==================== design 1
Fig. 1: design 1, metal 3
Drawn at 3 px/micron.
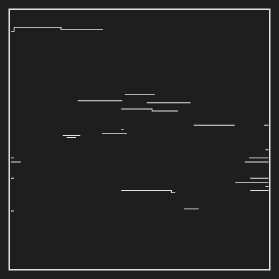

<file path="src/rtl/uart_tx_top.sv">
// uart_tx_top: LSB-first UART transmitter fed by a valid/ready word port.
// Define UART_TX_STOP2_EN for two stop bits per frame.
module uart_tx_top #(
   parameter int DATA_WIDTH = 8
) (
   input  logic                  UCLK,
   input  logic                  reset,
   input  logic                  parity_enable,
   input  logic                  parity_type,
   input  logic [5:0]            prescale,
   input  logic                  data_valid,
   input  logic [DATA_WIDTH-1:0] parallel_data,
   output logic                  tx_ready,
   output logic                  busy,
   output logic                  tx_done,
   output logic                  serial_data_out
);

   localparam int IW = (DATA_WIDTH > 1) ? $clog2(DATA_WIDTH) : 1;

   typedef enum logic [2:0] {
      IDLE,
      START,
      DATA,
      PARITY,
      STOP
   } state_t;

   state_t                state_q, state_d;
   logic [5:0]            timer_q, timer_d;
   logic [5:0]            presc_q, presc_d;
   logic [5:0]            presc_sat;
   logic [IW-1:0]         idx_q, idx_d;
   logic [DATA_WIDTH-1:0] shift_q, shift_d;
   logic [DATA_WIDTH-1:0] data_q, data_d;
   logic                  par_en_q, par_en_d;
   logic                  par_type_q, par_type_d;
   logic                  line_q, line_d;
   logic                  ready_q, ready_d;
   logic                  busy_q, busy_d;
   logic                  done_q, done_d;
`ifdef UART_TX_STOP2_EN
   logic                  stop2_q, stop2_d;
`endif
   logic                  accept;
   logic                  last;

   assign presc_sat = (prescale < 6'd4) ? 6'd4 : prescale;
   assign accept    = data_valid && ready_q && (state_q == IDLE);
   assign last      = (timer_q == 6'd0);

   always_comb begin
      state_d    = state_q;
      presc_d    = presc_q;
      idx_d      = idx_q;
      shift_d    = shift_q;
      data_d     = data_q;
      par_en_d   = par_en_q;
      par_type_d = par_type_q;
      line_d     = line_q;
      done_d     = 1'b0;
`ifdef UART_TX_STOP2_EN
      stop2_d    = stop2_q;
`endif
      timer_d    = (state_q != IDLE && !last) ? timer_q - 6'd1 : timer_q;

      unique case (state_q)
         IDLE: begin
            line_d = 1'b1;
            if (accept) begin
               state_d    = START;
               data_d     = parallel_data;
               shift_d    = parallel_data;
               par_en_d   = parity_enable;
               par_type_d = parity_type;
               presc_d    = presc_sat;
               timer_d    = presc_sat - 6'd1;
               line_d     = 1'b0;
            end
         end
         START: begin
            if (last) begin
               state_d = DATA;
               timer_d = presc_q - 6'd1;
               idx_d   = '0;
               line_d  = shift_q[0];
               shift_d = shift_q >> 1;
            end
         end
         DATA: begin
            if (last) begin
               timer_d = presc_q - 6'd1;
               if (idx_q == IW'(DATA_WIDTH - 1)) begin
                  idx_d = '0;
                  if (par_en_q) begin
                     state_d = PARITY;
                     line_d  = ^data_q ^ par_type_q;
                  end else begin
                     state_d = STOP;
                     line_d  = 1'b1;
                  end
               end else begin
                  idx_d   = idx_q + 1'b1;
                  line_d  = shift_q[0];
                  shift_d = shift_q >> 1;
               end
            end
         end
         PARITY: begin
            if (last) begin
               state_d = STOP;
               timer_d = presc_q - 6'd1;
               line_d  = 1'b1;
            end
         end
         STOP: begin
            if (last) begin
`ifdef UART_TX_STOP2_EN
               if (!stop2_q) begin
                  stop2_d = 1'b1;
                  timer_d = presc_q - 6'd1;
               end else begin
                  stop2_d = 1'b0;
                  state_d = IDLE;
                  done_d  = 1'b1;
                  line_d  = 1'b1;
               end
`else
               state_d = IDLE;
               done_d  = 1'b1;
               line_d  = 1'b1;
`endif
            end
         end
         default: begin
            state_d = IDLE;
            line_d  = 1'b1;
         end
      endcase

      ready_d = (state_d == IDLE);
      busy_d  = (state_d != IDLE);
   end

   always_ff @(posedge UCLK) begin
      if (reset) begin
         state_q    <= IDLE;
         timer_q    <= '0;
         presc_q    <= 6'd4;
         idx_q      <= '0;
         shift_q    <= '0;
         data_q     <= '0;
         par_en_q   <= 1'b0;
         par_type_q <= 1'b0;
         line_q     <= 1'b1;
         ready_q    <= 1'b1;
         busy_q     <= 1'b0;
         done_q     <= 1'b0;
`ifdef UART_TX_STOP2_EN
         stop2_q    <= 1'b0;
`endif
      end else begin
         state_q    <= state_d;
         timer_q    <= timer_d;
         presc_q    <= presc_d;
         idx_q      <= idx_d;
         shift_q    <= shift_d;
         data_q     <= data_d;
         par_en_q   <= par_en_d;
         par_type_q <= par_type_d;
         line_q     <= line_d;
         ready_q    <= ready_d;
         busy_q     <= busy_d;
         done_q     <= done_d;
`ifdef UART_TX_STOP2_EN
         stop2_q    <= stop2_d;
`endif
      end
   end

   assign tx_ready        = ready_q;
   assign busy            = busy_q;
   assign tx_done         = done_q;
   assign serial_data_out = line_q;

endmodule

</file>
<file path="config.mk">
export PLATFORM = sky130hd
export DESIGN_NAME = uart_tx_top
export DESIGN_NICKNAME = d
export VERILOG_FILES = /design/src/rtl/uart_tx_top.sv
export SDC_FILE = /design/constraint.sdc
export NUM_CORES = 1
export LEC_CHECK = 0
export ABC_AREA = 1
export ABC_CLOCK_PERIOD_IN_PS = 3300
export CORE_UTILIZATION = 33
export CTS_BUF_LIST = sky130_fd_sc_hd__clkbuf_4
export DETAILED_ROUTE_END_ITERATION = 10
export PLACE_DENSITY_LB_ADDON = 0.15
export SETUP_SLACK_MARGIN = 0.1
export SYNTH_ARGS = -nofsm -noshare
export SYNTH_HDL_FRONTEND = slang
export SYNTH_SLANG_ARGS = --single-unit
export TNS_END_PERCENT = 100
</file>
<file path="constraint.sdc">
create_clock -name UCLK -period 3.3 [get_ports UCLK]
set_clock_uncertainty 0.2 [all_clocks]
set_input_delay 0.33 -clock UCLK [delete_from_list [all_inputs] [get_ports UCLK]]
set_output_delay 0.33 -clock UCLK [all_outputs]
set_load 0.05 [all_outputs]
</file>
==================== design 2
$ cat src/rtl/dual_counter_pkg.sv
// dual_counter_pkg: shared op encoding and width-generic saturating add/sub helpers for counters.
package dual_counter_pkg;
  typedef enum logic [1:0] {OP_HOLD, OP_LOAD, OP_SWAP, OP_COUNT} dc_op_e;
  localparam int MAX_W = 32;
  // Operands live in MAX_W-bit containers; w selects the active width so one function serves any counter.
  function automatic logic [MAX_W-1:0] sat_add(input logic [MAX_W-1:0] a, input logic [MAX_W-1:0] b, input int w, input logic sat);
    logic [MAX_W:0] s;
    logic [MAX_W-1:0] lim;
    lim = {MAX_W{1'b1}} >> (MAX_W - w);
    s = {1'b0, a} + {1'b0, b};
    return (sat && s > {1'b0, lim}) ? lim : s[MAX_W-1:0] & lim;
  endfunction
  function automatic logic [MAX_W-1:0] sat_sub(input logic [MAX_W-1:0] a, input logic [MAX_W-1:0] b, input int w, input logic sat);
    logic [MAX_W-1:0] lim;
    lim = {MAX_W{1'b1}} >> (MAX_W - w);
    return (sat && b > a) ? '0 : (a - b) & lim;
  endfunction
endpackage

$ cat src/rtl/rise_detect.sv
// rise_detect: one-cycle rising-edge pulse from a level input, with its registered history bit.
module rise_detect (
  input  logic clock,
  input  logic reset,
  input  logic d,
  output logic pulse,
  output logic hist
);
  logic hist_q, hist_d;
  always_comb hist_d = d;
  always_ff @(posedge clock) hist_q <= reset ? 1'b0 : hist_d;
  assign hist = hist_q;
  assign pulse = d & ~hist_q;
endmodule

$ cat src/rtl/dual_counter_swap.sv
// dual_counter_swap: up/down counter pair with load, edge-qualified swap with ack, terminal-count flags.
// Saturation mode is built only with DUAL_COUNTER_SAT_EN; otherwise the sat port is ignored.
module dual_counter_swap
  import dual_counter_pkg::*;
#(
  parameter int WIDTH    = 4,
  parameter int STEP     = 1,
  parameter int UP_RST   = 0,
  parameter int DOWN_RST = 2**WIDTH - 1
) (
  input  logic             clock,
  input  logic             reset,
  input  logic             enable,
  input  logic             swap,
  input  logic             load,
  input  logic [WIDTH-1:0] load_up,
  input  logic [WIDTH-1:0] load_down,
  input  logic             sat,
  output logic [WIDTH-1:0] upcount,
  output logic [WIDTH-1:0] downcount,
  output logic             up_tc,
  output logic             down_tc,
  output logic             swap_ack
);
  logic [WIDTH-1:0] up_q, up_d, down_q, down_d, up_inc, down_dec;
  logic ack_q, ack_d, swap_edge, swap_hist, sat_on;
  dc_op_e op;
`ifdef DUAL_COUNTER_SAT_EN
  assign sat_on = sat;
`else
  logic sat_unused;
  assign sat_unused = sat;
  assign sat_on = 1'b0;
`endif
  rise_detect u_rise (
    .clock (clock),
    .reset (reset),
    .d     (swap),
    .pulse (swap_edge),
    .hist  (swap_hist)
  );
  always_comb begin
    op = load ? OP_LOAD : (enable & swap_edge) ? OP_SWAP : enable ? OP_COUNT : OP_HOLD;
    up_inc = WIDTH'(sat_add(MAX_W'(up_q), MAX_W'(STEP), WIDTH, sat_on));
    down_dec = WIDTH'(sat_sub(MAX_W'(down_q), MAX_W'(STEP), WIDTH, sat_on));
    up_d = op == OP_LOAD ? load_up : op == OP_SWAP ? down_q : op == OP_COUNT ? up_inc : up_q;
    down_d = op == OP_LOAD ? load_down : op == OP_SWAP ? up_q : op == OP_COUNT ? down_dec : down_q;
    ack_d = op == OP_SWAP;
  end
  always_ff @(posedge clock) begin
    if (reset) begin
      up_q <= WIDTH'(UP_RST);
      down_q <= WIDTH'(DOWN_RST);
      ack_q <= 1'b0;
    end else begin
      up_q <= up_d;
      down_q <= down_d;
      ack_q <= ack_d;
    end
  end
  logic hist_unused;
  assign hist_unused = swap_hist;
  assign upcount = up_q;
  assign downcount = down_q;
  assign swap_ack = ack_q;
  assign up_tc = &up_q;
  assign down_tc = ~|down_q;
endmodule
$ cat config.mk
export PLATFORM = sky130hd
export DESIGN_NAME = dual_counter_swap
export DESIGN_NICKNAME = d
export VERILOG_FILES = /design/src/rtl/dual_counter_pkg.sv /design/src/rtl/rise_detect.sv /design/src/rtl/dual_counter_swap.sv
export SDC_FILE = /design/constraint.sdc
export NUM_CORES = 1
export LEC_CHECK = 0
export CAP_MARGIN = 10
export CORE_UTILIZATION = 37
export CTS_BUF_LIST = sky130_fd_sc_hd__clkbuf_16
export CTS_CLUSTER_DIAMETER = 200
export DETAILED_ROUTE_END_ITERATION = 10
export PLACE_DENSITY = 0.74
export SYNTH_ARGS = -nofsm -noshare
export SYNTH_HDL_FRONTEND = slang
export SYNTH_SLANG_ARGS = --single-unit
export TNS_END_PERCENT = 100
$ cat constraint.sdc
create_clock -name clock -period 1 [get_ports clock]
set_input_delay 0.1 -clock clock [delete_from_list [all_inputs] [get_ports clock]]
set_output_delay 0.1 -clock clock [all_outputs]
set_load 0.005 [all_outputs]
==================== design 3
$ cat src/rtl/mem_arbiter.sv
// mem_arbiter: round-robin arbiter and sequencer for the shared main-memory port (I-side reads, D-side reads/writes).
// Latency: 4 cycles minimum from a request seen in IDLE back to IDLE; +1 per mem_stall cycle in ISSUE and per WAIT cycle without mem_done.
// Backpressure: mem_stall holds the issue phase with all memory outputs frozen; requesters hold req until their done pulse.
//
// Ports:
//   clk, rst              clock; asynchronous active-low reset
//   i_req, i_addr         I-side read request (held until i_done) and its address
//   i_done, i_rdata       I-side one-cycle completion pulse; read data held until the next I-side completion
//   d_req, d_wr, d_addr,  D-side request (held until d_done), write/read select, address
//   d_wdata               D-side write data
//   d_done, d_rdata       D-side one-cycle completion pulse; read data updated on reads only
//   mem_en, mem_wr,       memory request valid, write enable (qualified by mem_en),
//   mem_addr, mem_wdata   address and write data from the latched request
//   mem_stall             memory cannot accept the request this cycle
//   mem_done, mem_rdata   memory completion and read data; only honoured in WAIT
//   busy                  arbiter is not idle
//   grant_d               current or most recent grant went to the D-side
//   conflict_cnt          saturating count of IDLE cycles with both requests high

module mem_arbiter #(
  parameter int ADDR_W = 16,
  parameter int DATA_W = 16
) (
  input  logic              clk,
  input  logic              rst,
  input  logic              i_req,
  input  logic [ADDR_W-1:0] i_addr,
  output logic              i_done,
  output logic [DATA_W-1:0] i_rdata,
  input  logic              d_req,
  input  logic              d_wr,
  input  logic [ADDR_W-1:0] d_addr,
  input  logic [DATA_W-1:0] d_wdata,
  output logic              d_done,
  output logic [DATA_W-1:0] d_rdata,
  output logic              mem_en,
  output logic              mem_wr,
  output logic [ADDR_W-1:0] mem_addr,
  output logic [DATA_W-1:0] mem_wdata,
  input  logic              mem_stall,
  input  logic              mem_done,
  input  logic [DATA_W-1:0] mem_rdata,
  output logic              busy,
  output logic              grant_d,
  output logic [15:0]       conflict_cnt
);

  typedef enum logic [1:0] {
    IDLE  = 2'd0,
    ISSUE = 2'd1,
    WAIT  = 2'd2,
    RESP  = 2'd3
  } state_t;

  // Request as presented to memory; captured once at grant so the
  // requesters' inputs are free to change for the rest of the transaction.
  typedef struct packed {
    logic              wr;
    logic [ADDR_W-1:0] addr;
    logic [DATA_W-1:0] wdata;
  } memReq_t;

  localparam logic [15:0] CNT_MAX = 16'hFFFF;

  state_t            state;
  memReq_t           held;
  logic              grantD;
  logic              lastD;
  logic              memEn;
  logic              iDone;
  logic              dDone;
  logic [DATA_W-1:0] iRdata;
  logic [DATA_W-1:0] dRdata;
  logic [15:0]       conflictCnt;

  logic              anyReq;
  logic              bothReq;
  logic              pickD;
  memReq_t           nextReq;

  assign anyReq  = i_req | d_req;
  assign bothReq = i_req & d_req;

  // On a conflict the side that did not win last time goes first. lastD
  // resets to 0, so the very first conflict after reset goes to the D-side.
  always_comb begin
    pickD = d_req;
    if (bothReq) begin
      pickD = ~lastD;
    end
  end

  // I-side is read-only: write flag and write data are forced to zero.
  always_comb begin
    nextReq = '0;
    if (pickD) begin
      nextReq.wr    = d_wr;
      nextReq.addr  = d_addr;
      nextReq.wdata = d_wdata;
    end else begin
      nextReq.addr  = i_addr;
    end
  end

  always_ff @(posedge clk or negedge rst) begin
    if (!rst) begin
      state       <= IDLE;
      held        <= '0;
      grantD      <= 1'b0;
      lastD       <= 1'b0;
      memEn       <= 1'b0;
      iDone       <= 1'b0;
      dDone       <= 1'b0;
      iRdata      <= '0;
      dRdata      <= '0;
      conflictCnt <= '0;
    end else begin
      // Done flags live for exactly the one RESP cycle.
      iDone <= 1'b0;
      dDone <= 1'b0;

      case (state)
        IDLE: begin
          if (anyReq) begin
            grantD <= pickD;
            held   <= nextReq;
            memEn  <= 1'b1;
            state  <= ISSUE;
          end
        end

        ISSUE: begin
          // While stalled, nothing changes so memory sees a stable request.
          if (!mem_stall) begin
            memEn <= 1'b0;
            state <= WAIT;
          end
        end

        WAIT: begin
          if (mem_done) begin
            if (!held.wr) begin
              if (grantD) begin
                dRdata <= mem_rdata;
              end else begin
                iRdata <= mem_rdata;
              end
            end
            iDone <= ~grantD;
            dDone <= grantD;
            state <= RESP;
          end
        end

        RESP: begin
          // lastD only moves on completion, so an aborted transaction
          // does not count as a turn.
          lastD <= grantD;
          state <= IDLE;
        end

        default: begin
          state <= IDLE;
        end
      endcase

      if ((state == IDLE) && bothReq && (conflictCnt != CNT_MAX)) begin
        conflictCnt <= conflictCnt + 16'd1;
      end
    end
  end

  // All outputs come straight from flops or from state/flop decode.
  assign i_done       = iDone;
  assign d_done       = dDone;
  assign i_rdata      = iRdata;
  assign d_rdata      = dRdata;
  assign mem_en       = memEn;
  assign mem_wr       = memEn & held.wr;
  assign mem_addr     = held.addr;
  assign mem_wdata    = held.wdata;
  assign busy         = (state != IDLE);
  assign grant_d      = grantD;
  assign conflict_cnt = conflictCnt;

endmodule

$ cat config.mk
export PLATFORM = sky130hd
export DESIGN_NAME = mem_arbiter
export DESIGN_NICKNAME = d
export VERILOG_FILES = /design/src/rtl/mem_arbiter.sv
export SDC_FILE = /design/constraint.sdc
export NUM_CORES = 1
export LEC_CHECK = 0
export CORE_ASPECT_RATIO = 1.2
export CORE_MARGIN = 5
export CORE_UTILIZATION = 41
export CTS_BUF_LIST = sky130_fd_sc_hd__clkbuf_4 sky130_fd_sc_hd__clkbuf_8
export DETAILED_ROUTE_END_ITERATION = 12
export MAX_ROUTING_LAYER = met4
export PLACE_DENSITY = 0.79
export SLEW_MARGIN = 20
export SYNTH_ARGS = -nofsm -noshare
export SYNTH_HDL_FRONTEND = slang
export SYNTH_SLANG_ARGS = --single-unit
$ cat constraint.sdc
create_clock -name clk -period 1.57 [get_ports clk]
set_input_delay 0.157 -clock clk [delete_from_list [all_inputs] [get_ports clk]]
set_output_delay 0.157 -clock clk [all_outputs]
set_load 0.1 [all_outputs]
==================== design 4
===== config.mk =====
export PLATFORM = sky130hd
export DESIGN_NAME = refresh_sequencer
export DESIGN_NICKNAME = d
export VERILOG_FILES = /design/src/rtl/ddr3_pkg.sv /design/src/rtl/timing_down_counter.sv /design/src/rtl/refresh_sequencer.sv
export SDC_FILE = /design/constraint.sdc
export NUM_CORES = 1
export LEC_CHECK = 0
export ABC_CLOCK_PERIOD_IN_PS = 2940
export CAP_MARGIN = 40
export CORE_ASPECT_RATIO = 1.25
export CORE_MARGIN = 1
export CORE_UTILIZATION = 52
export DETAILED_ROUTE_END_ITERATION = 8
export PLACE_DENSITY = 0.92
export SYNTH_ARGS = -nofsm -noshare
export SYNTH_HDL_FRONTEND = slang
export SYNTH_SLANG_ARGS = --single-unit

===== constraint.sdc =====
create_clock -name clk -period 2.94 [get_ports clk]
set_clock_uncertainty 0.2 [all_clocks]
set_input_delay 0.294 -clock clk [delete_from_list [all_inputs] [get_ports clk]]
set_output_delay 0.294 -clock clk [all_outputs]
set_load 0.02 [all_outputs]

===== src/rtl/ddr3_pkg.sv =====
// Shared DDR3 controller types: command encoding, refresh-sequencer states, timing width.
// Also holds a small saturating-increment helper used by the optional refresh statistics.
package ddr3_pkg;

   localparam int TW_DEFAULT = 16;

   typedef enum logic [1:0] {
      CMD_NOP  = 2'd0,
      CMD_PREA = 2'd1,
      CMD_REF  = 2'd2
   } cmd_type_e;

   typedef enum logic [2:0] {
      SEQ_IDLE     = 3'd0,
      SEQ_DRAIN    = 3'd1,
      SEQ_PREA     = 3'd2,
      SEQ_WAIT_RP  = 3'd3,
      SEQ_REF      = 3'd4,
      SEQ_WAIT_RFC = 3'd5
   } seq_state_e;

   function automatic logic [15:0] sat_inc16(input logic [15:0] v);
      return (v == 16'hFFFF) ? v : v + 16'd1;
   endfunction

endpackage


===== src/rtl/timing_down_counter.sv =====
// Loadable down-counter for DRAM timing waits; holds at zero instead of wrapping.
// 'one' flags the final count so callers can leave a wait state without an extra cycle.
module timing_down_counter import ddr3_pkg::*; #(
   parameter int TW = TW_DEFAULT
) (
   input  logic          clk,
   input  logic          reset_n,
   input  logic          load,
   input  logic [TW-1:0] load_val,
   input  logic          dec,
   output logic          zero,
   output logic          one
);

   logic [TW-1:0] count;

   always_ff @(posedge clk or negedge reset_n) begin
      if (!reset_n) begin
         count <= '0;
      end else if (load) begin
         count <= load_val;
      end else if (dec && !zero) begin
         count <= count - 1'b1;
      end
   end

   assign zero = (count == '0);
   assign one  = (count == TW'(1));

endmodule


===== src/rtl/refresh_sequencer.sv =====
// DDR3 refresh sequencer: drain user traffic, PRECHARGE ALL if needed, wait tRP, REFRESH, wait tRFC.
// Optional statistics outputs (ref_count, max_ref_latency) are built when REF_STATS_EN is defined.
module refresh_sequencer import ddr3_pkg::*; #(
   parameter int NUM_BANKS = 8,
   parameter int TW        = TW_DEFAULT
) (
   input  logic                 clk,
   input  logic                 reset_n,
   input  logic                 ref_req,
   output logic                 ref_ack,
   input  logic [TW-1:0]        tRP,
   input  logic [TW-1:0]        tRFC,
   input  logic [NUM_BANKS-1:0] bank_open,
   input  logic                 user_idle,
   output logic                 cmd_valid,
   output logic [1:0]           cmd_type,
   input  logic                 cmd_grant,
   output logic                 hold_user,
   output logic                 ref_busy
`ifdef REF_STATS_EN
   ,
   output logic [15:0]          ref_count,
   output logic [15:0]          max_ref_latency
`endif
);

   seq_state_e    state, next_state;
   cmd_type_e     cmd_e;
   logic          cnt_load, cnt_dec, cnt_zero, cnt_one;
   logic [TW-1:0] cnt_val;

   function automatic logic [TW-1:0] wait_load(input logic [TW-1:0] t);
      return (t == '0) ? '0 : t - 1'b1;
   endfunction

   timing_down_counter #(.TW(TW)) u_wait_cnt (
      .clk      (clk),
      .reset_n  (reset_n),
      .load     (cnt_load),
      .load_val (cnt_val),
      .dec      (cnt_dec),
      .zero     (cnt_zero),
      .one      (cnt_one)
   );

   always_ff @(posedge clk or negedge reset_n) begin
      if (!reset_n) state <= SEQ_IDLE;
      else          state <= next_state;
   end

   // The grant cycle counts as the first cycle of the wait, so a zero load skips the wait state
   // and a wait state is left on its last count rather than one cycle after reaching zero.
   always_comb begin
      next_state = state;
      cnt_load   = 1'b0;
      cnt_val    = '0;
      cnt_dec    = (state == SEQ_WAIT_RP) || (state == SEQ_WAIT_RFC);
      case (state)
         SEQ_IDLE:     if (ref_req) next_state = SEQ_DRAIN;
         SEQ_DRAIN:    if (user_idle) next_state = (|bank_open) ? SEQ_PREA : SEQ_REF;
         SEQ_PREA: begin
            if (cmd_grant) begin
               cnt_load   = 1'b1;
               cnt_val    = wait_load(tRP);
               next_state = (cnt_val == '0) ? SEQ_REF : SEQ_WAIT_RP;
            end
         end
         SEQ_WAIT_RP:  if (cnt_one || cnt_zero) next_state = SEQ_REF;
         SEQ_REF: begin
            if (cmd_grant) begin
               cnt_load   = 1'b1;
               cnt_val    = wait_load(tRFC);
               next_state = (cnt_val == '0) ? SEQ_IDLE : SEQ_WAIT_RFC;
            end
         end
         SEQ_WAIT_RFC: if (cnt_one || cnt_zero) next_state = SEQ_IDLE;
         default:      next_state = SEQ_IDLE;
      endcase
   end

   always_comb begin
      cmd_e     = CMD_NOP;
      cmd_valid = 1'b0;
      if (state == SEQ_PREA) begin
         cmd_e     = CMD_PREA;
         cmd_valid = 1'b1;
      end else if (state == SEQ_REF) begin
         cmd_e     = CMD_REF;
         cmd_valid = 1'b1;
      end
   end

   assign cmd_type = cmd_e;

   always_ff @(posedge clk or negedge reset_n) begin
      if (!reset_n) begin
         ref_ack   <= 1'b0;
         hold_user <= 1'b0;
         ref_busy  <= 1'b0;
      end else begin
         ref_ack   <= (state == SEQ_REF) && cmd_grant;
         hold_user <= (next_state != SEQ_IDLE);
         ref_busy  <= (next_state != SEQ_IDLE);
      end
   end

`ifdef REF_STATS_EN
   // lat_cnt is cycles since entering DRAIN; the ack lands one cycle after the REF grant.
   logic [15:0] lat_cnt;
   logic [15:0] lat_at_ack;

   assign lat_at_ack = sat_inc16(lat_cnt);

   always_ff @(posedge clk or negedge reset_n) begin
      if (!reset_n) begin
         lat_cnt         <= '0;
         ref_count       <= '0;
         max_ref_latency <= '0;
      end else begin
         lat_cnt <= (state == SEQ_IDLE) ? 16'd0 : sat_inc16(lat_cnt);
         if ((state == SEQ_REF) && cmd_grant) begin
            ref_count <= sat_inc16(ref_count);
            if (lat_at_ack > max_ref_latency) max_ref_latency <= lat_at_ack;
         end
      end
   end
`endif

endmodule



## Gallery

Selected gate families.
picture 1
Drawn at 12 px/micron.
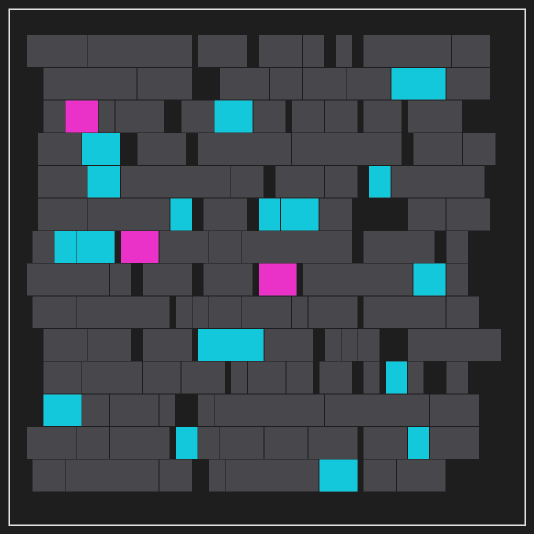
picture 2
Drawn at 6 px/micron.
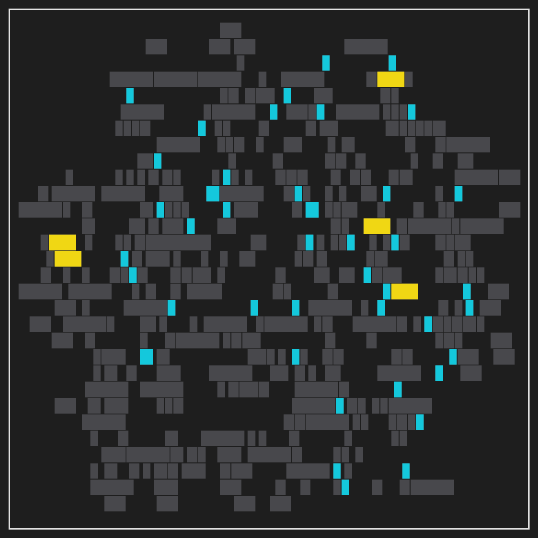
picture 3
Drawn at 4 px/micron.
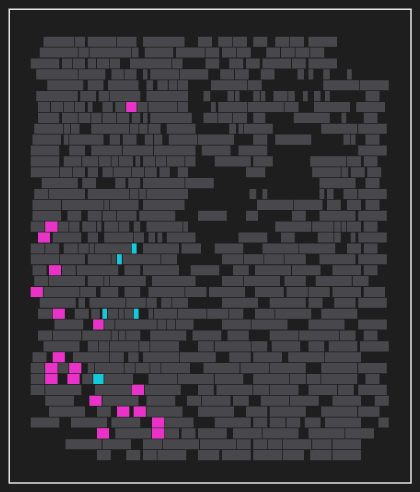
picture 4
Drawn at 6 px/micron.
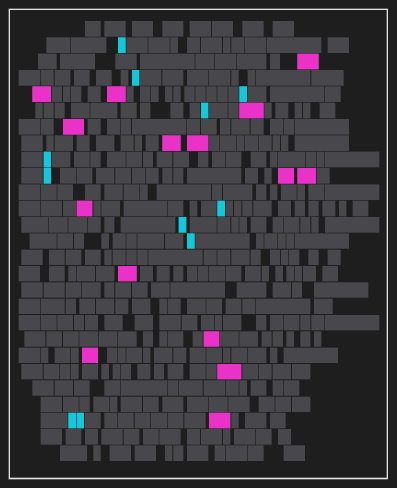
- smallest die: picture 1
- largest die: picture 3
picture 3 -> design 3
picture 4 -> design 4
picture 2 -> design 1
picture 1 -> design 2

Key to picture 1:
Cyan shows inverting AOI/OAI gates, cells 17, most used a21oi_2. Magenta shows AND-OR and OR-AND gates, cells 3, most used a211o_1.

Fig. 2: design 3, metal 3
Drawn at 2 px/micron.
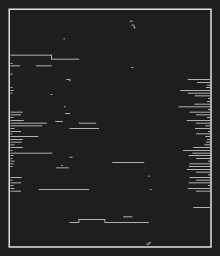
The longest straight run is 24.8 microns. The layer holds 5.0% of the routed length. 89 nets have wire on it. The layer carries 596 microns of wire.
total length of routed wires: 11.9 mm
routed via count: 3,079
met3 GRT Util: 4.21%

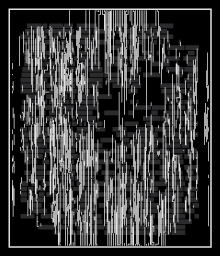
Fig. 3. The metal 2 layer (design 3).
Drawn at 2 px/micron. Cells faint in the background.
The layer holds 56% of the routed length. 522 nets have wire on it. The layer carries 6,700 microns of wire. The wires run mostly vertical.
met2 Use GR: 34.8%

==> summary.log, design 3 <==
[run_status] outcome complete, but fails checks
[run_status] violated checks negative setup slack
[drt] Vias/cell 4.97
[timing] setup violation total in the final timing report 39
[synthesis] most frequent cells after synthesis dfrtp_1 (88), buf_4 (37), mux2_1 (32)
[final_layout] clock buffer count in the final layout 11
[placement] PortBufs 156
[final_layout] share of the final layout cell area in multi-input gates 22.9%
[timing] setup ws final -0.0454 ns
[floorplanning] Placement Rows 39
[cts] worst skew pair latency 0.37 ns
[critical_path] critical path start-end classification flip-flop to flip-flop
[critical_path] Register-to-Register Setup Slack -0.05 ns
[timing] Worst slew margin 72.6%
[synthesis] synthesized area divided by synthesized cell count 12.6 sq um
[global_routing] global-route wire length before repair 17.8 mm
## design 3: cell families (layout without fill, tap and decap cells)
family | Yosys count | after routing | share of synthesized area [%]
AND-OR/OR-AND | 43 | 43 | 7.37
XOR/XNOR | 14 | 14 | 3.07
adder cells (fa/ha/maj) | 5 | 5 | 1.57
buffers and inverters | 50 | 230 | 8.59
flip-flops | 88 | 88 | 55.2
multiplexers | 50 | 50 | 13.7
AND/OR/NAND/NOR | 66 | 66 | 10.5
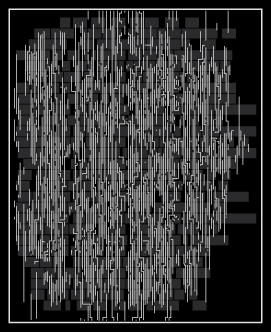
Fig. 4. The metal 2 layer (design 4).
Drawn at 4 px/micron. Cells faint in the background.
The wires run mostly vertical. The longest straight run is 37.7 microns. The layer holds 51% of the routed length.
routed via count: 3,209
total length of routed wires: 8.58 mm
met2 Use GR: 64.5%

==> summary.log, design 4 <==
[synthesis] largest non-sequential cell family by area simple AND/OR/NAND/NOR gates
[timing] ratio of final minimum period to clock period 98.3%
[synthesis] post-synthesis async set-or-reset flop share 100%
[run_status] outcome completed
[timing] fmax 346 MHz
[synthesis] number of instances in the synthesized netlist 327
[cts] CTS Root Cell clkbuf_8
[cts] total number of clock tree sinks 21
[placement] area after detailed placement 3370 sq um
[global_routing] maximum number of pins on one net before global-route repair 13
[synthesis] most repeated cell in the gate-level netlist after synthesis nor2_1
[cts] depth of the CTS H-tree 1
[synthesis] number of storage elements in the synthesis netlist 21
[synthesis] main flop type after synthesis dfrtp_1
[placement] PortBufs 50
[critical_path] count of cells along the worst register-to-register path 7
[final_layout] antenna diode count 0
[floorplanning] effective utilization at floorplan 54.2%
[floorplanning] die x size 62.8 microns
[final_layout] register bank with the most flops u_wait_cnt.count
[final_layout] Layout area overhead 43.6%
design 4: final cells by class:
cell class / instances / area (sq um) / area share [%]
Clock buffer: 4 / 45.0 / 1.31
Inverter: 11 / 41.3 / 1.20
Multi-Input combinational cell: 275 / 1780 / 51.5
Sequential cell: 21 / 526 / 15.3
Tap cell: 58 / 72.6 / 2.11
Timing Repair Buffer: 112 / 986 / 28.6
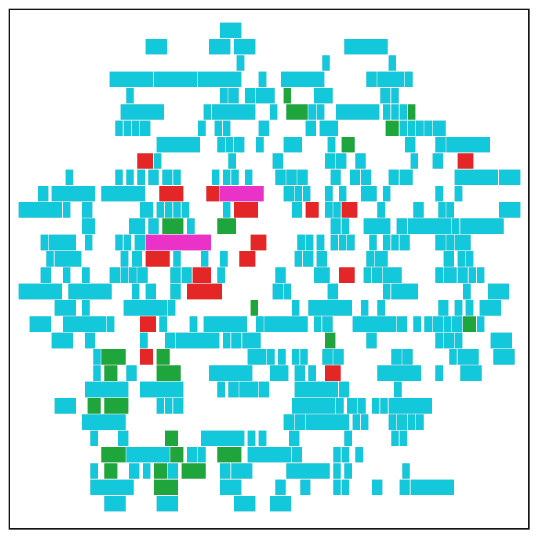
Fig. 5. Drive-strength map (design 1).
Drawn at 6 px/micron.
Cyan shows _0 and _1 cells, cells 329, share 89%, most used nand2_1. Red shows _3 and _4 cells, cells 16, share 4.3%, most used clkbuf_4. Green shows _2 cells, cells 24, share 6.5%, most used nor2_2. Magenta shows _6 and larger, cells 2, share 0.54%.
number of buffers outside the clock class in the layout: 24
Layout area overhead: 16.8%
setup ws final: 1.06 ns
post-route cell area: 2740 sq um

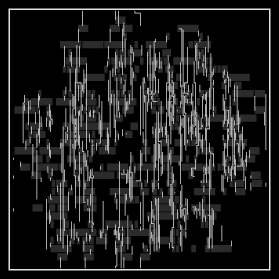
Fig. 6. The metal 2 layer (design 1).
Drawn at 3 px/micron. Cells faint in the background.
320 nets have wire on it. The wires run mostly vertical. The layer carries 2,520 microns of wire.
met2 Use GR: 28.5%
routed via count: 2,216
total length of routed wires: 5.67 mm

Notes on Fig. 1 above:
The layer holds 3.3% of the routed length. 20 nets have wire on it. The wires run mostly horizontal. The longest straight run is 16.6 microns.
met3 GRT Util: 4.10%

==> summary.log, design 1 <==
[drt] initial detailed-routing violation count 113
[synthesis] synthesized area divided by synthesized cell count 6.75 sq um
[global_routing] number of antenna violations at the first check in global routing 0
[timing] unrepaired setup endpoints after global routing false
[timing] Worst slew margin 46.8%
[critical_path] endpoint required time on the critical path 3.37 ns
[run_status] outcome completed
[synthesis] number of storage elements in the synthesis netlist 40
[final_layout] most common library cell in the layout ignoring fill and taps nand2_1
[critical_path] reg-to-reg startpoint timer_q[0]
[drt] First-pass DRT Iterations 4
[critical_path] Critical Path Start Type flip-flop
[timing] ratio of final minimum period to clock period 68.0%
[synthesis] sequential fraction of the synthesis area 34.1%
[synthesis] Max-area cell share 34.1%
[critical_path] count of cells along the worst register-to-register path 11
## design 1: sequential cells by signal, summed over array words and instances, names as in the netlist
| register | flops |
|---|---|
| busy | 1 |
| data_q | 8 |
| idx_q | 3 |
| par_en_q | 1 |
| par_type_q | 1 |
| presc_q | 6 |
| serial_data_out | 1 |
| shift_q | 8 |
| state_q | 3 |
| timer_q | 6 |
| tx_done | 1 |
| tx_ready | 1 |
## design 1: per-layer routing
layer	wire [microns]	global-route usage, %	vias to the layer above
met5	0	0	-
met4	64	4.55	0
met3	186	4.10	6
met2	2520	28.5	31
met1	2890	23.1	1011
li1	-	-	1168
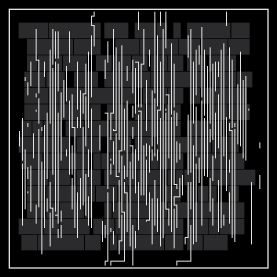
Fig. 7. The metal 2 layer (design 2).
Drawn at 6 px/micron. Cells faint in the background.
The layer holds 56% of the routed length. The layer carries 1,500 microns of wire. The wires run mostly vertical. The longest straight run is 34.7 microns.
met2 Use GR: 51.5%
total length of routed wires: 2.67 mm
routed via count: 797

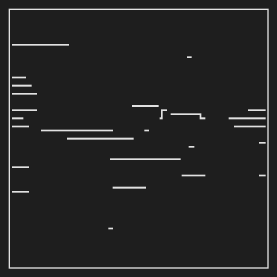
Fig. 8. Metal 3 (design 2).
Drawn at 6 px/micron.
The longest straight run is 11.7 microns. The layer carries 104 microns of wire.
met3 GRT Util: 4.68%

==> summary.log, design 2 <==
[run_status] outcome complete, but fails checks
[timing] setup violation total in the final timing report 13
[global_routing] total global-route track usage 27.8%
[critical_path] Critical Path Start Type flip-flop
[final_layout] layout net count 143
[timing] fmax 845 MHz
[floorplanning] effective utilization at floorplan 40.1%
[cts] depth of the CTS H-tree 1
[synthesis] dominant cell type by area after synthesis dfxtp_1
[critical_path] highest-delay cell along the critical path dfxtp_2
[timing] transition time at the pin with the least slew margin 0.301 ns
[timing] setup ws final -0.183 ns
[cts] Clock Pin Slew Worst Setup and Hold Paths 0.04 ns
[run_status] violated checks negative setup slack
[timing] post-layout min period 1.18 ns
[critical_path] endpoint required time on the critical path 0.90 ns
## design 2: area by class of cell
cell class	count	area share, %
Clock buffer	3	5.69
Clock inverter	1	0.285
Inverter	2	0.569
Multi-Input combinational cell	58	39.7
Sequential cell	10	16.4
Tap cell	16	1.52
Timing Repair Buffer	52	35.9
## design 2: layer usage
layer	vias up	wire [microns]
met5	-	0
met3	8	103
li1	373	-
met4	0	56
met2	30	1500
met1	386	1010
## design 2: sequential cells by signal, indices dropped and copies added, names as in the netlist
| name | count |
|---|---|
| downcount | 4 |
| upcount | 4 |
| swap_ack | 1 |
| u_rise.hist | 1 |

==================== design 5
Fig. 9: design 5, metal 3
Drawn at 1 px/micron.
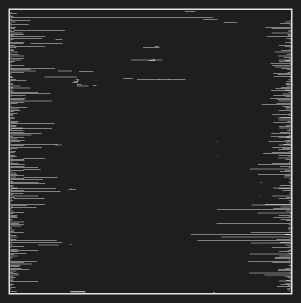

--- config.mk ---
export PLATFORM = sky130hd
export DESIGN_NAME = bsr_mem_arb
export DESIGN_NICKNAME = d
export VERILOG_FILES = /design/src/rtl/bsr_mem_arb.sv
export SDC_FILE = /design/constraint.sdc
export NUM_CORES = 1
export LEC_CHECK = 0
export CELL_PAD_IN_SITES_DETAIL_PLACEMENT = 0
export CELL_PAD_IN_SITES_GLOBAL_PLACEMENT = 1
export CORE_AREA = 2 2 279 281
export DETAILED_ROUTE_END_ITERATION = 6
export DIE_AREA = 0 0 281 283
export PLACE_DENSITY_LB_ADDON = 0.1
export SYNTH_ARGS = -nofsm -noshare
export SYNTH_HDL_FRONTEND = slang
export SYNTH_SLANG_ARGS = --single-unit
--- constraint.sdc ---
create_clock -name clock -period 2.2 [get_ports clock]
set_input_delay 0.33 -clock clock [delete_from_list [all_inputs] [get_ports clock]]
set_output_delay 0.33 -clock clock [all_outputs]
set_load 0.01 [all_outputs]
--- src/rtl/bsr_mem_arb.sv ---
`default_nettype none
// ==========================================================================
// bsr_mem_arb : registered I/D arbiter for the shared memory tile port
// Rev 1.0 - initial release
// ==========================================================================
module bsr_mem_arb #(
   parameter int STARVE_MAX = 4,
   parameter int TIMEOUT    = 255
) (
   input  logic         clock,
   input  logic         reset,
   input  logic [4:0]   icOpm,
   input  logic [19:0]  icAddr,
   output logic [127:0] icData,
   output logic [1:0]   icOK,
   input  logic [4:0]   dcOpm,
   input  logic [19:0]  dcAddr,
   input  logic [127:0] dcDataO,
   output logic [127:0] dcDataI,
   output logic [1:0]   dcOK,
   output logic [4:0]   memOpm,
   output logic [19:0]  memAddr,
   output logic [127:0] memDataO,
   input  logic [127:0] memDataI,
   input  logic [1:0]   memOK,
   output logic [1:0]   arbGrant,
   output logic         arbFault
);

   localparam logic [1:0] c_READY = 2'd0;
   localparam logic [1:0] c_OK    = 2'd1;
   localparam logic [1:0] c_HOLD  = 2'd2;
   localparam logic [1:0] c_FAULT = 2'd3;

   localparam logic [2:0] c_STARVE   = 3'(STARVE_MAX);
   localparam logic [7:0] c_TMO_LAST = 8'(TIMEOUT - 1);

   typedef enum logic [1:0] {
      S_IDLE    = 2'd0,
      S_GNT_I   = 2'd1,
      S_GNT_D   = 2'd2,
      S_RELEASE = 2'd3
   } state_t;

   state_t      r_state, w_state_nxt;
   logic [1:0]  r_grant, w_grant_nxt;
   logic        r_owner_d, w_owner_d_nxt;
   logic [2:0]  r_starve, w_starve_nxt;
   logic [7:0]  r_tmo, w_tmo_nxt;
   logic        r_faulted, w_faulted_nxt;

   logic        w_ireq, w_dreq;
   logic [4:0]  w_own_opm;
   logic [1:0]  w_own_ok;

   assign w_ireq    = (icOpm != 5'd0);
   assign w_dreq    = (dcOpm != 5'd0);
   assign w_own_opm = r_owner_d ? dcOpm : icOpm;
   assign arbGrant  = r_grant;

   always_ff @(posedge clock or negedge reset) begin
      if (!reset) begin
         r_state   <= S_IDLE;
         r_grant   <= 2'b00;
         r_owner_d <= 1'b0;
         r_starve  <= 3'd0;
         r_tmo     <= 8'd0;
         r_faulted <= 1'b0;
      end else begin
         r_state   <= w_state_nxt;
         r_grant   <= w_grant_nxt;
         r_owner_d <= w_owner_d_nxt;
         r_starve  <= w_starve_nxt;
         r_tmo     <= w_tmo_nxt;
         r_faulted <= w_faulted_nxt;
      end
   end

   always_comb begin
      w_state_nxt   = r_state;
      w_grant_nxt   = r_grant;
      w_owner_d_nxt = r_owner_d;
      w_starve_nxt  = r_starve;
      w_tmo_nxt     = r_tmo;
      w_faulted_nxt = r_faulted;
      w_own_ok      = c_READY;
      memOpm        = 5'd0;
      memAddr       = 20'd0;
      memDataO      = 128'd0;
      icOK          = c_READY;
      dcOK          = c_READY;
      icData        = 128'd0;
      dcDataI       = 128'd0;
      arbFault      = 1'b0;

      case (r_state)
         S_IDLE: begin
            w_tmo_nxt     = 8'd0;
            w_faulted_nxt = 1'b0;
            if (!w_dreq)
               w_starve_nxt = 3'd0;
            if (w_ireq && w_dreq && (r_starve >= c_STARVE)) begin
               w_state_nxt   = S_GNT_D;
               w_grant_nxt   = 2'b10;
               w_owner_d_nxt = 1'b1;
               w_starve_nxt  = 3'd0;
            end else if (w_ireq) begin
               w_state_nxt   = S_GNT_I;
               w_grant_nxt   = 2'b01;
               w_owner_d_nxt = 1'b0;
               if (w_dreq && (r_starve != 3'd7))
                  w_starve_nxt = r_starve + 3'd1;
            end else if (w_dreq) begin
               w_state_nxt   = S_GNT_D;
               w_grant_nxt   = 2'b10;
               w_owner_d_nxt = 1'b1;
               w_starve_nxt  = 3'd0;
            end
         end

         S_GNT_I, S_GNT_D: begin
            memOpm  = w_own_opm;
            memAddr = r_owner_d ? dcAddr : icAddr;
            if (r_owner_d)
               memDataO = dcDataO;
            w_own_ok = memOK;
            if (memOK != c_OK)
               w_tmo_nxt = r_tmo + 8'd1;
            // Memory completion/fault outranks the timeout on the same cycle.
            if ((memOK == c_OK) || (memOK == c_FAULT)) begin
               w_state_nxt   = S_RELEASE;
               w_faulted_nxt = (memOK == c_FAULT);
               w_tmo_nxt     = 8'd0;
            end else if (r_tmo == c_TMO_LAST) begin
               // r_tmo counts previous stalled cycles, so this is stall TIMEOUT.
               w_own_ok      = c_FAULT;
               arbFault      = 1'b1;
               w_state_nxt   = S_RELEASE;
               w_faulted_nxt = 1'b1;
               w_tmo_nxt     = 8'd0;
            end
         end

         S_RELEASE: begin
            if (w_own_opm != 5'd0)
               w_own_ok = r_faulted ? c_FAULT : c_OK;
            if ((w_own_opm == 5'd0) && (memOK == c_READY)) begin
               w_state_nxt = S_IDLE;
               w_grant_nxt = 2'b00;
            end
         end

         default: begin
            w_state_nxt = S_IDLE;
            w_grant_nxt = 2'b00;
         end
      endcase

      if (r_state != S_IDLE) begin
         if (r_owner_d) begin
            dcOK    = w_own_ok;
            dcDataI = memDataI;
            icOK    = w_ireq ? c_HOLD : c_READY;
         end else begin
            icOK    = w_own_ok;
            icData  = memDataI;
            dcOK    = w_dreq ? c_HOLD : c_READY;
         end
      end
   end

endmodule
`default_nettype wire

==================== design 6
## src/rtl/inst_fetch_ctrl.sv

```systemverilog
// rtl/inst_fetch_ctrl.sv - instruction fetch sequencer: PC, fetch FIFO to decode, redirect and fault trap
// Define FETCH_PERF_CNT_EN to add perf_fetched / perf_redirects counters.
module inst_fetch_ctrl #(
   parameter int              XLEN       = 64,
   parameter logic [XLEN-1:0] RESET_PC   = '0,
   parameter int              IMEM_BYTES = 512,
   parameter int              QDEPTH     = 2
) (
   input  logic            clk,
   input  logic            reset,
   output logic [XLEN-1:0] imem_addr,
   input  logic [31:0]     imem_inst,
   input  logic            redirect_valid,
   input  logic [XLEN-1:0] redirect_pc,
   output logic            dec_valid,
   output logic [31:0]     dec_inst,
   output logic [XLEN-1:0] dec_pc,
   input  logic            dec_ready,
   output logic            fault,
   output logic [XLEN-1:0] fault_pc
`ifdef FETCH_PERF_CNT_EN
   ,
   output logic [31:0]     perf_fetched,
   output logic [31:0]     perf_redirects
`endif
);
   localparam int AW = $clog2(QDEPTH);
   localparam int CW = $clog2(QDEPTH) + 1;
   // Highest word address whose last byte still lies inside the memory.
   localparam logic [XLEN-1:0] LAST_OK = XLEN'(IMEM_BYTES - 4);

   typedef enum logic [1:0] {IDLE, FETCH, FAULT} state_t;
   state_t state, state_n;

   logic [XLEN-1:0]  pc, pc_n, fault_pc_n;
   logic [CW-1:0]    count, count_n;
   logic [AW-1:0]    rd_ptr, rd_ptr_n, wr_ptr;
   logic [XLEN+31:0] mem [QDEPTH];
   logic [XLEN+31:0] head_n;
   logic             push, pop, flush, fault_n;

   function automatic logic addr_ok(input logic [XLEN-1:0] a);
      return (a[1:0] == 2'b00) && (a <= LAST_OK);
   endfunction

   assign imem_addr = pc;
   assign dec_valid = (count != '0);
   assign pop       = dec_valid && dec_ready;

   always_ff @(posedge clk or posedge reset) begin
      if (reset) state <= IDLE;
      else       state <= state_n;
   end

   always_comb begin
      state_n    = state;
      pc_n       = pc;
      push       = 1'b0;
      flush      = 1'b0;
      fault_n    = fault;
      fault_pc_n = fault_pc;
      case (state)
         IDLE: begin
            state_n = FETCH;
            if (redirect_valid) begin
               flush = 1'b1;
               pc_n  = redirect_pc;
            end
         end
         FETCH: begin
            if (redirect_valid) begin
               flush = 1'b1;
               pc_n  = redirect_pc;
            end else if (!addr_ok(pc)) begin
               fault_n    = 1'b1;
               fault_pc_n = pc;
               state_n    = FAULT;
            end else if ((count < CW'(QDEPTH)) || pop) begin
               push = 1'b1;
               pc_n = pc + XLEN'(4);
            end
         end
         FAULT: begin
            if (redirect_valid) begin
               flush = 1'b1;
               pc_n  = redirect_pc;
               if (addr_ok(redirect_pc)) begin
                  fault_n = 1'b0;
                  state_n = FETCH;
               end else begin
                  fault_pc_n = redirect_pc;
               end
            end
         end
         default: state_n = IDLE;
      endcase
   end

   // Next head: the word being pushed when it lands in the slot the read pointer moves to.
   always_comb begin
      rd_ptr_n = rd_ptr + AW'(pop);
      count_n  = count + CW'(push) - CW'(pop);
      if (push && (rd_ptr_n == wr_ptr)) head_n = {pc, imem_inst};
      else                              head_n = mem[rd_ptr_n];
   end

   always_ff @(posedge clk) begin
      if (push) mem[wr_ptr] <= {pc, imem_inst};
   end

   always_ff @(posedge clk or posedge reset) begin
      if (reset) begin
         pc       <= RESET_PC;
         count    <= '0;
         rd_ptr   <= '0;
         wr_ptr   <= '0;
         dec_inst <= '0;
         dec_pc   <= '0;
         fault    <= 1'b0;
         fault_pc <= '0;
      end else begin
         pc       <= pc_n;
         fault    <= fault_n;
         fault_pc <= fault_pc_n;
         if (flush) begin
            count  <= '0;
            rd_ptr <= '0;
            wr_ptr <= '0;
         end else begin
            count  <= count_n;
            rd_ptr <= rd_ptr_n;
            if (push) wr_ptr <= wr_ptr + AW'(1);
            if (count_n != '0) {dec_pc, dec_inst} <= head_n;
         end
      end
   end

`ifdef FETCH_PERF_CNT_EN
   always_ff @(posedge clk or posedge reset) begin
      if (reset) begin
         perf_fetched   <= '0;
         perf_redirects <= '0;
      end else begin
         if (push)  perf_fetched   <= perf_fetched + 32'd1;
         if (flush) perf_redirects <= perf_redirects + 32'd1;
      end
   end
`endif

endmodule
```

## config.mk

```make
export PLATFORM = sky130hd
export DESIGN_NAME = inst_fetch_ctrl
export DESIGN_NICKNAME = d
export VERILOG_FILES = /design/src/rtl/inst_fetch_ctrl.sv
export SDC_FILE = /design/constraint.sdc
export NUM_CORES = 1
export LEC_CHECK = 0
export CORE_MARGIN = 8
export CORE_UTILIZATION = 28
export CTS_CLUSTER_DIAMETER = 150
export DETAILED_ROUTE_END_ITERATION = 8
export SYNTH_ARGS = -nofsm -noshare
export SYNTH_HDL_FRONTEND = slang
export SYNTH_SLANG_ARGS = --single-unit
```

## constraint.sdc

```tcl
create_clock -name clk -period 9.3 [get_ports clk]
set_input_delay 0.93 -clock clk [delete_from_list [all_inputs] [get_ports clk]]
set_output_delay 0.93 -clock clk [all_outputs]
set_load 0.05 [all_outputs]
```

==================== design 7
===== config.mk =====
export PLATFORM = sky130hd
export DESIGN_NAME = keypad_scan_flat
export DESIGN_NICKNAME = d
export VERILOG_FILES = /design/src/rtl/keypad_scan_if.sv /design/src/rtl/keypad_scan.sv /design/src/flat_wrapper.sv
export SDC_FILE = /design/constraint.sdc
export NUM_CORES = 1
export LEC_CHECK = 0
export CORE_MARGIN = 5
export CORE_UTILIZATION = 40
export CTS_BUF_LIST = sky130_fd_sc_hd__clkbuf_4 sky130_fd_sc_hd__clkbuf_8
export DETAILED_ROUTE_END_ITERATION = 10
export PLACE_DENSITY = 0.56
export SLEW_MARGIN = 30
export SYNTH_ARGS = -nofsm -noshare
export SYNTH_HDL_FRONTEND = slang
export SYNTH_SLANG_ARGS = --single-unit

===== constraint.sdc =====
create_clock -name clk -period 3.13 [get_ports clk]
set_input_delay 0.626 -clock clk [delete_from_list [all_inputs] [get_ports clk]]
set_output_delay 0.626 -clock clk [all_outputs]
set_load 0.005 [all_outputs]

===== src/rtl/keypad_scan_if.sv =====
// Keypad scanner pin/result bundle.
// master: the scanner (drives rows and key results, reads columns).
// slave:  the board/consumer side (drives columns, reads rows and results).
interface keypad_scan_if;
  logic [3:0] col_n;
  logic [3:0] row_n;
  logic [1:0] row_sel;
  logic [3:0] key_code;
  logic       key_valid;
  logic       key_down;

  modport master (
    input  col_n,
    output row_n, row_sel, key_code, key_valid, key_down
  );

  modport slave (
    output col_n,
    input  row_n, row_sel, key_code, key_valid, key_down
  );
endinterface


===== src/rtl/keypad_scan.sv =====
// 4x4 matrix keypad scanner: one active-low row strobe at a time, 2-FF column
// synchronizer, frame-level ghost rejection, debounce FSM with one-cycle
// key_valid strobe. Optional auto-repeat is built when KEYPAD_AUTOREPEAT_EN
// is defined; the default build emits exactly one key_valid per press.
module keypad_scan #(
  parameter int SCAN_DIV     = 1000,
  parameter int DEBOUNCE     = 4,
  parameter int REPEAT_DELAY = 50,
  parameter int REPEAT_RATE  = 10
) (
  input logic            clk,
  input logic            rst_n,
  keypad_scan_if.master  kp
);

`ifdef KEYPAD_AUTOREPEAT_EN
  localparam bit AUTOREPEAT = 1'b1;
`else
  localparam bit AUTOREPEAT = 1'b0;
`endif

  localparam int DW = (SCAN_DIV > 1) ? $clog2(SCAN_DIV) : 1;
  localparam int CW = $clog2(DEBOUNCE + 1);
  localparam int RW = $clog2(REPEAT_DELAY + REPEAT_RATE + 1);

  localparam logic [DW-1:0] DWELL_LAST = DW'(SCAN_DIV - 1);
  localparam logic [CW-1:0] DB_N       = CW'(DEBOUNCE);
  localparam logic [RW-1:0] RPT_FIRST  = RW'(REPEAT_DELAY);
  localparam logic [RW-1:0] RPT_NEXT   = RW'(REPEAT_DELAY + REPEAT_RATE);

  typedef enum logic [1:0] {IDLE, CAND, PRESSED, REL} state_e;
  typedef enum logic [1:0] {F_NONE, F_SINGLE, F_MULTI} fres_e;

  logic [3:0]    col_s1_q, col_s2_q;
  logic [DW-1:0] dwell_q, dwell_d;
  logic [1:0]    row_sel_q, row_sel_d;
  fres_e         acc_q, acc_d, merged;
  logic [3:0]    acc_code_q, acc_code_d, merged_code;
  state_e        state_q, state_d;
  logic [CW-1:0] cnt_q, cnt_d, cnt_inc;
  logic [3:0]    cand_q, cand_d;
  logic [3:0]    key_code_q, key_code_d;
  logic          key_valid_q, key_valid_d;
  logic          key_down_q, key_down_d;
  logic [RW-1:0] rpt_q, rpt_d, rpt_inc;

  logic          sample, frame_end, frame_single, accept;
  logic          row_single, row_multi;
  logic [1:0]    col_idx;

  // Row dwell timing and per-row column decode merged into the frame result.
  always_comb begin
    sample    = (dwell_q == DWELL_LAST);
    dwell_d   = sample ? '0 : dwell_q + 1'b1;
    row_sel_d = sample ? row_sel_q + 2'd1 : row_sel_q;
    frame_end = sample && (row_sel_q == 2'd3);

    row_single = 1'b1;
    row_multi  = 1'b0;
    col_idx    = 2'd0;
    case (col_s2_q)
      4'hE:    col_idx = 2'd0;
      4'hD:    col_idx = 2'd1;
      4'hB:    col_idx = 2'd2;
      4'h7:    col_idx = 2'd3;
      4'hF:    row_single = 1'b0;
      default: begin row_single = 1'b0; row_multi = 1'b1; end
    endcase

    // Keys in two rows or two keys in one row are ghost-prone: MULTI.
    merged      = acc_q;
    merged_code = acc_code_q;
    if (row_multi || acc_q == F_MULTI || (row_single && acc_q == F_SINGLE))
      merged = F_MULTI;
    else if (row_single) begin
      merged      = F_SINGLE;
      merged_code = {row_sel_q, col_idx};
    end

    acc_d      = acc_q;
    acc_code_d = acc_code_q;
    if (sample) begin
      acc_d      = frame_end ? F_NONE : merged;
      acc_code_d = merged_code;
    end
    frame_single = frame_end && (merged == F_SINGLE);
  end

  // Debounce / press-release FSM, stepped once per frame end.
  always_comb begin
    state_d     = state_q;
    cnt_d       = cnt_q;
    cand_d      = cand_q;
    key_code_d  = key_code_q;
    key_valid_d = 1'b0;
    key_down_d  = key_down_q;
    rpt_d       = rpt_q;
    accept      = 1'b0;
    cnt_inc     = cnt_q + 1'b1;
    rpt_inc     = rpt_q + 1'b1;

    if (frame_end) begin
      case (state_q)
        IDLE: if (frame_single) begin
          cand_d  = merged_code;
          cnt_d   = CW'(1);
          state_d = CAND;
          accept  = (DEBOUNCE == 1);
        end
        CAND: if (frame_single && merged_code == cand_q) begin
          cnt_d  = cnt_inc;
          accept = (cnt_inc == DB_N);
        end else begin
          state_d = IDLE;
          cnt_d   = '0;
        end
        PRESSED: if (frame_single) begin
          // Repeat counter cycles between REPEAT_DELAY and REPEAT_DELAY+RATE.
          rpt_d = (rpt_inc == RPT_NEXT) ? RPT_FIRST : rpt_inc;
          key_valid_d = AUTOREPEAT && (rpt_inc == RPT_FIRST || rpt_inc == RPT_NEXT);
        end else begin
          rpt_d = '0;
          if (DEBOUNCE == 1) begin
            state_d    = IDLE;
            cnt_d      = '0;
            key_down_d = 1'b0;
          end else begin
            state_d = REL;
            cnt_d   = CW'(1);
          end
        end
        REL: if (frame_single) begin
          state_d = PRESSED;
          cnt_d   = '0;
          rpt_d   = '0;
        end else if (cnt_inc == DB_N) begin
          state_d    = IDLE;
          cnt_d      = '0;
          key_down_d = 1'b0;
        end else begin
          cnt_d = cnt_inc;
        end
        default: state_d = IDLE;
      endcase

      if (accept) begin
        state_d     = PRESSED;
        cnt_d       = '0;
        rpt_d       = '0;
        key_code_d  = merged_code;
        key_valid_d = 1'b1;
        key_down_d  = 1'b1;
      end
    end
  end

  // State registers with synchronous active-low reset.
  always_ff @(posedge clk) begin
    if (!rst_n) begin
      col_s1_q    <= 4'hF;
      col_s2_q    <= 4'hF;
      dwell_q     <= '0;
      row_sel_q   <= 2'd0;
      acc_q       <= F_NONE;
      acc_code_q  <= 4'h0;
      state_q     <= IDLE;
      cnt_q       <= '0;
      cand_q      <= 4'h0;
      key_code_q  <= 4'h0;
      key_valid_q <= 1'b0;
      key_down_q  <= 1'b0;
      rpt_q       <= '0;
    end else begin
      col_s1_q    <= kp.col_n;
      col_s2_q    <= col_s1_q;
      dwell_q     <= dwell_d;
      row_sel_q   <= row_sel_d;
      acc_q       <= acc_d;
      acc_code_q  <= acc_code_d;
      state_q     <= state_d;
      cnt_q       <= cnt_d;
      cand_q      <= cand_d;
      key_code_q  <= key_code_d;
      key_valid_q <= key_valid_d;
      key_down_q  <= key_down_d;
      rpt_q       <= rpt_d;
    end
  end

  assign kp.row_n     = ~(4'b0001 << row_sel_q);
  assign kp.row_sel   = row_sel_q;
  assign kp.key_code  = key_code_q;
  assign kp.key_valid = key_valid_q;
  assign kp.key_down  = key_down_q;

endmodule


===== src/flat_wrapper.sv =====
// flat-port wrapper written by rule: the top's interface ports become plain ports
module keypad_scan_flat 
#(
  parameter int SCAN_DIV     = 1000,
  parameter int DEBOUNCE     = 4,
  parameter int REPEAT_DELAY = 50,
  parameter int REPEAT_RATE  = 10
)
  (clk, rst_n, kp_col_n, kp_row_n, kp_row_sel, kp_key_code, kp_key_valid, kp_key_down);
  keypad_scan_if kp_i ();
  input logic clk;
  input logic rst_n;
  input wire logic [$bits(kp_i.col_n)-1:0] kp_col_n;
  output wire logic [$bits(kp_i.row_n)-1:0] kp_row_n;
  output wire logic [$bits(kp_i.row_sel)-1:0] kp_row_sel;
  output wire logic [$bits(kp_i.key_code)-1:0] kp_key_code;
  output wire logic [$bits(kp_i.key_valid)-1:0] kp_key_valid;
  output wire logic [$bits(kp_i.key_down)-1:0] kp_key_down;
  assign kp_i.col_n = kp_col_n;
  assign kp_row_n = kp_i.row_n;
  assign kp_row_sel = kp_i.row_sel;
  assign kp_key_code = kp_i.key_code;
  assign kp_key_valid = kp_i.key_valid;
  assign kp_key_down = kp_i.key_down;
  keypad_scan #(.SCAN_DIV(SCAN_DIV), .DEBOUNCE(DEBOUNCE), .REPEAT_DELAY(REPEAT_DELAY), .REPEAT_RATE(REPEAT_RATE)) u_core (.clk(clk), .rst_n(rst_n), .kp(kp_i));
endmodule

Fig. 10: design 7, the metal 2 layer
Drawn at 3 px/micron. Cells faint in the background.
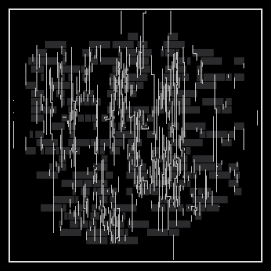
The layer holds 42% of the routed length. 217 nets have wire on it. The longest straight run is 29.9 microns.
total length of routed wires: 4.62 mm
routed via count: 1,759
met2 Use GR: 20.7%

==> summary.log, design 7 <==
[run_status] outcome completed
[pwr] combinational group share of total power 7.1%
[drt] First-pass DRT Iterations 4
[timing] count of final hold-check violations 0
[drt] Wirelength per Cell 13.5 microns
[cts] TritonCTS Buffers 5
[critical_path] Critical Path Start Type flip-flop
[synthesis] fraction of synthesized area in multiplexers 4.15%
[critical_path] count of cells along the worst register-to-register path 9
[final_layout] Logic cell area 1270 sq um
[pwr] fraction of power consumed by the clock network 36.8%
[cts] depth of the CTS H-tree 2
[floorplanning] die x size 83.6 microns
[critical_path] cells along the critical path ha_1, nand2b_1, nor4_1, and2_1, or4b_4, nor4b_4, buf_4, mux2i_1, nor2_1
[flow_run] OpenROAD warnings 30
[final_layout] register bank with the most flops u_core.dwell_q
[pwr] power density of the placed cells 379 nW/um^2
[cts] total number of clock tree sinks 41
## design 7: stage by stage
| stage | util (%) | total power [W] | hold WS (ns) | area, sq um | setup slack, ns |
|---|---|---|---|---|---|
| final | 48.9 | 0.000958 | 0.421 | 2530 | 0.353 |
| after floorplan | - | 0.000598 | 0.386 | 2170 | 0.624 |
| after detailed placement | 47.1 | 0.000617 | 0.391 | 2440 | 0.352 |
| after global routing | 48.9 | 0.000999 | 0.442 | 2530 | 0.114 |
| after CTS | 48.9 | 0.000974 | 0.424 | 2530 | 0.317 |
| after global placement | 47.1 | 0.000618 | 0.404 | 2440 | 0.407 |
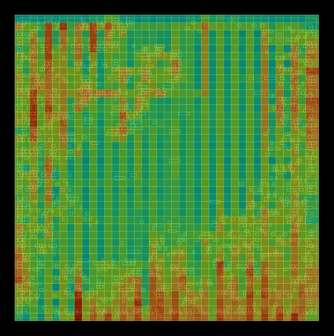
Fig. 11. Congestion heat map (design 5).
met1 Resource Use GR: 11.9%
met2 Use GR: 25.5%
total global-route track usage: 12.3%

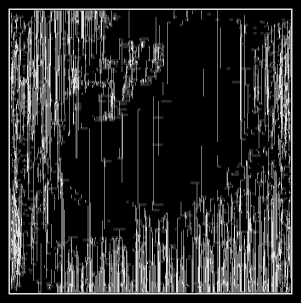
Fig. 12. The metal 2 layer (design 5).
Drawn at 1 px/micron. Cells faint in the background.
1,490 nets have wire on it. The longest straight run is 170 microns. The layer holds 55% of the routed length.
routed via count: 7,872
total length of routed wires: 53.3 mm

About Fig. 9:
427 nets have wire on it. The layer carries 5,060 microns of wire.
met3 GRT Util: 4.35%

==> summary.log, design 5 <==
[drt] initial detailed-routing violation count 253
[global_routing] aggregate global routing overflow 0
[placement] half-perimeter wire length after placement 43.7 mm
[timing] setup ws final -0.0658 ns
[pwr] fraction of power consumed by the clock network 2.2%
[pwr] Leak 6.95 nW
[global_routing] global-route wire length before repair 69.1 mm
[global_routing] maximum number of pins on one net before global-route repair 105
[floorplanning] total die size 79,500 sq um
[drt] wire length on met2 29.4 mm
[timing] setup violation total in the final timing report 3
[critical_path] highest-delay cell along the critical path dfrtp_1
[timing] post-layout min period 2.27 ns
[critical_path] cells along the critical path inv_2, ha_4, nor2_4, buf_4, buf_12, buf_4, buf_12, and2_1, clkdlybuf4s15_2
[floorplanning] die x size 281 microns
[cts] worst skew pair latency 0.25 ns
[timing] Final Max-Slew Violation Tally 0
[drt] metal3 WL 5.06 mm
[synthesis] Net Count, Synth 955
[synthesis] fraction of synthesized area in multiplexers 6.18%
[flow_run] OpenROAD warnings 31
[critical_path] Critical Path Max Stage Delay 0.39 ns
[final_layout] Flop Count 17
[run_status] violated checks negative setup slack
[run_status] outcome complete, but fails checks
[drt] M1 WL 18.6 mm
[final_layout] sequential share of cell area 3.28%
[synthesis] synth warn 0
[timing] ratio of final minimum period to clock period 103%
==> design 5: worst paths after layout <==
check	from	to	slack [ns]	cells after the start
hold reg to reg	r_starve[1]	r_starve[1]	0.51	1
min in group clock	r_starve[1]	r_starve[1]	0.51	1
max in group asynchronous	reset	r_owner_d	1.52	2
setup reg to reg	r_state[0]	r_tmo[7]	0.20	9
hold / removal	reset	r_tmo[2]	0.44	2
setup / recovery	r_state[0]	icData[19]	-0.07	9
==> design 5: sequential cells by signal (all words and copies together) (netlist names) <==
name       count
arbGrant       2
r_starve       3
r_faulted      1
r_state        2
r_owner_d      1
r_tmo          8
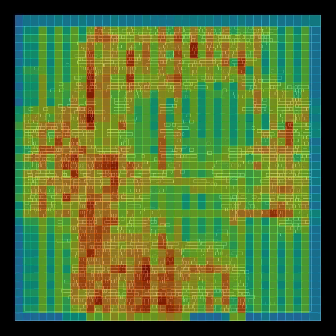
Fig. 13. Congestion heat map (design 6).
most used routing layer: met2
met2 Use GR: 26.0%
Post-Route Utilization: 37.7%
met3 GRT Util: 3.80%
Wirelength per Cell: 22.0 microns

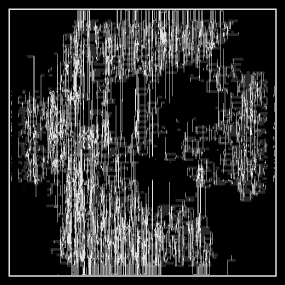
Fig. 14. The metal 2 layer (design 6).
Drawn at 1 px/micron. Cells faint in the background.
1,465 nets have wire on it. The longest straight run is 133 microns. The layer carries 27.4 mm of wire. The layer holds 48% of the routed length.
total length of routed wires: 57.3 mm
routed via count: 12.7k

==> summary.log, design 6 <==
[run_status] outcome completed
[synthesis] Max-area cell share 33.2%
[synthesis] Largest cells by area dfrtp_1 (33%), edfxtp_1 (33%), mux2i_1 (7.0%)
[pwr] combinational group share of total power 48.0%
[synthesis] xor/xnor cell area share of the yosys netlist 0.201%
[final_layout] Layout area overhead 33.4%
[placement] PortBufs 325
[cts] Clock Pin Slew Worst Setup and Hold Paths 0.06 ns
[cts] CTS tree yes
[critical_path] highest-delay cell along the critical path or4_1
[final_layout] Flop area 11,500 sq um
[timing] ratio of final minimum period to clock period 48.3%
[floorplanning] tap cell instance count 837
[cts] number of buffers inserted by post-CTS setup repair 0
[final_layout] number of buffers outside the clock class in the layout 344
[synthesis] main flop type after synthesis dfrtp_1
[pwr] largest power group combinational logic
[final_layout] antenna diode count 1
[final_layout] buffer share of cell area 14.7%
[design 6: flip-flops by register name, summed over array words and instances (netlist names)]
signal / flops
mem: 192
dec_pc: 64
fault_pc: 64
imem_addr: 64
dec_inst: 32
count: 2
state: 2
fault: 1
rd_ptr: 1
wr_ptr: 1
[design 6: layer usage]
layer  up-vias  GRT usage, %
met1      6353          20.5
met2       404          26.0
met5         -             0
li1       5831             -
met3        71          3.80
met4         4          4.59

==> gallery <==
Selected gate families.
shot_01.png
Drawn at 2 px/micron.
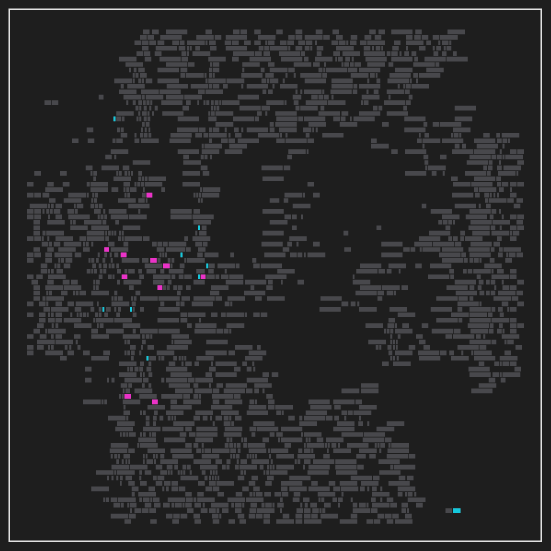
shot_02.png
Drawn at 6 px/micron.
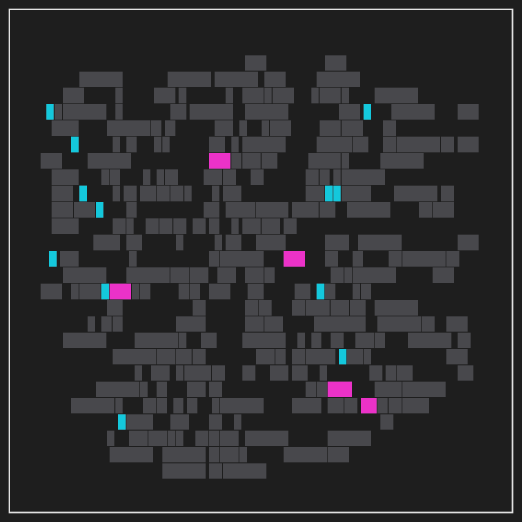
shot_03.png
Drawn at 1.5 px/micron.
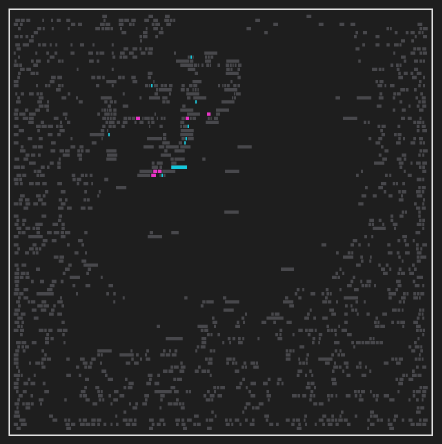
design 5 -> shot_03.png
design 7 -> shot_02.png
design 6 -> shot_01.png


==================== design 8
--- src/rtl/st_adapter_pkg.sv ---
// Shared helpers for Avalon-ST data-format adapters: width derivation, ratio
// legality, and per-beat last-slice / empty arithmetic.
package st_adapter_pkg;

  function automatic int clog2_min1(input int n);
    return (n <= 1) ? 1 : $clog2(n);
  endfunction

  function automatic bit ratio_ok(input int in_sym, input int out_sym);
    return (out_sym > 0) && (in_sym >= out_sym) && ((in_sym % out_sym) == 0);
  endfunction

  // Index of the last narrow slice that carries at least one valid symbol.
  function automatic int last_slice(input bit eop, input int empty, input int in_sym,
                                    input int out_sym);
    if (!eop) return in_sym / out_sym - 1;
    return (in_sym - empty + out_sym - 1) / out_sym - 1;
  endfunction

  // Unused trailing symbols inside the final narrow slice of a packet.
  function automatic int slice_empty(input bit eop, input int empty, input int in_sym,
                                     input int out_sym);
    if (!eop) return 0;
    return (last_slice(eop, empty, in_sym, out_sym) + 1) * out_sym - (in_sym - empty);
  endfunction

endpackage

--- src/rtl/st_out_stage.sv ---
// Registered Avalon-ST output slice: loads a new beat (or a bubble) whenever the
// downstream can take one, and holds everything stable under backpressure.
module st_out_stage #(
  parameter int PAYLOAD_W = 8
) (
  input  logic                 clk,
  input  logic                 rst,
  input  logic                 src_valid,
  input  logic [PAYLOAD_W-1:0] src_payload,
  input  logic                 out_ready,
  output logic                 adv,
  output logic                 out_valid,
  output logic [PAYLOAD_W-1:0] out_payload
);

  assign adv = out_ready | ~out_valid;

  // Payload holds its last value across bubbles; only valid beats overwrite it.
  always_ff @(posedge clk or posedge rst) begin
    if (rst) begin
      out_valid   <= 1'b0;
      out_payload <= '0;
    end else if (adv) begin
      out_valid <= src_valid;
      if (src_valid) out_payload <= src_payload;
    end
  end

endmodule

--- src/rtl/st_width_narrower.sv ---
// Avalon-ST narrower: splits each wide beat into IN_SYMBOLS/OUT_SYMBOLS narrow
// beats, symbol 0 (MSBs) first, cutting short on eop beats with trailing empty.
module st_width_narrower
  import st_adapter_pkg::*;
#(
  parameter int SYMBOL_W    = 8,
  parameter int IN_SYMBOLS  = 4,
  parameter int OUT_SYMBOLS = 1,
  parameter int CHANNEL_W   = 1,
  parameter int ERROR_W     = 1
) (
  input  logic                                 clk,
  input  logic                                 reset,
  output logic                                 in_ready,
  input  logic                                 in_valid,
  input  logic [SYMBOL_W*IN_SYMBOLS-1:0]       in_data,
  input  logic [CHANNEL_W-1:0]                 in_channel,
  input  logic [ERROR_W-1:0]                   in_error,
  input  logic                                 in_startofpacket,
  input  logic                                 in_endofpacket,
  input  logic [clog2_min1(IN_SYMBOLS)-1:0]    in_empty,
  input  logic                                 out_ready,
  output logic                                 out_valid,
  output logic [SYMBOL_W*OUT_SYMBOLS-1:0]      out_data,
  output logic [CHANNEL_W-1:0]                 out_channel,
  output logic [ERROR_W-1:0]                   out_error,
  output logic                                 out_startofpacket,
  output logic                                 out_endofpacket,
  output logic [clog2_min1(OUT_SYMBOLS)-1:0]   out_empty
);

  localparam int RATIO       = IN_SYMBOLS / OUT_SYMBOLS;
  localparam int IN_W        = SYMBOL_W * IN_SYMBOLS;
  localparam int OUT_W       = SYMBOL_W * OUT_SYMBOLS;
  localparam int IN_EMPTY_W  = clog2_min1(IN_SYMBOLS);
  localparam int OUT_EMPTY_W = clog2_min1(OUT_SYMBOLS);
  localparam int IDX_W       = clog2_min1(RATIO);
  localparam int PAYLOAD_W   = OUT_W + CHANNEL_W + ERROR_W + 2 + OUT_EMPTY_W;

  if (!ratio_ok(IN_SYMBOLS, OUT_SYMBOLS)) begin : g_ratio_check
    $error("st_width_narrower: IN_SYMBOLS must be a multiple of OUT_SYMBOLS");
  end

  logic                   a_valid;
  logic [IN_W-1:0]        a_data;
  logic [CHANNEL_W-1:0]   a_channel;
  logic [ERROR_W-1:0]     a_error;
  logic                   a_sop;
  logic                   a_eop;
  logic [IN_EMPTY_W-1:0]  a_empty;
  logic [IN_EMPTY_W-1:0]  eff_empty;
  logic [IDX_W-1:0]       idx;

  int                     last;
  logic                   is_last;
  logic                   adv;
  logic                   emit;
  logic [OUT_W-1:0]       slice;
  logic                   slice_sop;
  logic                   slice_eop;
  logic [OUT_EMPTY_W-1:0] slice_emp;
  logic [PAYLOAD_W-1:0]   src_payload;
  logic [PAYLOAD_W-1:0]   out_payload;

  always_comb begin
    eff_empty = in_endofpacket ? in_empty : '0;
    if (int'(eff_empty) > IN_SYMBOLS - 1) eff_empty = IN_EMPTY_W'(IN_SYMBOLS - 1);
  end

  assign last     = last_slice(a_eop, int'(a_empty), IN_SYMBOLS, OUT_SYMBOLS);
  assign is_last  = (int'(idx) == last);
  assign emit     = adv & a_valid;
  assign in_ready = ~a_valid | (adv & is_last);

  always_comb begin
    slice = '0;
    for (int k = 0; k < RATIO; k++)
      if (int'(idx) == k) slice = a_data[IN_W-1-k*OUT_W -: OUT_W];
  end

  assign slice_sop = a_sop & (idx == '0);
  assign slice_eop = a_eop & is_last;
  assign slice_emp = slice_eop ?
                     OUT_EMPTY_W'(slice_empty(a_eop, int'(a_empty), IN_SYMBOLS, OUT_SYMBOLS)) : '0;

  // A reloads on the same edge its last slice is handed to the output stage.
  always_ff @(posedge clk or posedge reset) begin
    if (reset) begin
      a_valid   <= 1'b0;
      a_data    <= '0;
      a_channel <= '0;
      a_error   <= '0;
      a_sop     <= 1'b0;
      a_eop     <= 1'b0;
      a_empty   <= '0;
      idx       <= '0;
    end else begin
      if (emit) idx <= is_last ? '0 : idx + 1'b1;
      if (in_ready && in_valid) begin
        a_valid   <= 1'b1;
        a_data    <= in_data;
        a_channel <= in_channel;
        a_error   <= in_error;
        a_sop     <= in_startofpacket;
        a_eop     <= in_endofpacket;
        a_empty   <= eff_empty;
      end else if (emit && is_last) begin
        a_valid <= 1'b0;
      end
    end
  end

  assign src_payload = {slice, a_channel, a_error, slice_sop, slice_eop, slice_emp};

  st_out_stage #(
    .PAYLOAD_W(PAYLOAD_W)
  ) u_out_stage (
    .clk        (clk),
    .rst        (reset),
    .src_valid  (a_valid),
    .src_payload(src_payload),
    .out_ready  (out_ready),
    .adv        (adv),
    .out_valid  (out_valid),
    .out_payload(out_payload)
  );

  assign {out_data, out_channel, out_error, out_startofpacket, out_endofpacket, out_empty} =
         out_payload;

endmodule

--- config.mk ---
export PLATFORM = sky130hd
export DESIGN_NAME = st_width_narrower
export DESIGN_NICKNAME = d
export VERILOG_FILES = /design/src/rtl/st_adapter_pkg.sv /design/src/rtl/st_out_stage.sv /design/src/rtl/st_width_narrower.sv
export SDC_FILE = /design/constraint.sdc
export NUM_CORES = 1
export LEC_CHECK = 0
export ABC_AREA = 1
export CORE_MARGIN = 10
export CORE_UTILIZATION = 50
export CTS_CLUSTER_DIAMETER = 80
export CTS_CLUSTER_SIZE = 16
export DETAILED_ROUTE_END_ITERATION = 8
export PLACE_DENSITY = 0.79
export SYNTH_ARGS = -nofsm -noshare
export SYNTH_HDL_FRONTEND = slang
export SYNTH_SLANG_ARGS = --single-unit
--- constraint.sdc ---
create_clock -name clk -period 3.5 [get_ports clk]
set_clock_uncertainty 0.15 [all_clocks]
set_input_delay 0.875 -clock clk [delete_from_list [all_inputs] [get_ports clk]]
set_output_delay 0.875 -clock clk [all_outputs]
set_load 0.1 [all_outputs]
==================== design 9
<file path="src/rtl/duty_cycle_monitor.sv">
// Half-cycle-resolution period / duty-cycle checker for a divided clock derived from clockin.
// divclk is sampled on both clockin edges; each posedge processes the ordered pair (a = negedge sample, b = posedge sample).
module duty_cycle_monitor #(
    parameter int CW         = 8,
    parameter int EXP_PERIOD = 9,
    parameter int TOL        = 0,
    parameter int LOCK_N     = 4
) (
    input  logic          clockin,
    input  logic          reset,
    input  logic          divclk,
    input  logic          clr_err,
    output logic [CW-1:0] period,
    output logic [CW-1:0] high,
    output logic          valid,
    output logic          err,
    output logic          err_flag,
    output logic          locked,
    output logic          stuck
);

    localparam logic [CW-1:0] SAT_V  = {CW{1'b1}};
    localparam logic [CW-1:0] ONE_V  = CW'(1);
    localparam logic [CW-1:0] TWO_V  = CW'(2);
    localparam logic [CW:0]   EXP_V  = (CW+1)'(EXP_PERIOD);
    localparam logic [CW:0]   TOL_V  = (CW+1)'(TOL);
    localparam int            LW     = $clog2(LOCK_N + 1);
    localparam logic [LW-1:0] LOCK_V = LW'(LOCK_N);

    typedef enum logic {IDLE = 1'b0, MEASURE = 1'b1} state_t;

    state_t        state_r;
    logic          sn_r;
    logic          z_r;
    logic [CW-1:0] acc_r;
    logic [CW-1:0] hacc_r;
    logic [CW-1:0] period_r;
    logic [CW-1:0] high_r;
    logic          valid_r;
    logic          err_r;
    logic          err_flag_r;
    logic          locked_r;
    logic          stuck_r;
    logic [LW-1:0] lock_cnt_r;

    logic          rise_a_s;
    logic          rise_b_s;
    logic [1:0]    ab_sum_s;
    logic [CW-1:0] acc_inc_s;
    logic [CW-1:0] hacc_inc_s;
    logic          sat_hit_s;
    logic [CW-1:0] meas_period_s;
    logic [CW-1:0] meas_high_s;
    logic [CW:0]   dev_s;
    logic          bad_s;
    logic [LW-1:0] lock_next_s;

    function automatic logic [CW-1:0] sat_add(input logic [CW-1:0] x, input logic [1:0] y);
        logic [CW:0] s;
        s = {1'b0, x} + {{(CW-1){1'b0}}, y};
        return s[CW] ? SAT_V : s[CW-1:0];
    endfunction

    // Capture the first sample of each pair on the falling edge.
    always_ff @(negedge clockin or negedge reset) begin
        if (!reset) begin
            sn_r <= 1'b0;
        end else begin
            sn_r <= divclk;
        end
    end

    // Rise detection, accumulator updates, period deviation and next lock count.
    always_comb begin
        rise_a_s   = ~z_r & sn_r;
        rise_b_s   = ~sn_r & divclk;
        ab_sum_s   = {1'b0, sn_r} + {1'b0, divclk};
        acc_inc_s  = sat_add(acc_r, 2'd2);
        hacc_inc_s = sat_add(hacc_r, ab_sum_s);
        // Saturation is an event: only the step that first reaches the ceiling counts.
        sat_hit_s  = ~(rise_a_s | rise_b_s) & (acc_r != SAT_V) & (acc_inc_s == SAT_V);
        if (rise_a_s) begin
            meas_period_s = acc_r;
            meas_high_s   = hacc_r;
        end else begin
            meas_period_s = sat_add(acc_r, 2'd1);
            meas_high_s   = sat_add(hacc_r, {1'b0, sn_r});
        end
        if ({1'b0, meas_period_s} >= EXP_V) begin
            dev_s = {1'b0, meas_period_s} - EXP_V;
        end else begin
            dev_s = EXP_V - {1'b0, meas_period_s};
        end
        bad_s = (dev_s > TOL_V);
        if (lock_cnt_r == LOCK_V) begin
            lock_next_s = lock_cnt_r;
        end else begin
            lock_next_s = lock_cnt_r + LW'(1);
        end
    end

    // Measurement state machine with registered reports, lock tracking and sticky flags.
    always_ff @(posedge clockin or negedge reset) begin
        if (!reset) begin
            state_r    <= IDLE;
            z_r        <= 1'b0;
            acc_r      <= '0;
            hacc_r     <= '0;
            period_r   <= '0;
            high_r     <= '0;
            valid_r    <= 1'b0;
            err_r      <= 1'b0;
            err_flag_r <= 1'b0;
            locked_r   <= 1'b0;
            stuck_r    <= 1'b0;
            lock_cnt_r <= '0;
        end else begin
            valid_r <= 1'b0;
            err_r   <= 1'b0;
            z_r     <= divclk;
            // Clear first so that a coincident set below takes priority.
            if (clr_err) begin
                err_flag_r <= 1'b0;
                stuck_r    <= 1'b0;
            end
            if (rise_a_s || rise_b_s) begin
                acc_r   <= rise_a_s ? TWO_V : ONE_V;
                hacc_r  <= rise_a_s ? {{(CW-2){1'b0}}, ab_sum_s} : ONE_V;
                state_r <= MEASURE;
                case (state_r)
                    MEASURE: begin
                        period_r <= meas_period_s;
                        high_r   <= meas_high_s;
                        valid_r  <= 1'b1;
                        if (bad_s) begin
                            err_r      <= 1'b1;
                            err_flag_r <= 1'b1;
                            lock_cnt_r <= '0;
                            locked_r   <= 1'b0;
                        end else begin
                            lock_cnt_r <= lock_next_s;
                            locked_r   <= locked_r | (lock_next_s == LOCK_V);
                        end
                    end
                    default: begin
                        valid_r <= 1'b0;
                    end
                endcase
            end else if (sat_hit_s) begin
                acc_r      <= SAT_V;
                hacc_r     <= hacc_inc_s;
                stuck_r    <= 1'b1;
                locked_r   <= 1'b0;
                lock_cnt_r <= '0;
                state_r    <= IDLE;
            end else begin
                acc_r  <= acc_inc_s;
                hacc_r <= hacc_inc_s;
            end
        end
    end

    assign period   = period_r;
    assign high     = high_r;
    assign valid    = valid_r;
    assign err      = err_r;
    assign err_flag = err_flag_r;
    assign locked   = locked_r;
    assign stuck    = stuck_r;

endmodule

</file>
<file path="config.mk">
export PLATFORM = sky130hd
export DESIGN_NAME = duty_cycle_monitor
export DESIGN_NICKNAME = d
export VERILOG_FILES = /design/src/rtl/duty_cycle_monitor.sv
export SDC_FILE = /design/constraint.sdc
export NUM_CORES = 1
export LEC_CHECK = 0
export ABC_AREA = 1
export ABC_CLOCK_PERIOD_IN_PS = 2500
export CAP_MARGIN = 10
export CORE_MARGIN = 3
export CORE_UTILIZATION = 45
export CTS_CLUSTER_DIAMETER = 120
export CTS_CLUSTER_SIZE = 40
export DETAILED_ROUTE_END_ITERATION = 8
export PLACE_DENSITY_LB_ADDON = 0.12
export SLEW_MARGIN = 20
export SYNTH_ARGS = -nofsm -noshare
export SYNTH_HDL_FRONTEND = slang
export SYNTH_SLANG_ARGS = --single-unit
</file>
<file path="constraint.sdc">
create_clock -name clockin -period 2.5 [get_ports clockin]
set_clock_uncertainty 0.2 [all_clocks]
set_input_delay 0.5 -clock clockin [delete_from_list [all_inputs] [get_ports clockin]]
set_output_delay 0.5 -clock clockin [all_outputs]
set_load 0.03 [all_outputs]
</file>
==================== design 10
==> config.mk <==
export PLATFORM = sky130hd
export DESIGN_NAME = knight_rider_gen_flat
export DESIGN_NICKNAME = d
export VERILOG_FILES = /design/src/rtl/knight_rider_gen_pkg.sv /design/src/rtl/knight_rider_gen_if.sv /design/src/rtl/knight_rider_gen_prescaler.sv /design/src/rtl/knight_rider_gen.sv /design/src/flat_wrapper.sv
export SDC_FILE = /design/constraint.sdc
export NUM_CORES = 1
export LEC_CHECK = 0
export CAP_MARGIN = 0
export CORE_UTILIZATION = 50
export DETAILED_ROUTE_END_ITERATION = 10
export PLACE_DENSITY = 0.73
export SLEW_MARGIN = 0
export SYNTH_ARGS = -nofsm -noshare
export SYNTH_HDL_FRONTEND = slang
export SYNTH_SLANG_ARGS = --single-unit
==> constraint.sdc <==
create_clock -name clk -period 3.6 [get_ports clk]
set_input_delay 0.72 -clock clk [delete_from_list [all_inputs] [get_ports clk]]
set_output_delay 0.72 -clock clk [all_outputs]
set_load 0.005 [all_outputs]
==> src/rtl/knight_rider_gen_pkg.sv <==
// knight_rider_pkg
// Shared definitions for the knight-rider pattern generator:
//   - state_e      : sweep FSM states (explicit encodings kept stable for
//                    anyone decoding the state from a waveform or debug bus)
//   - MODE_*       : display mode codes carried on the mode input
//   - step_period  : clocks per position step for a given base divider/speed
package knight_rider_pkg;

  typedef enum logic [1:0] {
    IDLE = 2'd0,
    UP   = 2'd1,
    DOWN = 2'd2
  } state_e;

  localparam logic [1:0] MODE_SINGLE = 2'b00;
  localparam logic [1:0] MODE_TAIL   = 2'b01;
  localparam logic [1:0] MODE_FILL   = 2'b10;

  // speed 3 is the fastest (base_div clocks); each lower speed doubles it.
  function automatic int unsigned step_period(int unsigned base_div, logic [1:0] speed);
    return base_div << (2'd3 - speed);
  endfunction

endpackage

==> src/rtl/knight_rider_gen_if.sv <==
// knight_rider_gen_if
// Control and display bundle between the ALU sequencer and the generator.
//   en, hold     : run enable / freeze request        (master -> slave)
//   speed, mode  : step rate select / display mode     (master -> slave)
//   pattern      : WIDTH-bit display word for the mux  (slave -> master)
//   pos, dir     : lead position and sweep direction   (slave -> master)
//   tick, bounce : step and reversal pulses            (slave -> master)
interface knight_rider_gen_if #(
  parameter int WIDTH = 8
);
  localparam int PW = $clog2(WIDTH);

  logic             en;
  logic             hold;
  logic [1:0]       speed;
  logic [1:0]       mode;
  logic [WIDTH-1:0] pattern;
  logic [PW-1:0]    pos;
  logic             dir;
  logic             tick;
  logic             bounce;

  modport master (
    output en, hold, speed, mode,
    input  pattern, pos, dir, tick, bounce
  );

  modport slave (
    input  en, hold, speed, mode,
    output pattern, pos, dir, tick, bounce
  );

endinterface

==> src/rtl/knight_rider_gen_prescaler.sv <==
// kr_prescaler
// Step-rate prescaler. Counts clocks while run is high and raises step in
// the cycle where the count reaches the terminal value for the current speed.
//   clk, rst : system clock, async active-high reset
//   run      : count enable (generator sweeping and not held)
//   clear    : force count back to zero (generator idle / disabled)
//   speed    : selects period BASE_DIV * 2^(3-speed)
//   step     : combinational strobe, high when this edge should move pos
module kr_prescaler
  import knight_rider_pkg::*;
#(
  parameter int BASE_DIV = 4,
  parameter int DIV_BITS = 8
) (
  input  logic       clk,
  input  logic       rst,
  input  logic       run,
  input  logic       clear,
  input  logic [1:0] speed,
  output logic       step
);

  logic [DIV_BITS-1:0] cnt;
  logic [DIV_BITS-1:0] term;

  assign term = DIV_BITS'(step_period(BASE_DIV, speed) - 1);

  // >= rather than == so that switching to a faster speed while the count
  // is already past the new terminal value steps on the very next edge.
  assign step = run & (cnt >= term);

  // Count is frozen whenever run is low, so a hold resumes the interval
  // where it left off instead of starting a fresh period.
  always_ff @(posedge clk or posedge rst) begin
    if (rst) begin
      cnt <= '0;
    end else if (clear) begin
      cnt <= '0;
    end else if (run) begin
      if (cnt >= term) begin
        cnt <= '0;
      end else begin
        cnt <= cnt + 1'b1;
      end
    end
  end

endmodule

==> src/rtl/knight_rider_gen.sv <==
// knight_rider_gen
// Knight-rider pattern generator feeding the ALU output mux nightrid input
// (select code 4'b1100). A lit segment sweeps between bit 0 and bit WIDTH-1
// with no dwell at the ends, in single, tail or fill display modes.
//   clk, rst : system clock, async active-high reset
//   bus      : knight_rider_gen_if slave modport (en, hold, speed, mode in;
//              pattern, pos, dir, tick, bounce out, all registered)
module knight_rider_gen
  import knight_rider_pkg::*;
#(
  parameter int WIDTH    = 8,
  parameter int BASE_DIV = 4,
  parameter int DIV_BITS = 8
) (
  input  logic                clk,
  input  logic                rst,
  knight_rider_gen_if.slave   bus
);

  localparam int            PW      = $clog2(WIDTH);
  localparam logic [PW-1:0] POS_MAX = PW'(WIDTH - 1);

  state_e           state_q, state_d;
  logic [PW-1:0]    pos_q, pos_d;
  logic             dir_q, dir_d;
  logic             nbr_off_q, nbr_off_d;
  logic [WIDTH-1:0] pattern_q, pattern_d;
  logic             tick_q;
  logic             bounce_q, bounce_d;
  logic             run;
  logic             clear;
  logic             step;

  assign run   = bus.en & ~bus.hold & (state_q != IDLE);
  assign clear = ~bus.en | (state_q == IDLE);

  kr_prescaler #(
    .BASE_DIV (BASE_DIV),
    .DIV_BITS (DIV_BITS)
  ) u_prescaler (
    .clk   (clk),
    .rst   (rst),
    .run   (run),
    .clear (clear),
    .speed (bus.speed),
    .step  (step)
  );

  // Display word for a given lead position. no_nbr suppresses the tail
  // segment for the first position after a reversal, where the trailing
  // neighbour would otherwise light the end bit just left.
  function automatic logic [WIDTH-1:0] encode(logic [PW-1:0] p, logic d,
                                              logic [1:0] m, logic no_nbr);
    logic [WIDTH-1:0] r;
    r = '0;
    case (m)
      MODE_FILL: begin
        for (int i = 0; i < WIDTH; i++) begin
          r[i] = (PW'(i) <= p);
        end
      end
      MODE_TAIL: begin
        r[p] = 1'b1;
        if (!no_nbr) begin
          if (d && (p != '0)) begin
            r[p - 1'b1] = 1'b1;
          end else if (!d && (p != POS_MAX)) begin
            r[p + 1'b1] = 1'b1;
          end
        end
      end
      default: r[p] = 1'b1;
    endcase
    return r;
  endfunction

  // Next-state sweep logic. en low always wins and returns everything to
  // reset values; pos/dir only move on a prescaler step, which cannot occur
  // while held.
  always_comb begin
    state_d   = state_q;
    pos_d     = pos_q;
    dir_d     = dir_q;
    nbr_off_d = nbr_off_q;
    bounce_d  = 1'b0;
    if (!bus.en) begin
      state_d   = IDLE;
      pos_d     = '0;
      dir_d     = 1'b1;
      nbr_off_d = 1'b0;
    end else begin
      case (state_q)
        IDLE: begin
          state_d   = UP;
          pos_d     = '0;
          dir_d     = 1'b1;
          nbr_off_d = 1'b0;
        end
        UP: begin
          if (step) begin
            nbr_off_d = 1'b0;
            if (pos_q == POS_MAX) begin
              pos_d     = POS_MAX - 1'b1;
              dir_d     = 1'b0;
              state_d   = DOWN;
              bounce_d  = 1'b1;
              nbr_off_d = 1'b1;
            end else begin
              pos_d = pos_q + 1'b1;
            end
          end
        end
        DOWN: begin
          if (step) begin
            nbr_off_d = 1'b0;
            if (pos_q == '0) begin
              pos_d     = PW'(1);
              dir_d     = 1'b1;
              state_d   = UP;
              bounce_d  = 1'b1;
              nbr_off_d = 1'b1;
            end else begin
              pos_d = pos_q - 1'b1;
            end
          end
        end
        default: begin
          state_d   = IDLE;
          pos_d     = '0;
          dir_d     = 1'b1;
          nbr_off_d = 1'b0;
        end
      endcase
    end
  end

  // Pattern is built from the next-state position so it lines up with pos
  // and dir on the same edge; it still tracks mode while held.
  always_comb begin
    pattern_d = '0;
    if (bus.en) begin
      pattern_d = encode(pos_d, dir_d, bus.mode, nbr_off_d);
    end
  end

  // All outputs registered together so the mux sees one coherent update.
  always_ff @(posedge clk or posedge rst) begin
    if (rst) begin
      state_q   <= IDLE;
      pos_q     <= '0;
      dir_q     <= 1'b1;
      nbr_off_q <= 1'b0;
      pattern_q <= '0;
      tick_q    <= 1'b0;
      bounce_q  <= 1'b0;
    end else begin
      state_q   <= state_d;
      pos_q     <= pos_d;
      dir_q     <= dir_d;
      nbr_off_q <= nbr_off_d;
      pattern_q <= pattern_d;
      tick_q    <= step;
      bounce_q  <= bounce_d;
    end
  end

  assign bus.pattern = pattern_q;
  assign bus.pos     = pos_q;
  assign bus.dir     = dir_q;
  assign bus.tick    = tick_q;
  assign bus.bounce  = bounce_q;

endmodule

==> src/flat_wrapper.sv <==
// flat-port wrapper written by rule: the top's interface ports become plain ports
module knight_rider_gen_flat import knight_rider_pkg::*;
#(
  parameter int WIDTH    = 8,
  parameter int BASE_DIV = 4,
  parameter int DIV_BITS = 8
)
  (clk, rst, bus_en, bus_hold, bus_speed, bus_mode, bus_pattern, bus_pos, bus_dir, bus_tick, bus_bounce);
  knight_rider_gen_if #(.WIDTH(WIDTH)) bus_i ();
  input  logic clk;
  input  logic rst;
  input wire logic [$bits(bus_i.en)-1:0] bus_en;
  input wire logic [$bits(bus_i.hold)-1:0] bus_hold;
  input wire logic [$bits(bus_i.speed)-1:0] bus_speed;
  input wire logic [$bits(bus_i.mode)-1:0] bus_mode;
  output wire logic [$bits(bus_i.pattern)-1:0] bus_pattern;
  output wire logic [$bits(bus_i.pos)-1:0] bus_pos;
  output wire logic [$bits(bus_i.dir)-1:0] bus_dir;
  output wire logic [$bits(bus_i.tick)-1:0] bus_tick;
  output wire logic [$bits(bus_i.bounce)-1:0] bus_bounce;
  assign bus_i.en = bus_en;
  assign bus_i.hold = bus_hold;
  assign bus_i.speed = bus_speed;
  assign bus_i.mode = bus_mode;
  assign bus_pattern = bus_i.pattern;
  assign bus_pos = bus_i.pos;
  assign bus_dir = bus_i.dir;
  assign bus_tick = bus_i.tick;
  assign bus_bounce = bus_i.bounce;
  knight_rider_gen #(.WIDTH(WIDTH), .BASE_DIV(BASE_DIV), .DIV_BITS(DIV_BITS)) u_core (.clk(clk), .rst(rst), .bus(bus_i));
endmodule

==> screenshots <==
Drive-strength map.
image #1
Drawn at 4 px/micron.
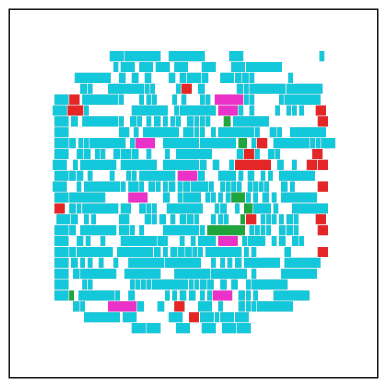
image #2
Drawn at 6 px/micron.
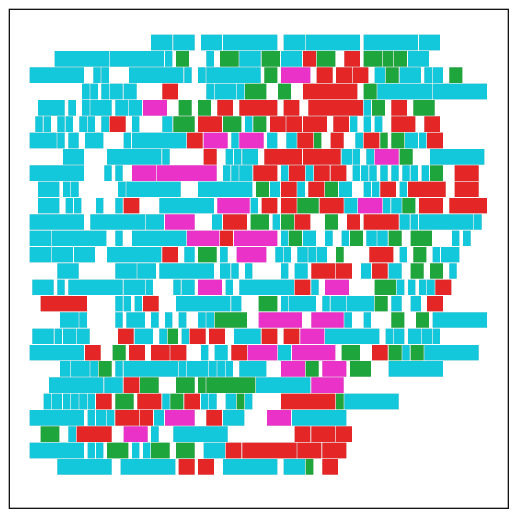
image #3
Drawn at 8 px/micron.
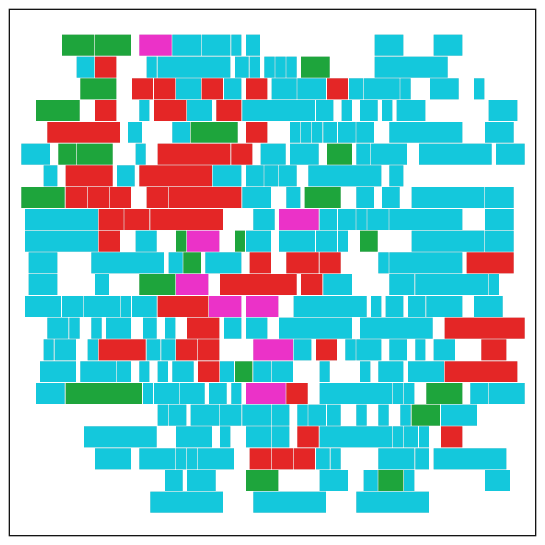
design 8: image #1
design 10: image #3
design 9: image #2

Key to image #2:
Red shows _3 and _4 cells, cells 89, share 20%, most used buf_4. Cyan shows _0 and _1 cells, cells 268, share 59%, most used nand2_1. Green shows _2 cells, cells 68, share 15%, most used nand2_2. Magenta shows _6 and larger, cells 26, share 5.8%, most used buf_6.

Fig. 15: design 8, metal 3
Drawn at 3 px/micron.
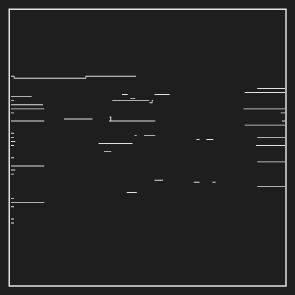
The wires run mostly horizontal. The longest straight run is 23.9 microns.
routed via count: 2,200
total length of routed wires: 5.89 mm

==> summary.log, design 8 <==
[pwr] fraction of power consumed by the clock network 10.3%
[timing] setup tns final 0 ns
[critical_path] RR Endpoint a_eop
[run_status] outcome completed
[pwr] sequential cell fraction of total power 32.6%
[final_layout] clock buffer count in the final layout 7
[synthesis] fraction of synthesized area in multiplexers 0%
[final_layout] register bank with the most flops a_data
[pwr] power in combinational cells 0.00195 W
[floorplanning] Ports 57
[synthesis] number of synthesized flops with an enable pin 0
[synthesis] Max-area cell share 52.5%
[synthesis] fa+ha+maj area frac 3.40%
[global_routing] aggregate global routing overflow 0
[critical_path] cell family with most CP delay simple AND/OR/NAND/NOR gates
[synthesis] cell count listed in synth_stat.txt 321
[critical_path] Worst path depth 15
[flow_run] OpenROAD warnings 30
[floorplanning] total die size 8420 sq um
[design 8: what timing repair did]
action                                 CTS  global route
setup endpoints to repair                0            40
endpoints found under the hold margin    0             0
buffers inserted                         0             1
resized                                  0             3
[design 8: metal layers]
metal  track usage, %  up-vias  share of wire, %
li1                 -     1125                 -
met1             16.4     1009                43
met2             24.4       52                50
met3             3.42       14               4.7
met4             4.88        0               2.0
met5                0        -                 0
[design 8: worst min-delay path, cell delays in order, from the launching register on]
cell,delay (ns)
dfrtp_1,0.35
nand2_1,0.06
nand2_1,0.05
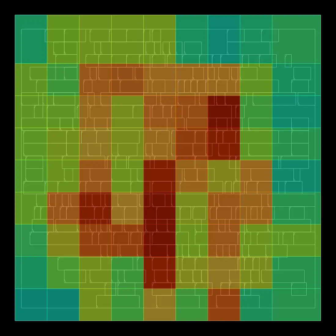
Fig. 16. Congestion heat map (design 10).
met3 GRT Util: 3.47%
Post-Route Utilization: 71.2%
met1 Resource Use GR: 34.2%
met2 Use GR: 36.9%
Wirelength per Cell: 15.6 microns

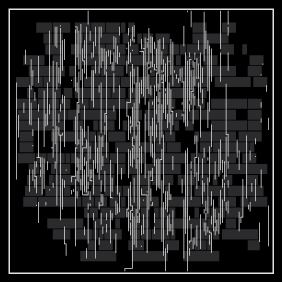
Fig. 17. The metal 2 layer (design 10).
Drawn at 4 px/micron. Cells faint in the background.
The longest straight run is 30.8 microns. The wires run mostly vertical. The layer holds 45% of the routed length. 241 nets have wire on it.
total length of routed wires: 4.90 mm
routed via count: 1,815

==> summary.log, design 10 <==
[synthesis] most frequent cells after synthesis dfrtp_1 (24), ha_1 (22), nand2_1 (20)
[drt] post-route antenna net violation count 0
[critical_path] Critical Path Start Type input port
[cts] total number of clock tree sinks 25
[cts] quantity of hold-fixing buffers added after cts 0
[run_status] outcome completed
[synthesis] largest non-sequential cell family by area simple AND/OR/NAND/NOR gates
[pwr] Internal 0.000556 W
[final_layout] share of the final layout cell area in multi-input gates 53.1%
[final_layout] dominant kind of cell multi-input combinational cells
[critical_path] Critical Path Max Stage Delay 0.40 ns
[pwr] peak supply drop 0.310 mV
[cts] CTS tree yes
[global_routing] total global-route track usage 24.3%
[timing] count of final hold-check violations 0
[final_layout] clock network contribution to total cell area 1.82%
[pwr] fraction of power consumed by the clock network 20.2%
design 10: worst max path at each step:
| stage | depth (start not counted) | to | from | slack [ns] |
|---|---|---|---|---|
| detailed placement | 16 | u_core.bus.pattern[5] | bus_speed[1] | -0.38 |
| global route | 16 | u_core.bus.pattern[6] | bus_speed[1] | 0.02 |
| CTS | 15 | u_core.bus.pattern[4] | bus_speed[0] | 0.02 |
| finish | 16 | u_core.bus.pattern[6] | bus_speed[1] | 0.17 |
| floorplan | 15 | u_core.bus.pattern[4] | bus_speed[1] | 0.003 |
| global placement | 16 | u_core.bus.pattern[4] | bus_speed[1] | -0.31 |
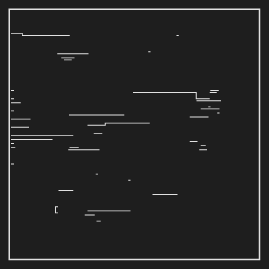
Fig. 18. Metal 3 (design 9).
Drawn at 3 px/micron.
The layer carries 238 microns of wire. The layer holds 3.2% of the routed length.
total length of routed wires: 7.48 mm
met3 GRT Util: 4.07%
routed via count: 2,649

==> summary.log, design 9 <==
[run_status] violated checks negative setup slack
[cts] number of buffers inserted by post-CTS setup repair 18
[final_layout] Post-Route Utilization 73.0%
[timing] transition time at the pin with the least slew margin 0.545 ns
[synthesis] synthesized area divided by synthesized cell count 7.57 sq um
[timing] setup violation total in the final timing report 41
[timing] setup ws final -1.08 ns
[final_layout] Logic cell area 1710 sq um
[final_layout] Layout area overhead 53.8%
[run_status] outcome complete, but fails checks
[pwr] sequential cell fraction of total power 36.1%
[drt] Wirelength per Cell 14.3 microns
[critical_path] start point of the critical path sn_r
[drt] First-pass DRT Iterations 4
[critical_path] RR Endpoint err_flag
[final_layout] clock buffer count in the final layout 5
==> design 9: Yosys cell counts (all sizes together) (3+ instances only) <==
library cell,number,area (sq um)
ha,11,138
nor2,41,189
nand2,101,404
nor3,7,40.0
nand4,11,68.8
o22ai,3,18.8
nand3,18,128
inv,57,214
o32a,3,30.0
a21oi,12,63.8
o21ai,21,105
buf,3,20.0
xor2,6,52.6
dfrtp,42,1050
==> design 9: cells by family after synthesis <==
logic type	Yosys count	share of synthesized area (%)
fa+ha+maj	12	5.92
compound gates	45	9.96
simple gates	183	32.4
buf+inv	62	9.06
xor+xnor	7	2.30
flops	43	40.4

==================== design 11
Fig. 19: design 11, metal 3
Drawn at 3 px/micron.
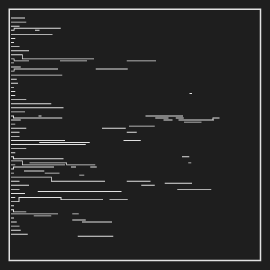

**src/rtl/display_scheduler.sv**
```systemverilog
// Round-robin time-sharing of the four-digit display between three requesters,
// holding each granted 16-bit value for HOLD_CYCLES clocks; all outputs registered.
module display_scheduler #(
  parameter int HOLD_CYCLES = 50_000_000
) (
  input  logic        clk,
  input  logic        rst,
  input  logic [2:0]  req,
  input  logic [15:0] val0,
  input  logic [15:0] val1,
  input  logic [15:0] val2,
  output logic [2:0]  ack,
  output logic [1:0]  owner,
  output logic        busy,
  output logic [3:0]  d0,
  output logic [3:0]  d1,
  output logic [3:0]  d2,
  output logic [3:0]  d3
);

  localparam int CW = (HOLD_CYCLES > 1) ? $clog2(HOLD_CYCLES) : 1;
  localparam logic [CW-1:0] CNT_LOAD = CW'(HOLD_CYCLES - 1);

  typedef enum logic {IDLE, SHOW} state_t;

  state_t      state_q;
  logic [CW-1:0] cnt_q;
  logic [1:0]  last_q;
  logic [2:0]  ack_q;
  logic [1:0]  owner_q;
  logic        busy_q;
  logic [15:0] disp_q;

  logic        win_vld_d;
  logic [1:0]  win_idx_d;
  logic [1:0]  scan_idx;
  logic [15:0] win_val_d;
  logic        arb_d;

  // Scan last+1, last+2, last+3 (mod 3); first requester found wins.
  always_comb begin
    win_vld_d = 1'b0;
    win_idx_d = 2'd0;
    scan_idx  = last_q;
    for (int k = 0; k < 3; k++) begin
      scan_idx = (scan_idx == 2'd2) ? 2'd0 : scan_idx + 2'd1;
      if (!win_vld_d && req[scan_idx]) begin
        win_vld_d = 1'b1;
        win_idx_d = scan_idx;
      end
    end
  end

  always_comb begin
    case (win_idx_d)
      2'd0:    win_val_d = val0;
      2'd1:    win_val_d = val1;
      default: win_val_d = val2;
    endcase
  end

  assign arb_d = ((state_q == IDLE) || (cnt_q == '0)) && win_vld_d;

  always_ff @(posedge clk or posedge rst) begin
    if (rst) begin
      state_q <= IDLE;
      cnt_q   <= '0;
      last_q  <= 2'd2;
      ack_q   <= 3'b000;
      owner_q <= 2'd3;
      busy_q  <= 1'b0;
      disp_q  <= 16'h0000;
    end else begin
      ack_q <= 3'b000;
      if (arb_d) begin
        state_q <= SHOW;
        cnt_q   <= CNT_LOAD;
        last_q  <= win_idx_d;
        owner_q <= win_idx_d;
        ack_q   <= 3'b001 << win_idx_d;
        busy_q  <= 1'b1;
        disp_q  <= win_val_d;
      end else if (state_q == SHOW) begin
        if (cnt_q != '0) begin
          cnt_q <= cnt_q - 1'b1;
        end else begin
          // Expired with nobody asking: stop the dwell but leave the digits up.
          state_q <= IDLE;
          busy_q  <= 1'b0;
        end
      end
    end
  end

  assign ack   = ack_q;
  assign owner = owner_q;
  assign busy  = busy_q;
  assign d0    = disp_q[3:0];
  assign d1    = disp_q[7:4];
  assign d2    = disp_q[11:8];
  assign d3    = disp_q[15:12];

endmodule

```
**config.mk**
```make
export PLATFORM = sky130hd
export DESIGN_NAME = display_scheduler
export DESIGN_NICKNAME = d
export VERILOG_FILES = /design/src/rtl/display_scheduler.sv
export SDC_FILE = /design/constraint.sdc
export NUM_CORES = 1
export LEC_CHECK = 0
export ABC_AREA = 1
export CORE_UTILIZATION = 45
export CTS_BUF_LIST = sky130_fd_sc_hd__clkbuf_4
export DETAILED_ROUTE_END_ITERATION = 10
export GPL_TIMING_DRIVEN = 0
export PLACE_DENSITY = 0.83
export SYNTH_ARGS = -nofsm -noshare
export SYNTH_HDL_FRONTEND = slang
export SYNTH_SLANG_ARGS = --single-unit
```
**constraint.sdc**
```tcl
create_clock -name clk -period 3.5 [get_ports clk]
set_input_delay 0.7 -clock clk [delete_from_list [all_inputs] [get_ports clk]]
set_output_delay 0.7 -clock clk [all_outputs]
set_load 0.005 [all_outputs]
```
==================== design 12
[src/rtl/i2c_seq_pkg.sv]
// i2c_seq_pkg: shared state encoding, phase constants and line-drive helper for the I2C sequencer
package i2c_seq_pkg;
  typedef enum logic [2:0] {IDLE, START, ADDR, AACK, WR, RD, DACK, STOP} state_t;
  localparam logic [1:0] PH_0 = 2'd0;
  localparam logic [1:0] PH_1 = 2'd1;
  localparam logic [1:0] PH_2 = 2'd2;
  localparam logic [1:0] PH_3 = 2'd3;
  localparam int BITS_PER_BYTE = 8;
  // {scl_oe, sda_oe} for a state, quarter phase and the outgoing bit b
  function automatic logic [1:0] line_oe(input state_t s, input logic [1:0] ph, input logic b);
    line_oe = s == IDLE  ? 2'b00 :
              s == START ? {1'b0, ph >= PH_2} :
              s == STOP  ? {ph <= PH_1, ph != PH_3} :
                           {ph <= PH_1, (s == ADDR || s == WR) & ~b};
  endfunction
endpackage

[src/rtl/i2c_phase_timer.sv]
// i2c_phase_timer: quarter-bit phase generator with SCL-stretch hold in phase 2
module i2c_phase_timer
  import i2c_seq_pkg::*;
#(
  parameter int DIVIDER = 6500,
  parameter int CBITS = 15
) (
  input  logic       clk,
  input  logic       rst,
  input  logic       run,
  input  logic       hold,
  output logic [1:0] phase,
  output logic       phase_last
);
  logic [CBITS-1:0] cnt_q, cnt_d;
  logic [1:0] phase_q, phase_d;
  logic stall;
  // next count/phase; the counter freezes while the slave stretches SCL in phase 2
  always_comb begin
    stall = hold && phase_q == PH_2;
    phase_last = run && !stall && cnt_q == CBITS'(DIVIDER - 1);
    cnt_d = !run ? '0 : stall ? cnt_q : phase_last ? '0 : cnt_q + 1'b1;
    phase_d = !run ? PH_0 : phase_q + {1'b0, phase_last};
  end
  // timer state
  always_ff @(posedge clk)
    if (rst) begin
      cnt_q <= '0;
      phase_q <= PH_0;
    end else begin
      cnt_q <= cnt_d;
      phase_q <= phase_d;
    end
  assign phase = phase_q;
endmodule

[src/rtl/i2c_txn_sequencer.sv]
// i2c_txn_sequencer: single-master I2C byte transaction controller; define I2C_SEQ_ARB_LOSS_EN for arbitration-loss detection
module i2c_txn_sequencer
  import i2c_seq_pkg::*;
#(
  parameter int DIVIDER = 6500,
  parameter int CBITS = 15
) (
  input  logic       clk,
  input  logic       rst,
  input  logic       req,
  input  logic       rw,
  input  logic [6:0] addr,
  input  logic [7:0] wdata,
  input  logic       scl_in,
  input  logic       sda_in,
  output logic       scl_oe,
  output logic       sda_oe,
  output logic       busy,
  output logic       done,
  output logic       nack,
  output logic [7:0] rdata
`ifdef I2C_SEQ_ARB_LOSS_EN
  ,
  output logic       arb_lost
`endif
);
  state_t state_q, state_d;
  logic [2:0] bit_q, bit_d;
  logic [7:0] shift_q, shift_d, wdata_q, wdata_d, rdata_q, rdata_d;
  logic rw_q, rw_d, ack_q, ack_d, nack_q, nack_d, done_q, done_d;
  logic busy_q, scl_oe_q, sda_oe_q;
  logic [1:0] phase, ph_n, oe_d;
  logic phase_last, sample, bit_end;
`ifdef I2C_SEQ_ARB_LOSS_EN
  logic arb_q, arb_d;
`endif

  i2c_phase_timer #(.DIVIDER(DIVIDER), .CBITS(CBITS)) u_timer (
    .clk(clk),
    .rst(rst),
    .run(state_q != IDLE),
    .hold(~scl_in),
    .phase(phase),
    .phase_last(phase_last)
  );

  // transaction sequencing; line enables are computed from the next state and phase so they change with it
  always_comb begin
    sample = phase == PH_2 && phase_last;
    bit_end = phase == PH_3 && phase_last;
    state_d = state_q;
    bit_d = bit_q;
    shift_d = shift_q;
    wdata_d = wdata_q;
    rdata_d = rdata_q;
    rw_d = rw_q;
    ack_d = ack_q;
    nack_d = nack_q;
    done_d = 1'b0;
`ifdef I2C_SEQ_ARB_LOSS_EN
    arb_d = arb_q;
`endif
    case (state_q)
      IDLE: if (req) begin
        state_d = START;
        shift_d = {addr, rw};
        wdata_d = wdata;
        rw_d = rw;
        bit_d = '0;
        nack_d = 1'b0;
`ifdef I2C_SEQ_ARB_LOSS_EN
        arb_d = 1'b0;
`endif
      end
      START: if (bit_end) state_d = ADDR;
      ADDR, WR, RD: begin
        if (sample && state_q == RD) rdata_d = {rdata_q[6:0], sda_in};
        if (bit_end) begin
          shift_d = {shift_q[6:0], 1'b0};
          bit_d = bit_q + 3'd1;
          if (bit_q == 3'(BITS_PER_BYTE - 1)) state_d = state_q == ADDR ? AACK : DACK;
        end
`ifdef I2C_SEQ_ARB_LOSS_EN
        if (sample && state_q != RD && !sda_oe_q && !sda_in) begin
          state_d = IDLE;
          done_d = 1'b1;
          arb_d = 1'b1;
        end
`endif
      end
      AACK: begin
        if (sample) ack_d = sda_in;
        if (bit_end) begin
          state_d = ack_q ? STOP : rw_q ? RD : WR;
          nack_d = ack_q;
          shift_d = wdata_q;
        end
      end
      DACK: begin
        if (sample && !rw_q && sda_in) nack_d = 1'b1;
        if (bit_end) state_d = STOP;
      end
      STOP: if (bit_end) begin
        state_d = IDLE;
        done_d = 1'b1;
      end
      default: state_d = IDLE;
    endcase
    ph_n = (state_q == IDLE || state_d == IDLE) ? PH_0 : phase + {1'b0, phase_last};
    oe_d = line_oe(state_d, ph_n, shift_d[7]);
  end

  // state and registered outputs
  always_ff @(posedge clk)
    if (rst) begin
      state_q <= IDLE;
      bit_q <= '0;
      shift_q <= '0;
      wdata_q <= '0;
      rdata_q <= '0;
      rw_q <= 1'b0;
      ack_q <= 1'b0;
      nack_q <= 1'b0;
      done_q <= 1'b0;
      busy_q <= 1'b0;
      scl_oe_q <= 1'b0;
      sda_oe_q <= 1'b0;
`ifdef I2C_SEQ_ARB_LOSS_EN
      arb_q <= 1'b0;
`endif
    end else begin
      state_q <= state_d;
      bit_q <= bit_d;
      shift_q <= shift_d;
      wdata_q <= wdata_d;
      rdata_q <= rdata_d;
      rw_q <= rw_d;
      ack_q <= ack_d;
      nack_q <= nack_d;
      done_q <= done_d;
      busy_q <= state_d != IDLE;
      {scl_oe_q, sda_oe_q} <= oe_d;
`ifdef I2C_SEQ_ARB_LOSS_EN
      arb_q <= arb_d;
`endif
    end

  assign scl_oe = scl_oe_q;
  assign sda_oe = sda_oe_q;
  assign busy = busy_q;
  assign done = done_q;
  assign nack = nack_q;
  assign rdata = rdata_q;
`ifdef I2C_SEQ_ARB_LOSS_EN
  assign arb_lost = arb_q;
`endif
endmodule

[config.mk]
export PLATFORM = sky130hd
export DESIGN_NAME = i2c_txn_sequencer
export DESIGN_NICKNAME = d
export VERILOG_FILES = /design/src/rtl/i2c_seq_pkg.sv /design/src/rtl/i2c_phase_timer.sv /design/src/rtl/i2c_txn_sequencer.sv
export SDC_FILE = /design/constraint.sdc
export NUM_CORES = 1
export LEC_CHECK = 0
export CAP_MARGIN = 40
export CORE_MARGIN = 3
export CORE_UTILIZATION = 40
export CTS_CLUSTER_DIAMETER = 60
export DETAILED_ROUTE_END_ITERATION = 7
export PLACE_DENSITY = 0.67
export SETUP_SLACK_MARGIN = 0.3
export SLEW_MARGIN = 20
export SYNTH_ARGS = -nofsm -noshare
export SYNTH_HDL_FRONTEND = slang
export SYNTH_SLANG_ARGS = --single-unit
[constraint.sdc]
create_clock -name clk -period 4.1 [get_ports clk]
set_input_delay 0.41 -clock clk [delete_from_list [all_inputs] [get_ports clk]]
set_output_delay 0.41 -clock clk [all_outputs]
set_load 0.02 [all_outputs]
Fig. 20: design 11, selected gate families
Drawn at 6 px/micron.
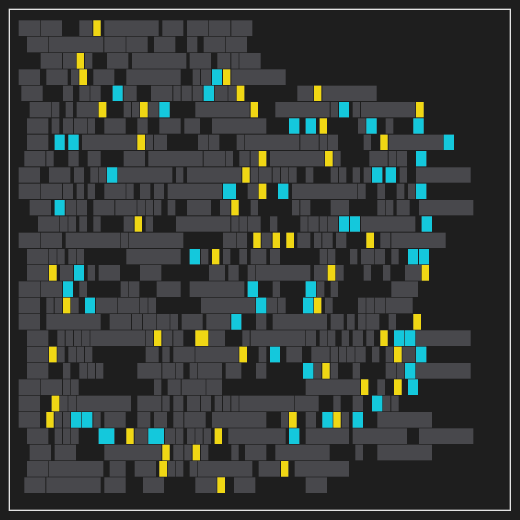
Cyan shows inverting AOI/OAI gates, cells 49, most used o21ai_0. Yellow shows inverters, cells 50, most used inv_1, where spread over the die.
final standard cell count with taps included and fillers excluded: 574
share of the final layout cell area in multi-input gates: 37.0%
most common library cell in the layout ignoring fill and taps: nand2_1

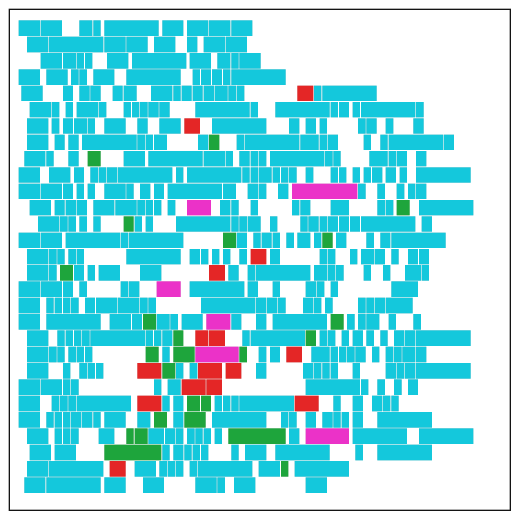
Fig. 21. Drive-strength map (design 11).
Drawn at 6 px/micron.
Red shows _3 and _4 cells, cells 15, share 3.0%, most used clkbuf_4. Cyan shows _0 and _1 cells, cells 452, share 91%, most used nand2_1. Magenta shows _6 and larger, cells 6, share 1.2%, most used buf_6. Green shows _2 cells, cells 24, share 4.8%, most used nor2_2.
post-route cell area: 3910 sq um
Layout area overhead: 31.5%
number of buffers outside the clock class in the layout: 86
setup ws final: 1.17 ns

Notes on Fig. 19 above:
The layer carries 671 microns of wire. 80 nets have wire on it.
met3 GRT Util: 6.66%
routed via count: 2,982
total length of routed wires: 7.83 mm

==> summary.log, design 11 <==
[cts] CTS tree yes
[critical_path] critical path start-end classification flip-flop to output port
[placement] Post-Place Worst Slack 0.972 ns
[floorplanning] area of the core 6350 sq um
[synthesis] basic-gate share of the synthesized area counting and, or, nand and nor cells 38.1%
[final_layout] Filler Cell Count 546
[final_layout] commonest cells after routing, fill and taps aside nand2_1 (107), clkdlybuf4s50_1 (74), nor2_1 (55), dfrtp_1 (48), inv_1 (46)
[drt] max layer used met4
[pwr] sequential cell fraction of total power 56.1%
[synthesis] post-synthesis compound-gate area fraction 8.46%
[run_status] outcome completed
[synthesis] largest non-sequential cell family by area simple AND/OR/NAND/NOR gates
[final_layout] Post-Route Utilization 61.5%
[final_layout] Flop Count 50
[critical_path] element type at the critical path end output port
[timing] final worst clock skew 0.0118 ns
[drt] First-pass DRT Iterations 4
[floorplanning] Ports 75
[pwr] peak supply drop 0.140 mV
[pwr] largest power group registers
[synthesis] main flop type after synthesis dfrtp_1
[cts] quantity of hold-fixing buffers added after cts 0
[global_routing] global-route wire length before repair 13.1 mm
[final_layout] flip-flop count of the largest register after layout 26
[final_layout] buffer share of cell area 21.6%
[pwr] combinational group share of total power 11.0%
[synthesis] netlist area before placement 2970 sq um
[synthesis] xor/xnor cell area share of the yosys netlist 1.18%
[synthesis] synthesized area divided by synthesized cell count 7.18 sq um
[cts] number of buffers on the longest clock path 2
-- design 11: path summary, 6_finish.rpt --
check	start	endpoint	slack [ns]	depth (start not counted)
worst max register to register	cnt_q[12]	cnt_q[20]	1.45	9
worst min-delay path	owner[0]	owner[0]	0.49	2
worst min register to register	owner[0]	owner[0]	0.49	2
min in group asynchronous	rst	cnt_q[7]	0.60	2
worst max-delay path	last_q[1]	owner[1]	1.17	2
max in group asynchronous	rst	last_q[1]	2.34	3
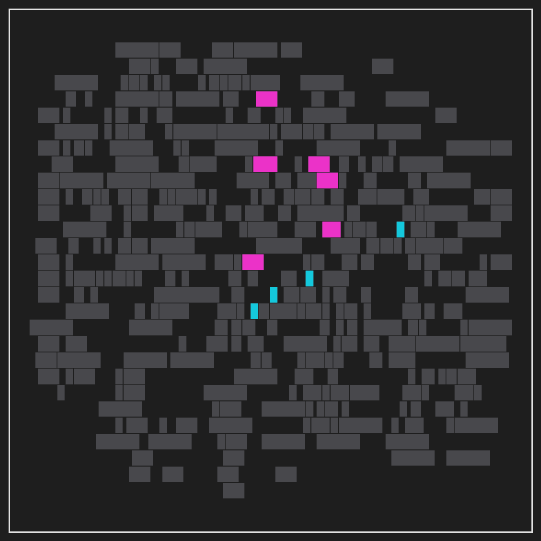
Fig. 22. Selected gate families (design 12).
Drawn at 6 px/micron.
Magenta shows AND-OR and OR-AND gates, cells 6. Cyan shows inverters, cells 4, most used inv_1, where centre.
most common library cell in the layout ignoring fill and taps: dfxtp_1
final standard cell count with taps included and fillers excluded: 412
share of the final layout cell area in multi-input gates: 46.8%

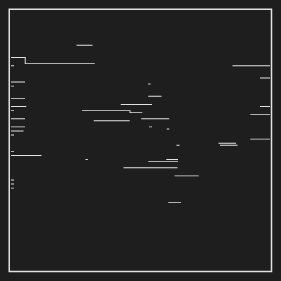
Fig. 23. Metal 3 (design 12).
Drawn at 3 px/micron.
The wires run mostly horizontal. The longest straight run is 23.0 microns. 32 nets have wire on it. The layer holds 4.0% of the routed length.
routed via count: 2,246
met3 GRT Util: 3.50%
total length of routed wires: 5.53 mm

==> summary.log, design 12 <==
[run_status] outcome completed
[pwr] combinational group share of total power 8.0%
[synthesis] synthesized area divided by synthesized cell count 8.53 sq um
[floorplanning] area of the core 6130 sq um
[global_routing] number of global-route vias before repair 2,148
[floorplanning] die height 86.9 microns
[timing] fmax 370 MHz
[pwr] net load switching power 0.000221 W
[timing] setup violation total in the final timing report 0
[global_routing] most used routing layer met2
[synthesis] number of instances in the synthesized netlist 307
[synthesis] number of unique standard cell types used by synthesis 54
[placement] half-perimeter wire length after placement 3.95 mm
[pwr] power in combinational cells 0.0000782 W
[pwr] Power Total 0.000978 W
[worst_hold_path] depth of the worst hold-timing path 2
[pwr] net switching fraction of the power 22.6%
[pwr] total clock network power 0.000353 W
[critical_path] start point of the critical path state_q[1]
design 12: final cells by class:
class | count | area, sq um | share of cell area, %
clock buffer | 6 | 72.6 | 2.33
clock inverter | 2 | 37.5 | 1.20
inverter | 4 | 15.0 | 0.481
multi-input combinational | 235 | 1460 | 46.8
sequential | 54 | 1080 | 34.7
tap | 75 | 93.8 | 3.01
timing repair buffer | 36 | 359 | 11.5
design 12: critical path, cell delays in order (launching register included):
cell and delay [ns]:
dfxtp_1 0.78, or3_1 0.25, nand2_1 0.18, nor4_4 0.69, a221oi_2 0.19, a311o_1 0.38
o211a_1 0.13

==> gallery <==
Congestion heat map.
Plate I
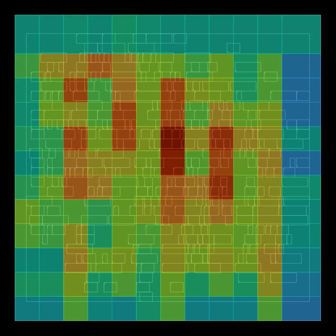
Plate II
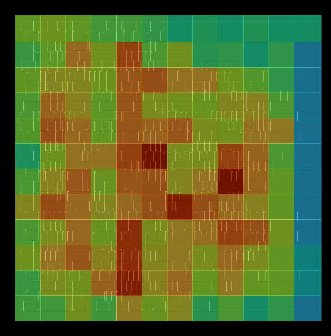
- Plate II = design 11
- Plate I = design 12
The one with the highest track usage is Plate II.



==> gallery <==
Drive-strength map.
(a)
Drawn at 12 px/micron.
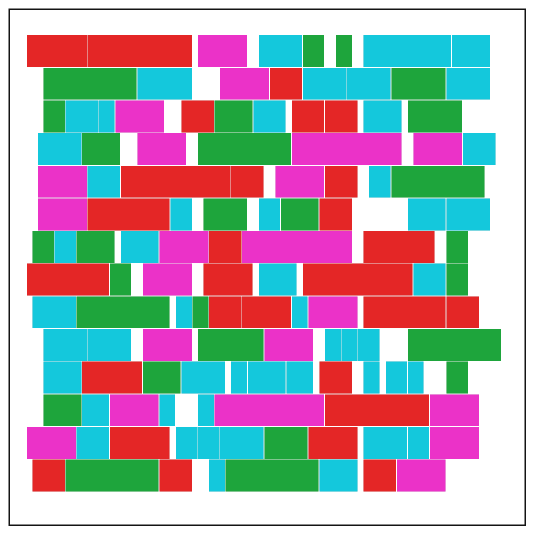
(b)
Drawn at 6 px/micron.
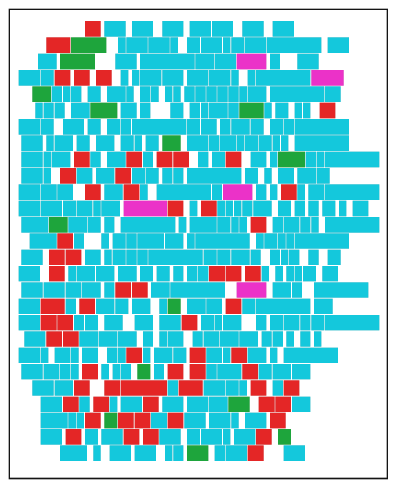
(c)
Drawn at 2 px/micron.
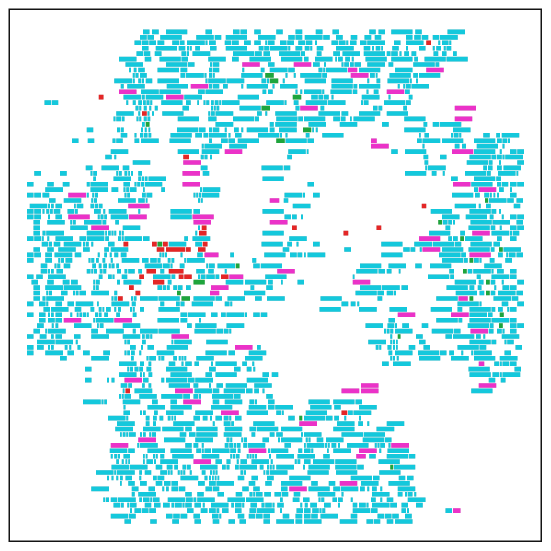
(d)
Drawn at 1.5 px/micron.
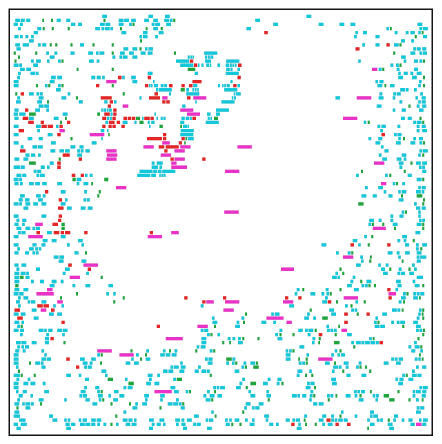
(e)
Drawn at 6 px/micron.
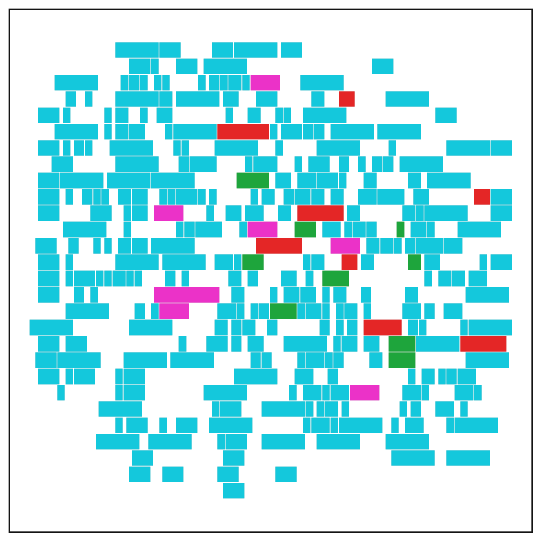
(f)
Drawn at 4 px/micron.
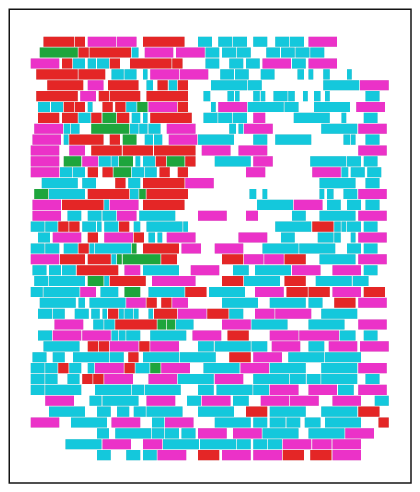
The one with the smallest die is (a).
The one with the fewest cells is (a).
design 5 -> (d)
design 2 -> (a)
design 12 -> (e)
design 3 -> (f)
design 4 -> (b)
design 6 -> (c)


==> notes/layouts.md <==
Pictures saved along the way, in no particular order.

Selected gate families.
panel A
Drawn at 6 px/micron.
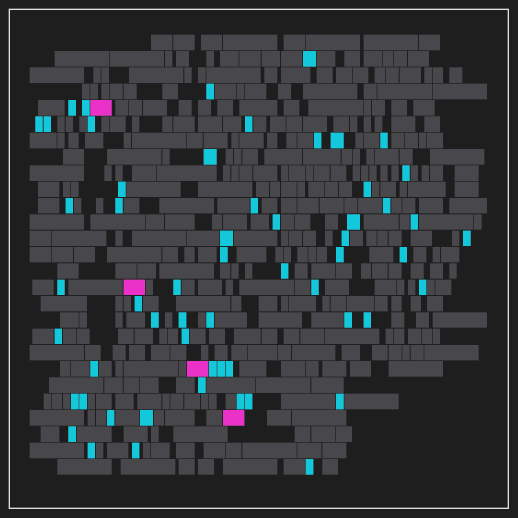
panel B
Drawn at 8 px/micron.
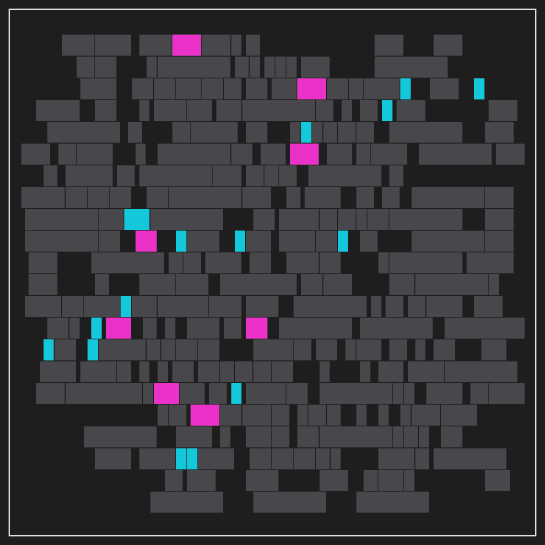
panel C
Drawn at 4 px/micron.
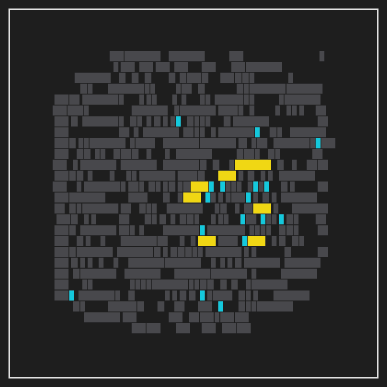
panel C -> design 8
panel B -> design 10
panel A -> design 9
- most cells: panel A
- fewest cells: panel B

Key to panel A:
Magenta shows AND-OR and OR-AND gates, cells 4, most used o32a_1. Cyan shows inverters, cells 57, most used inv_1.

Power and IR drop assume default switching activity.
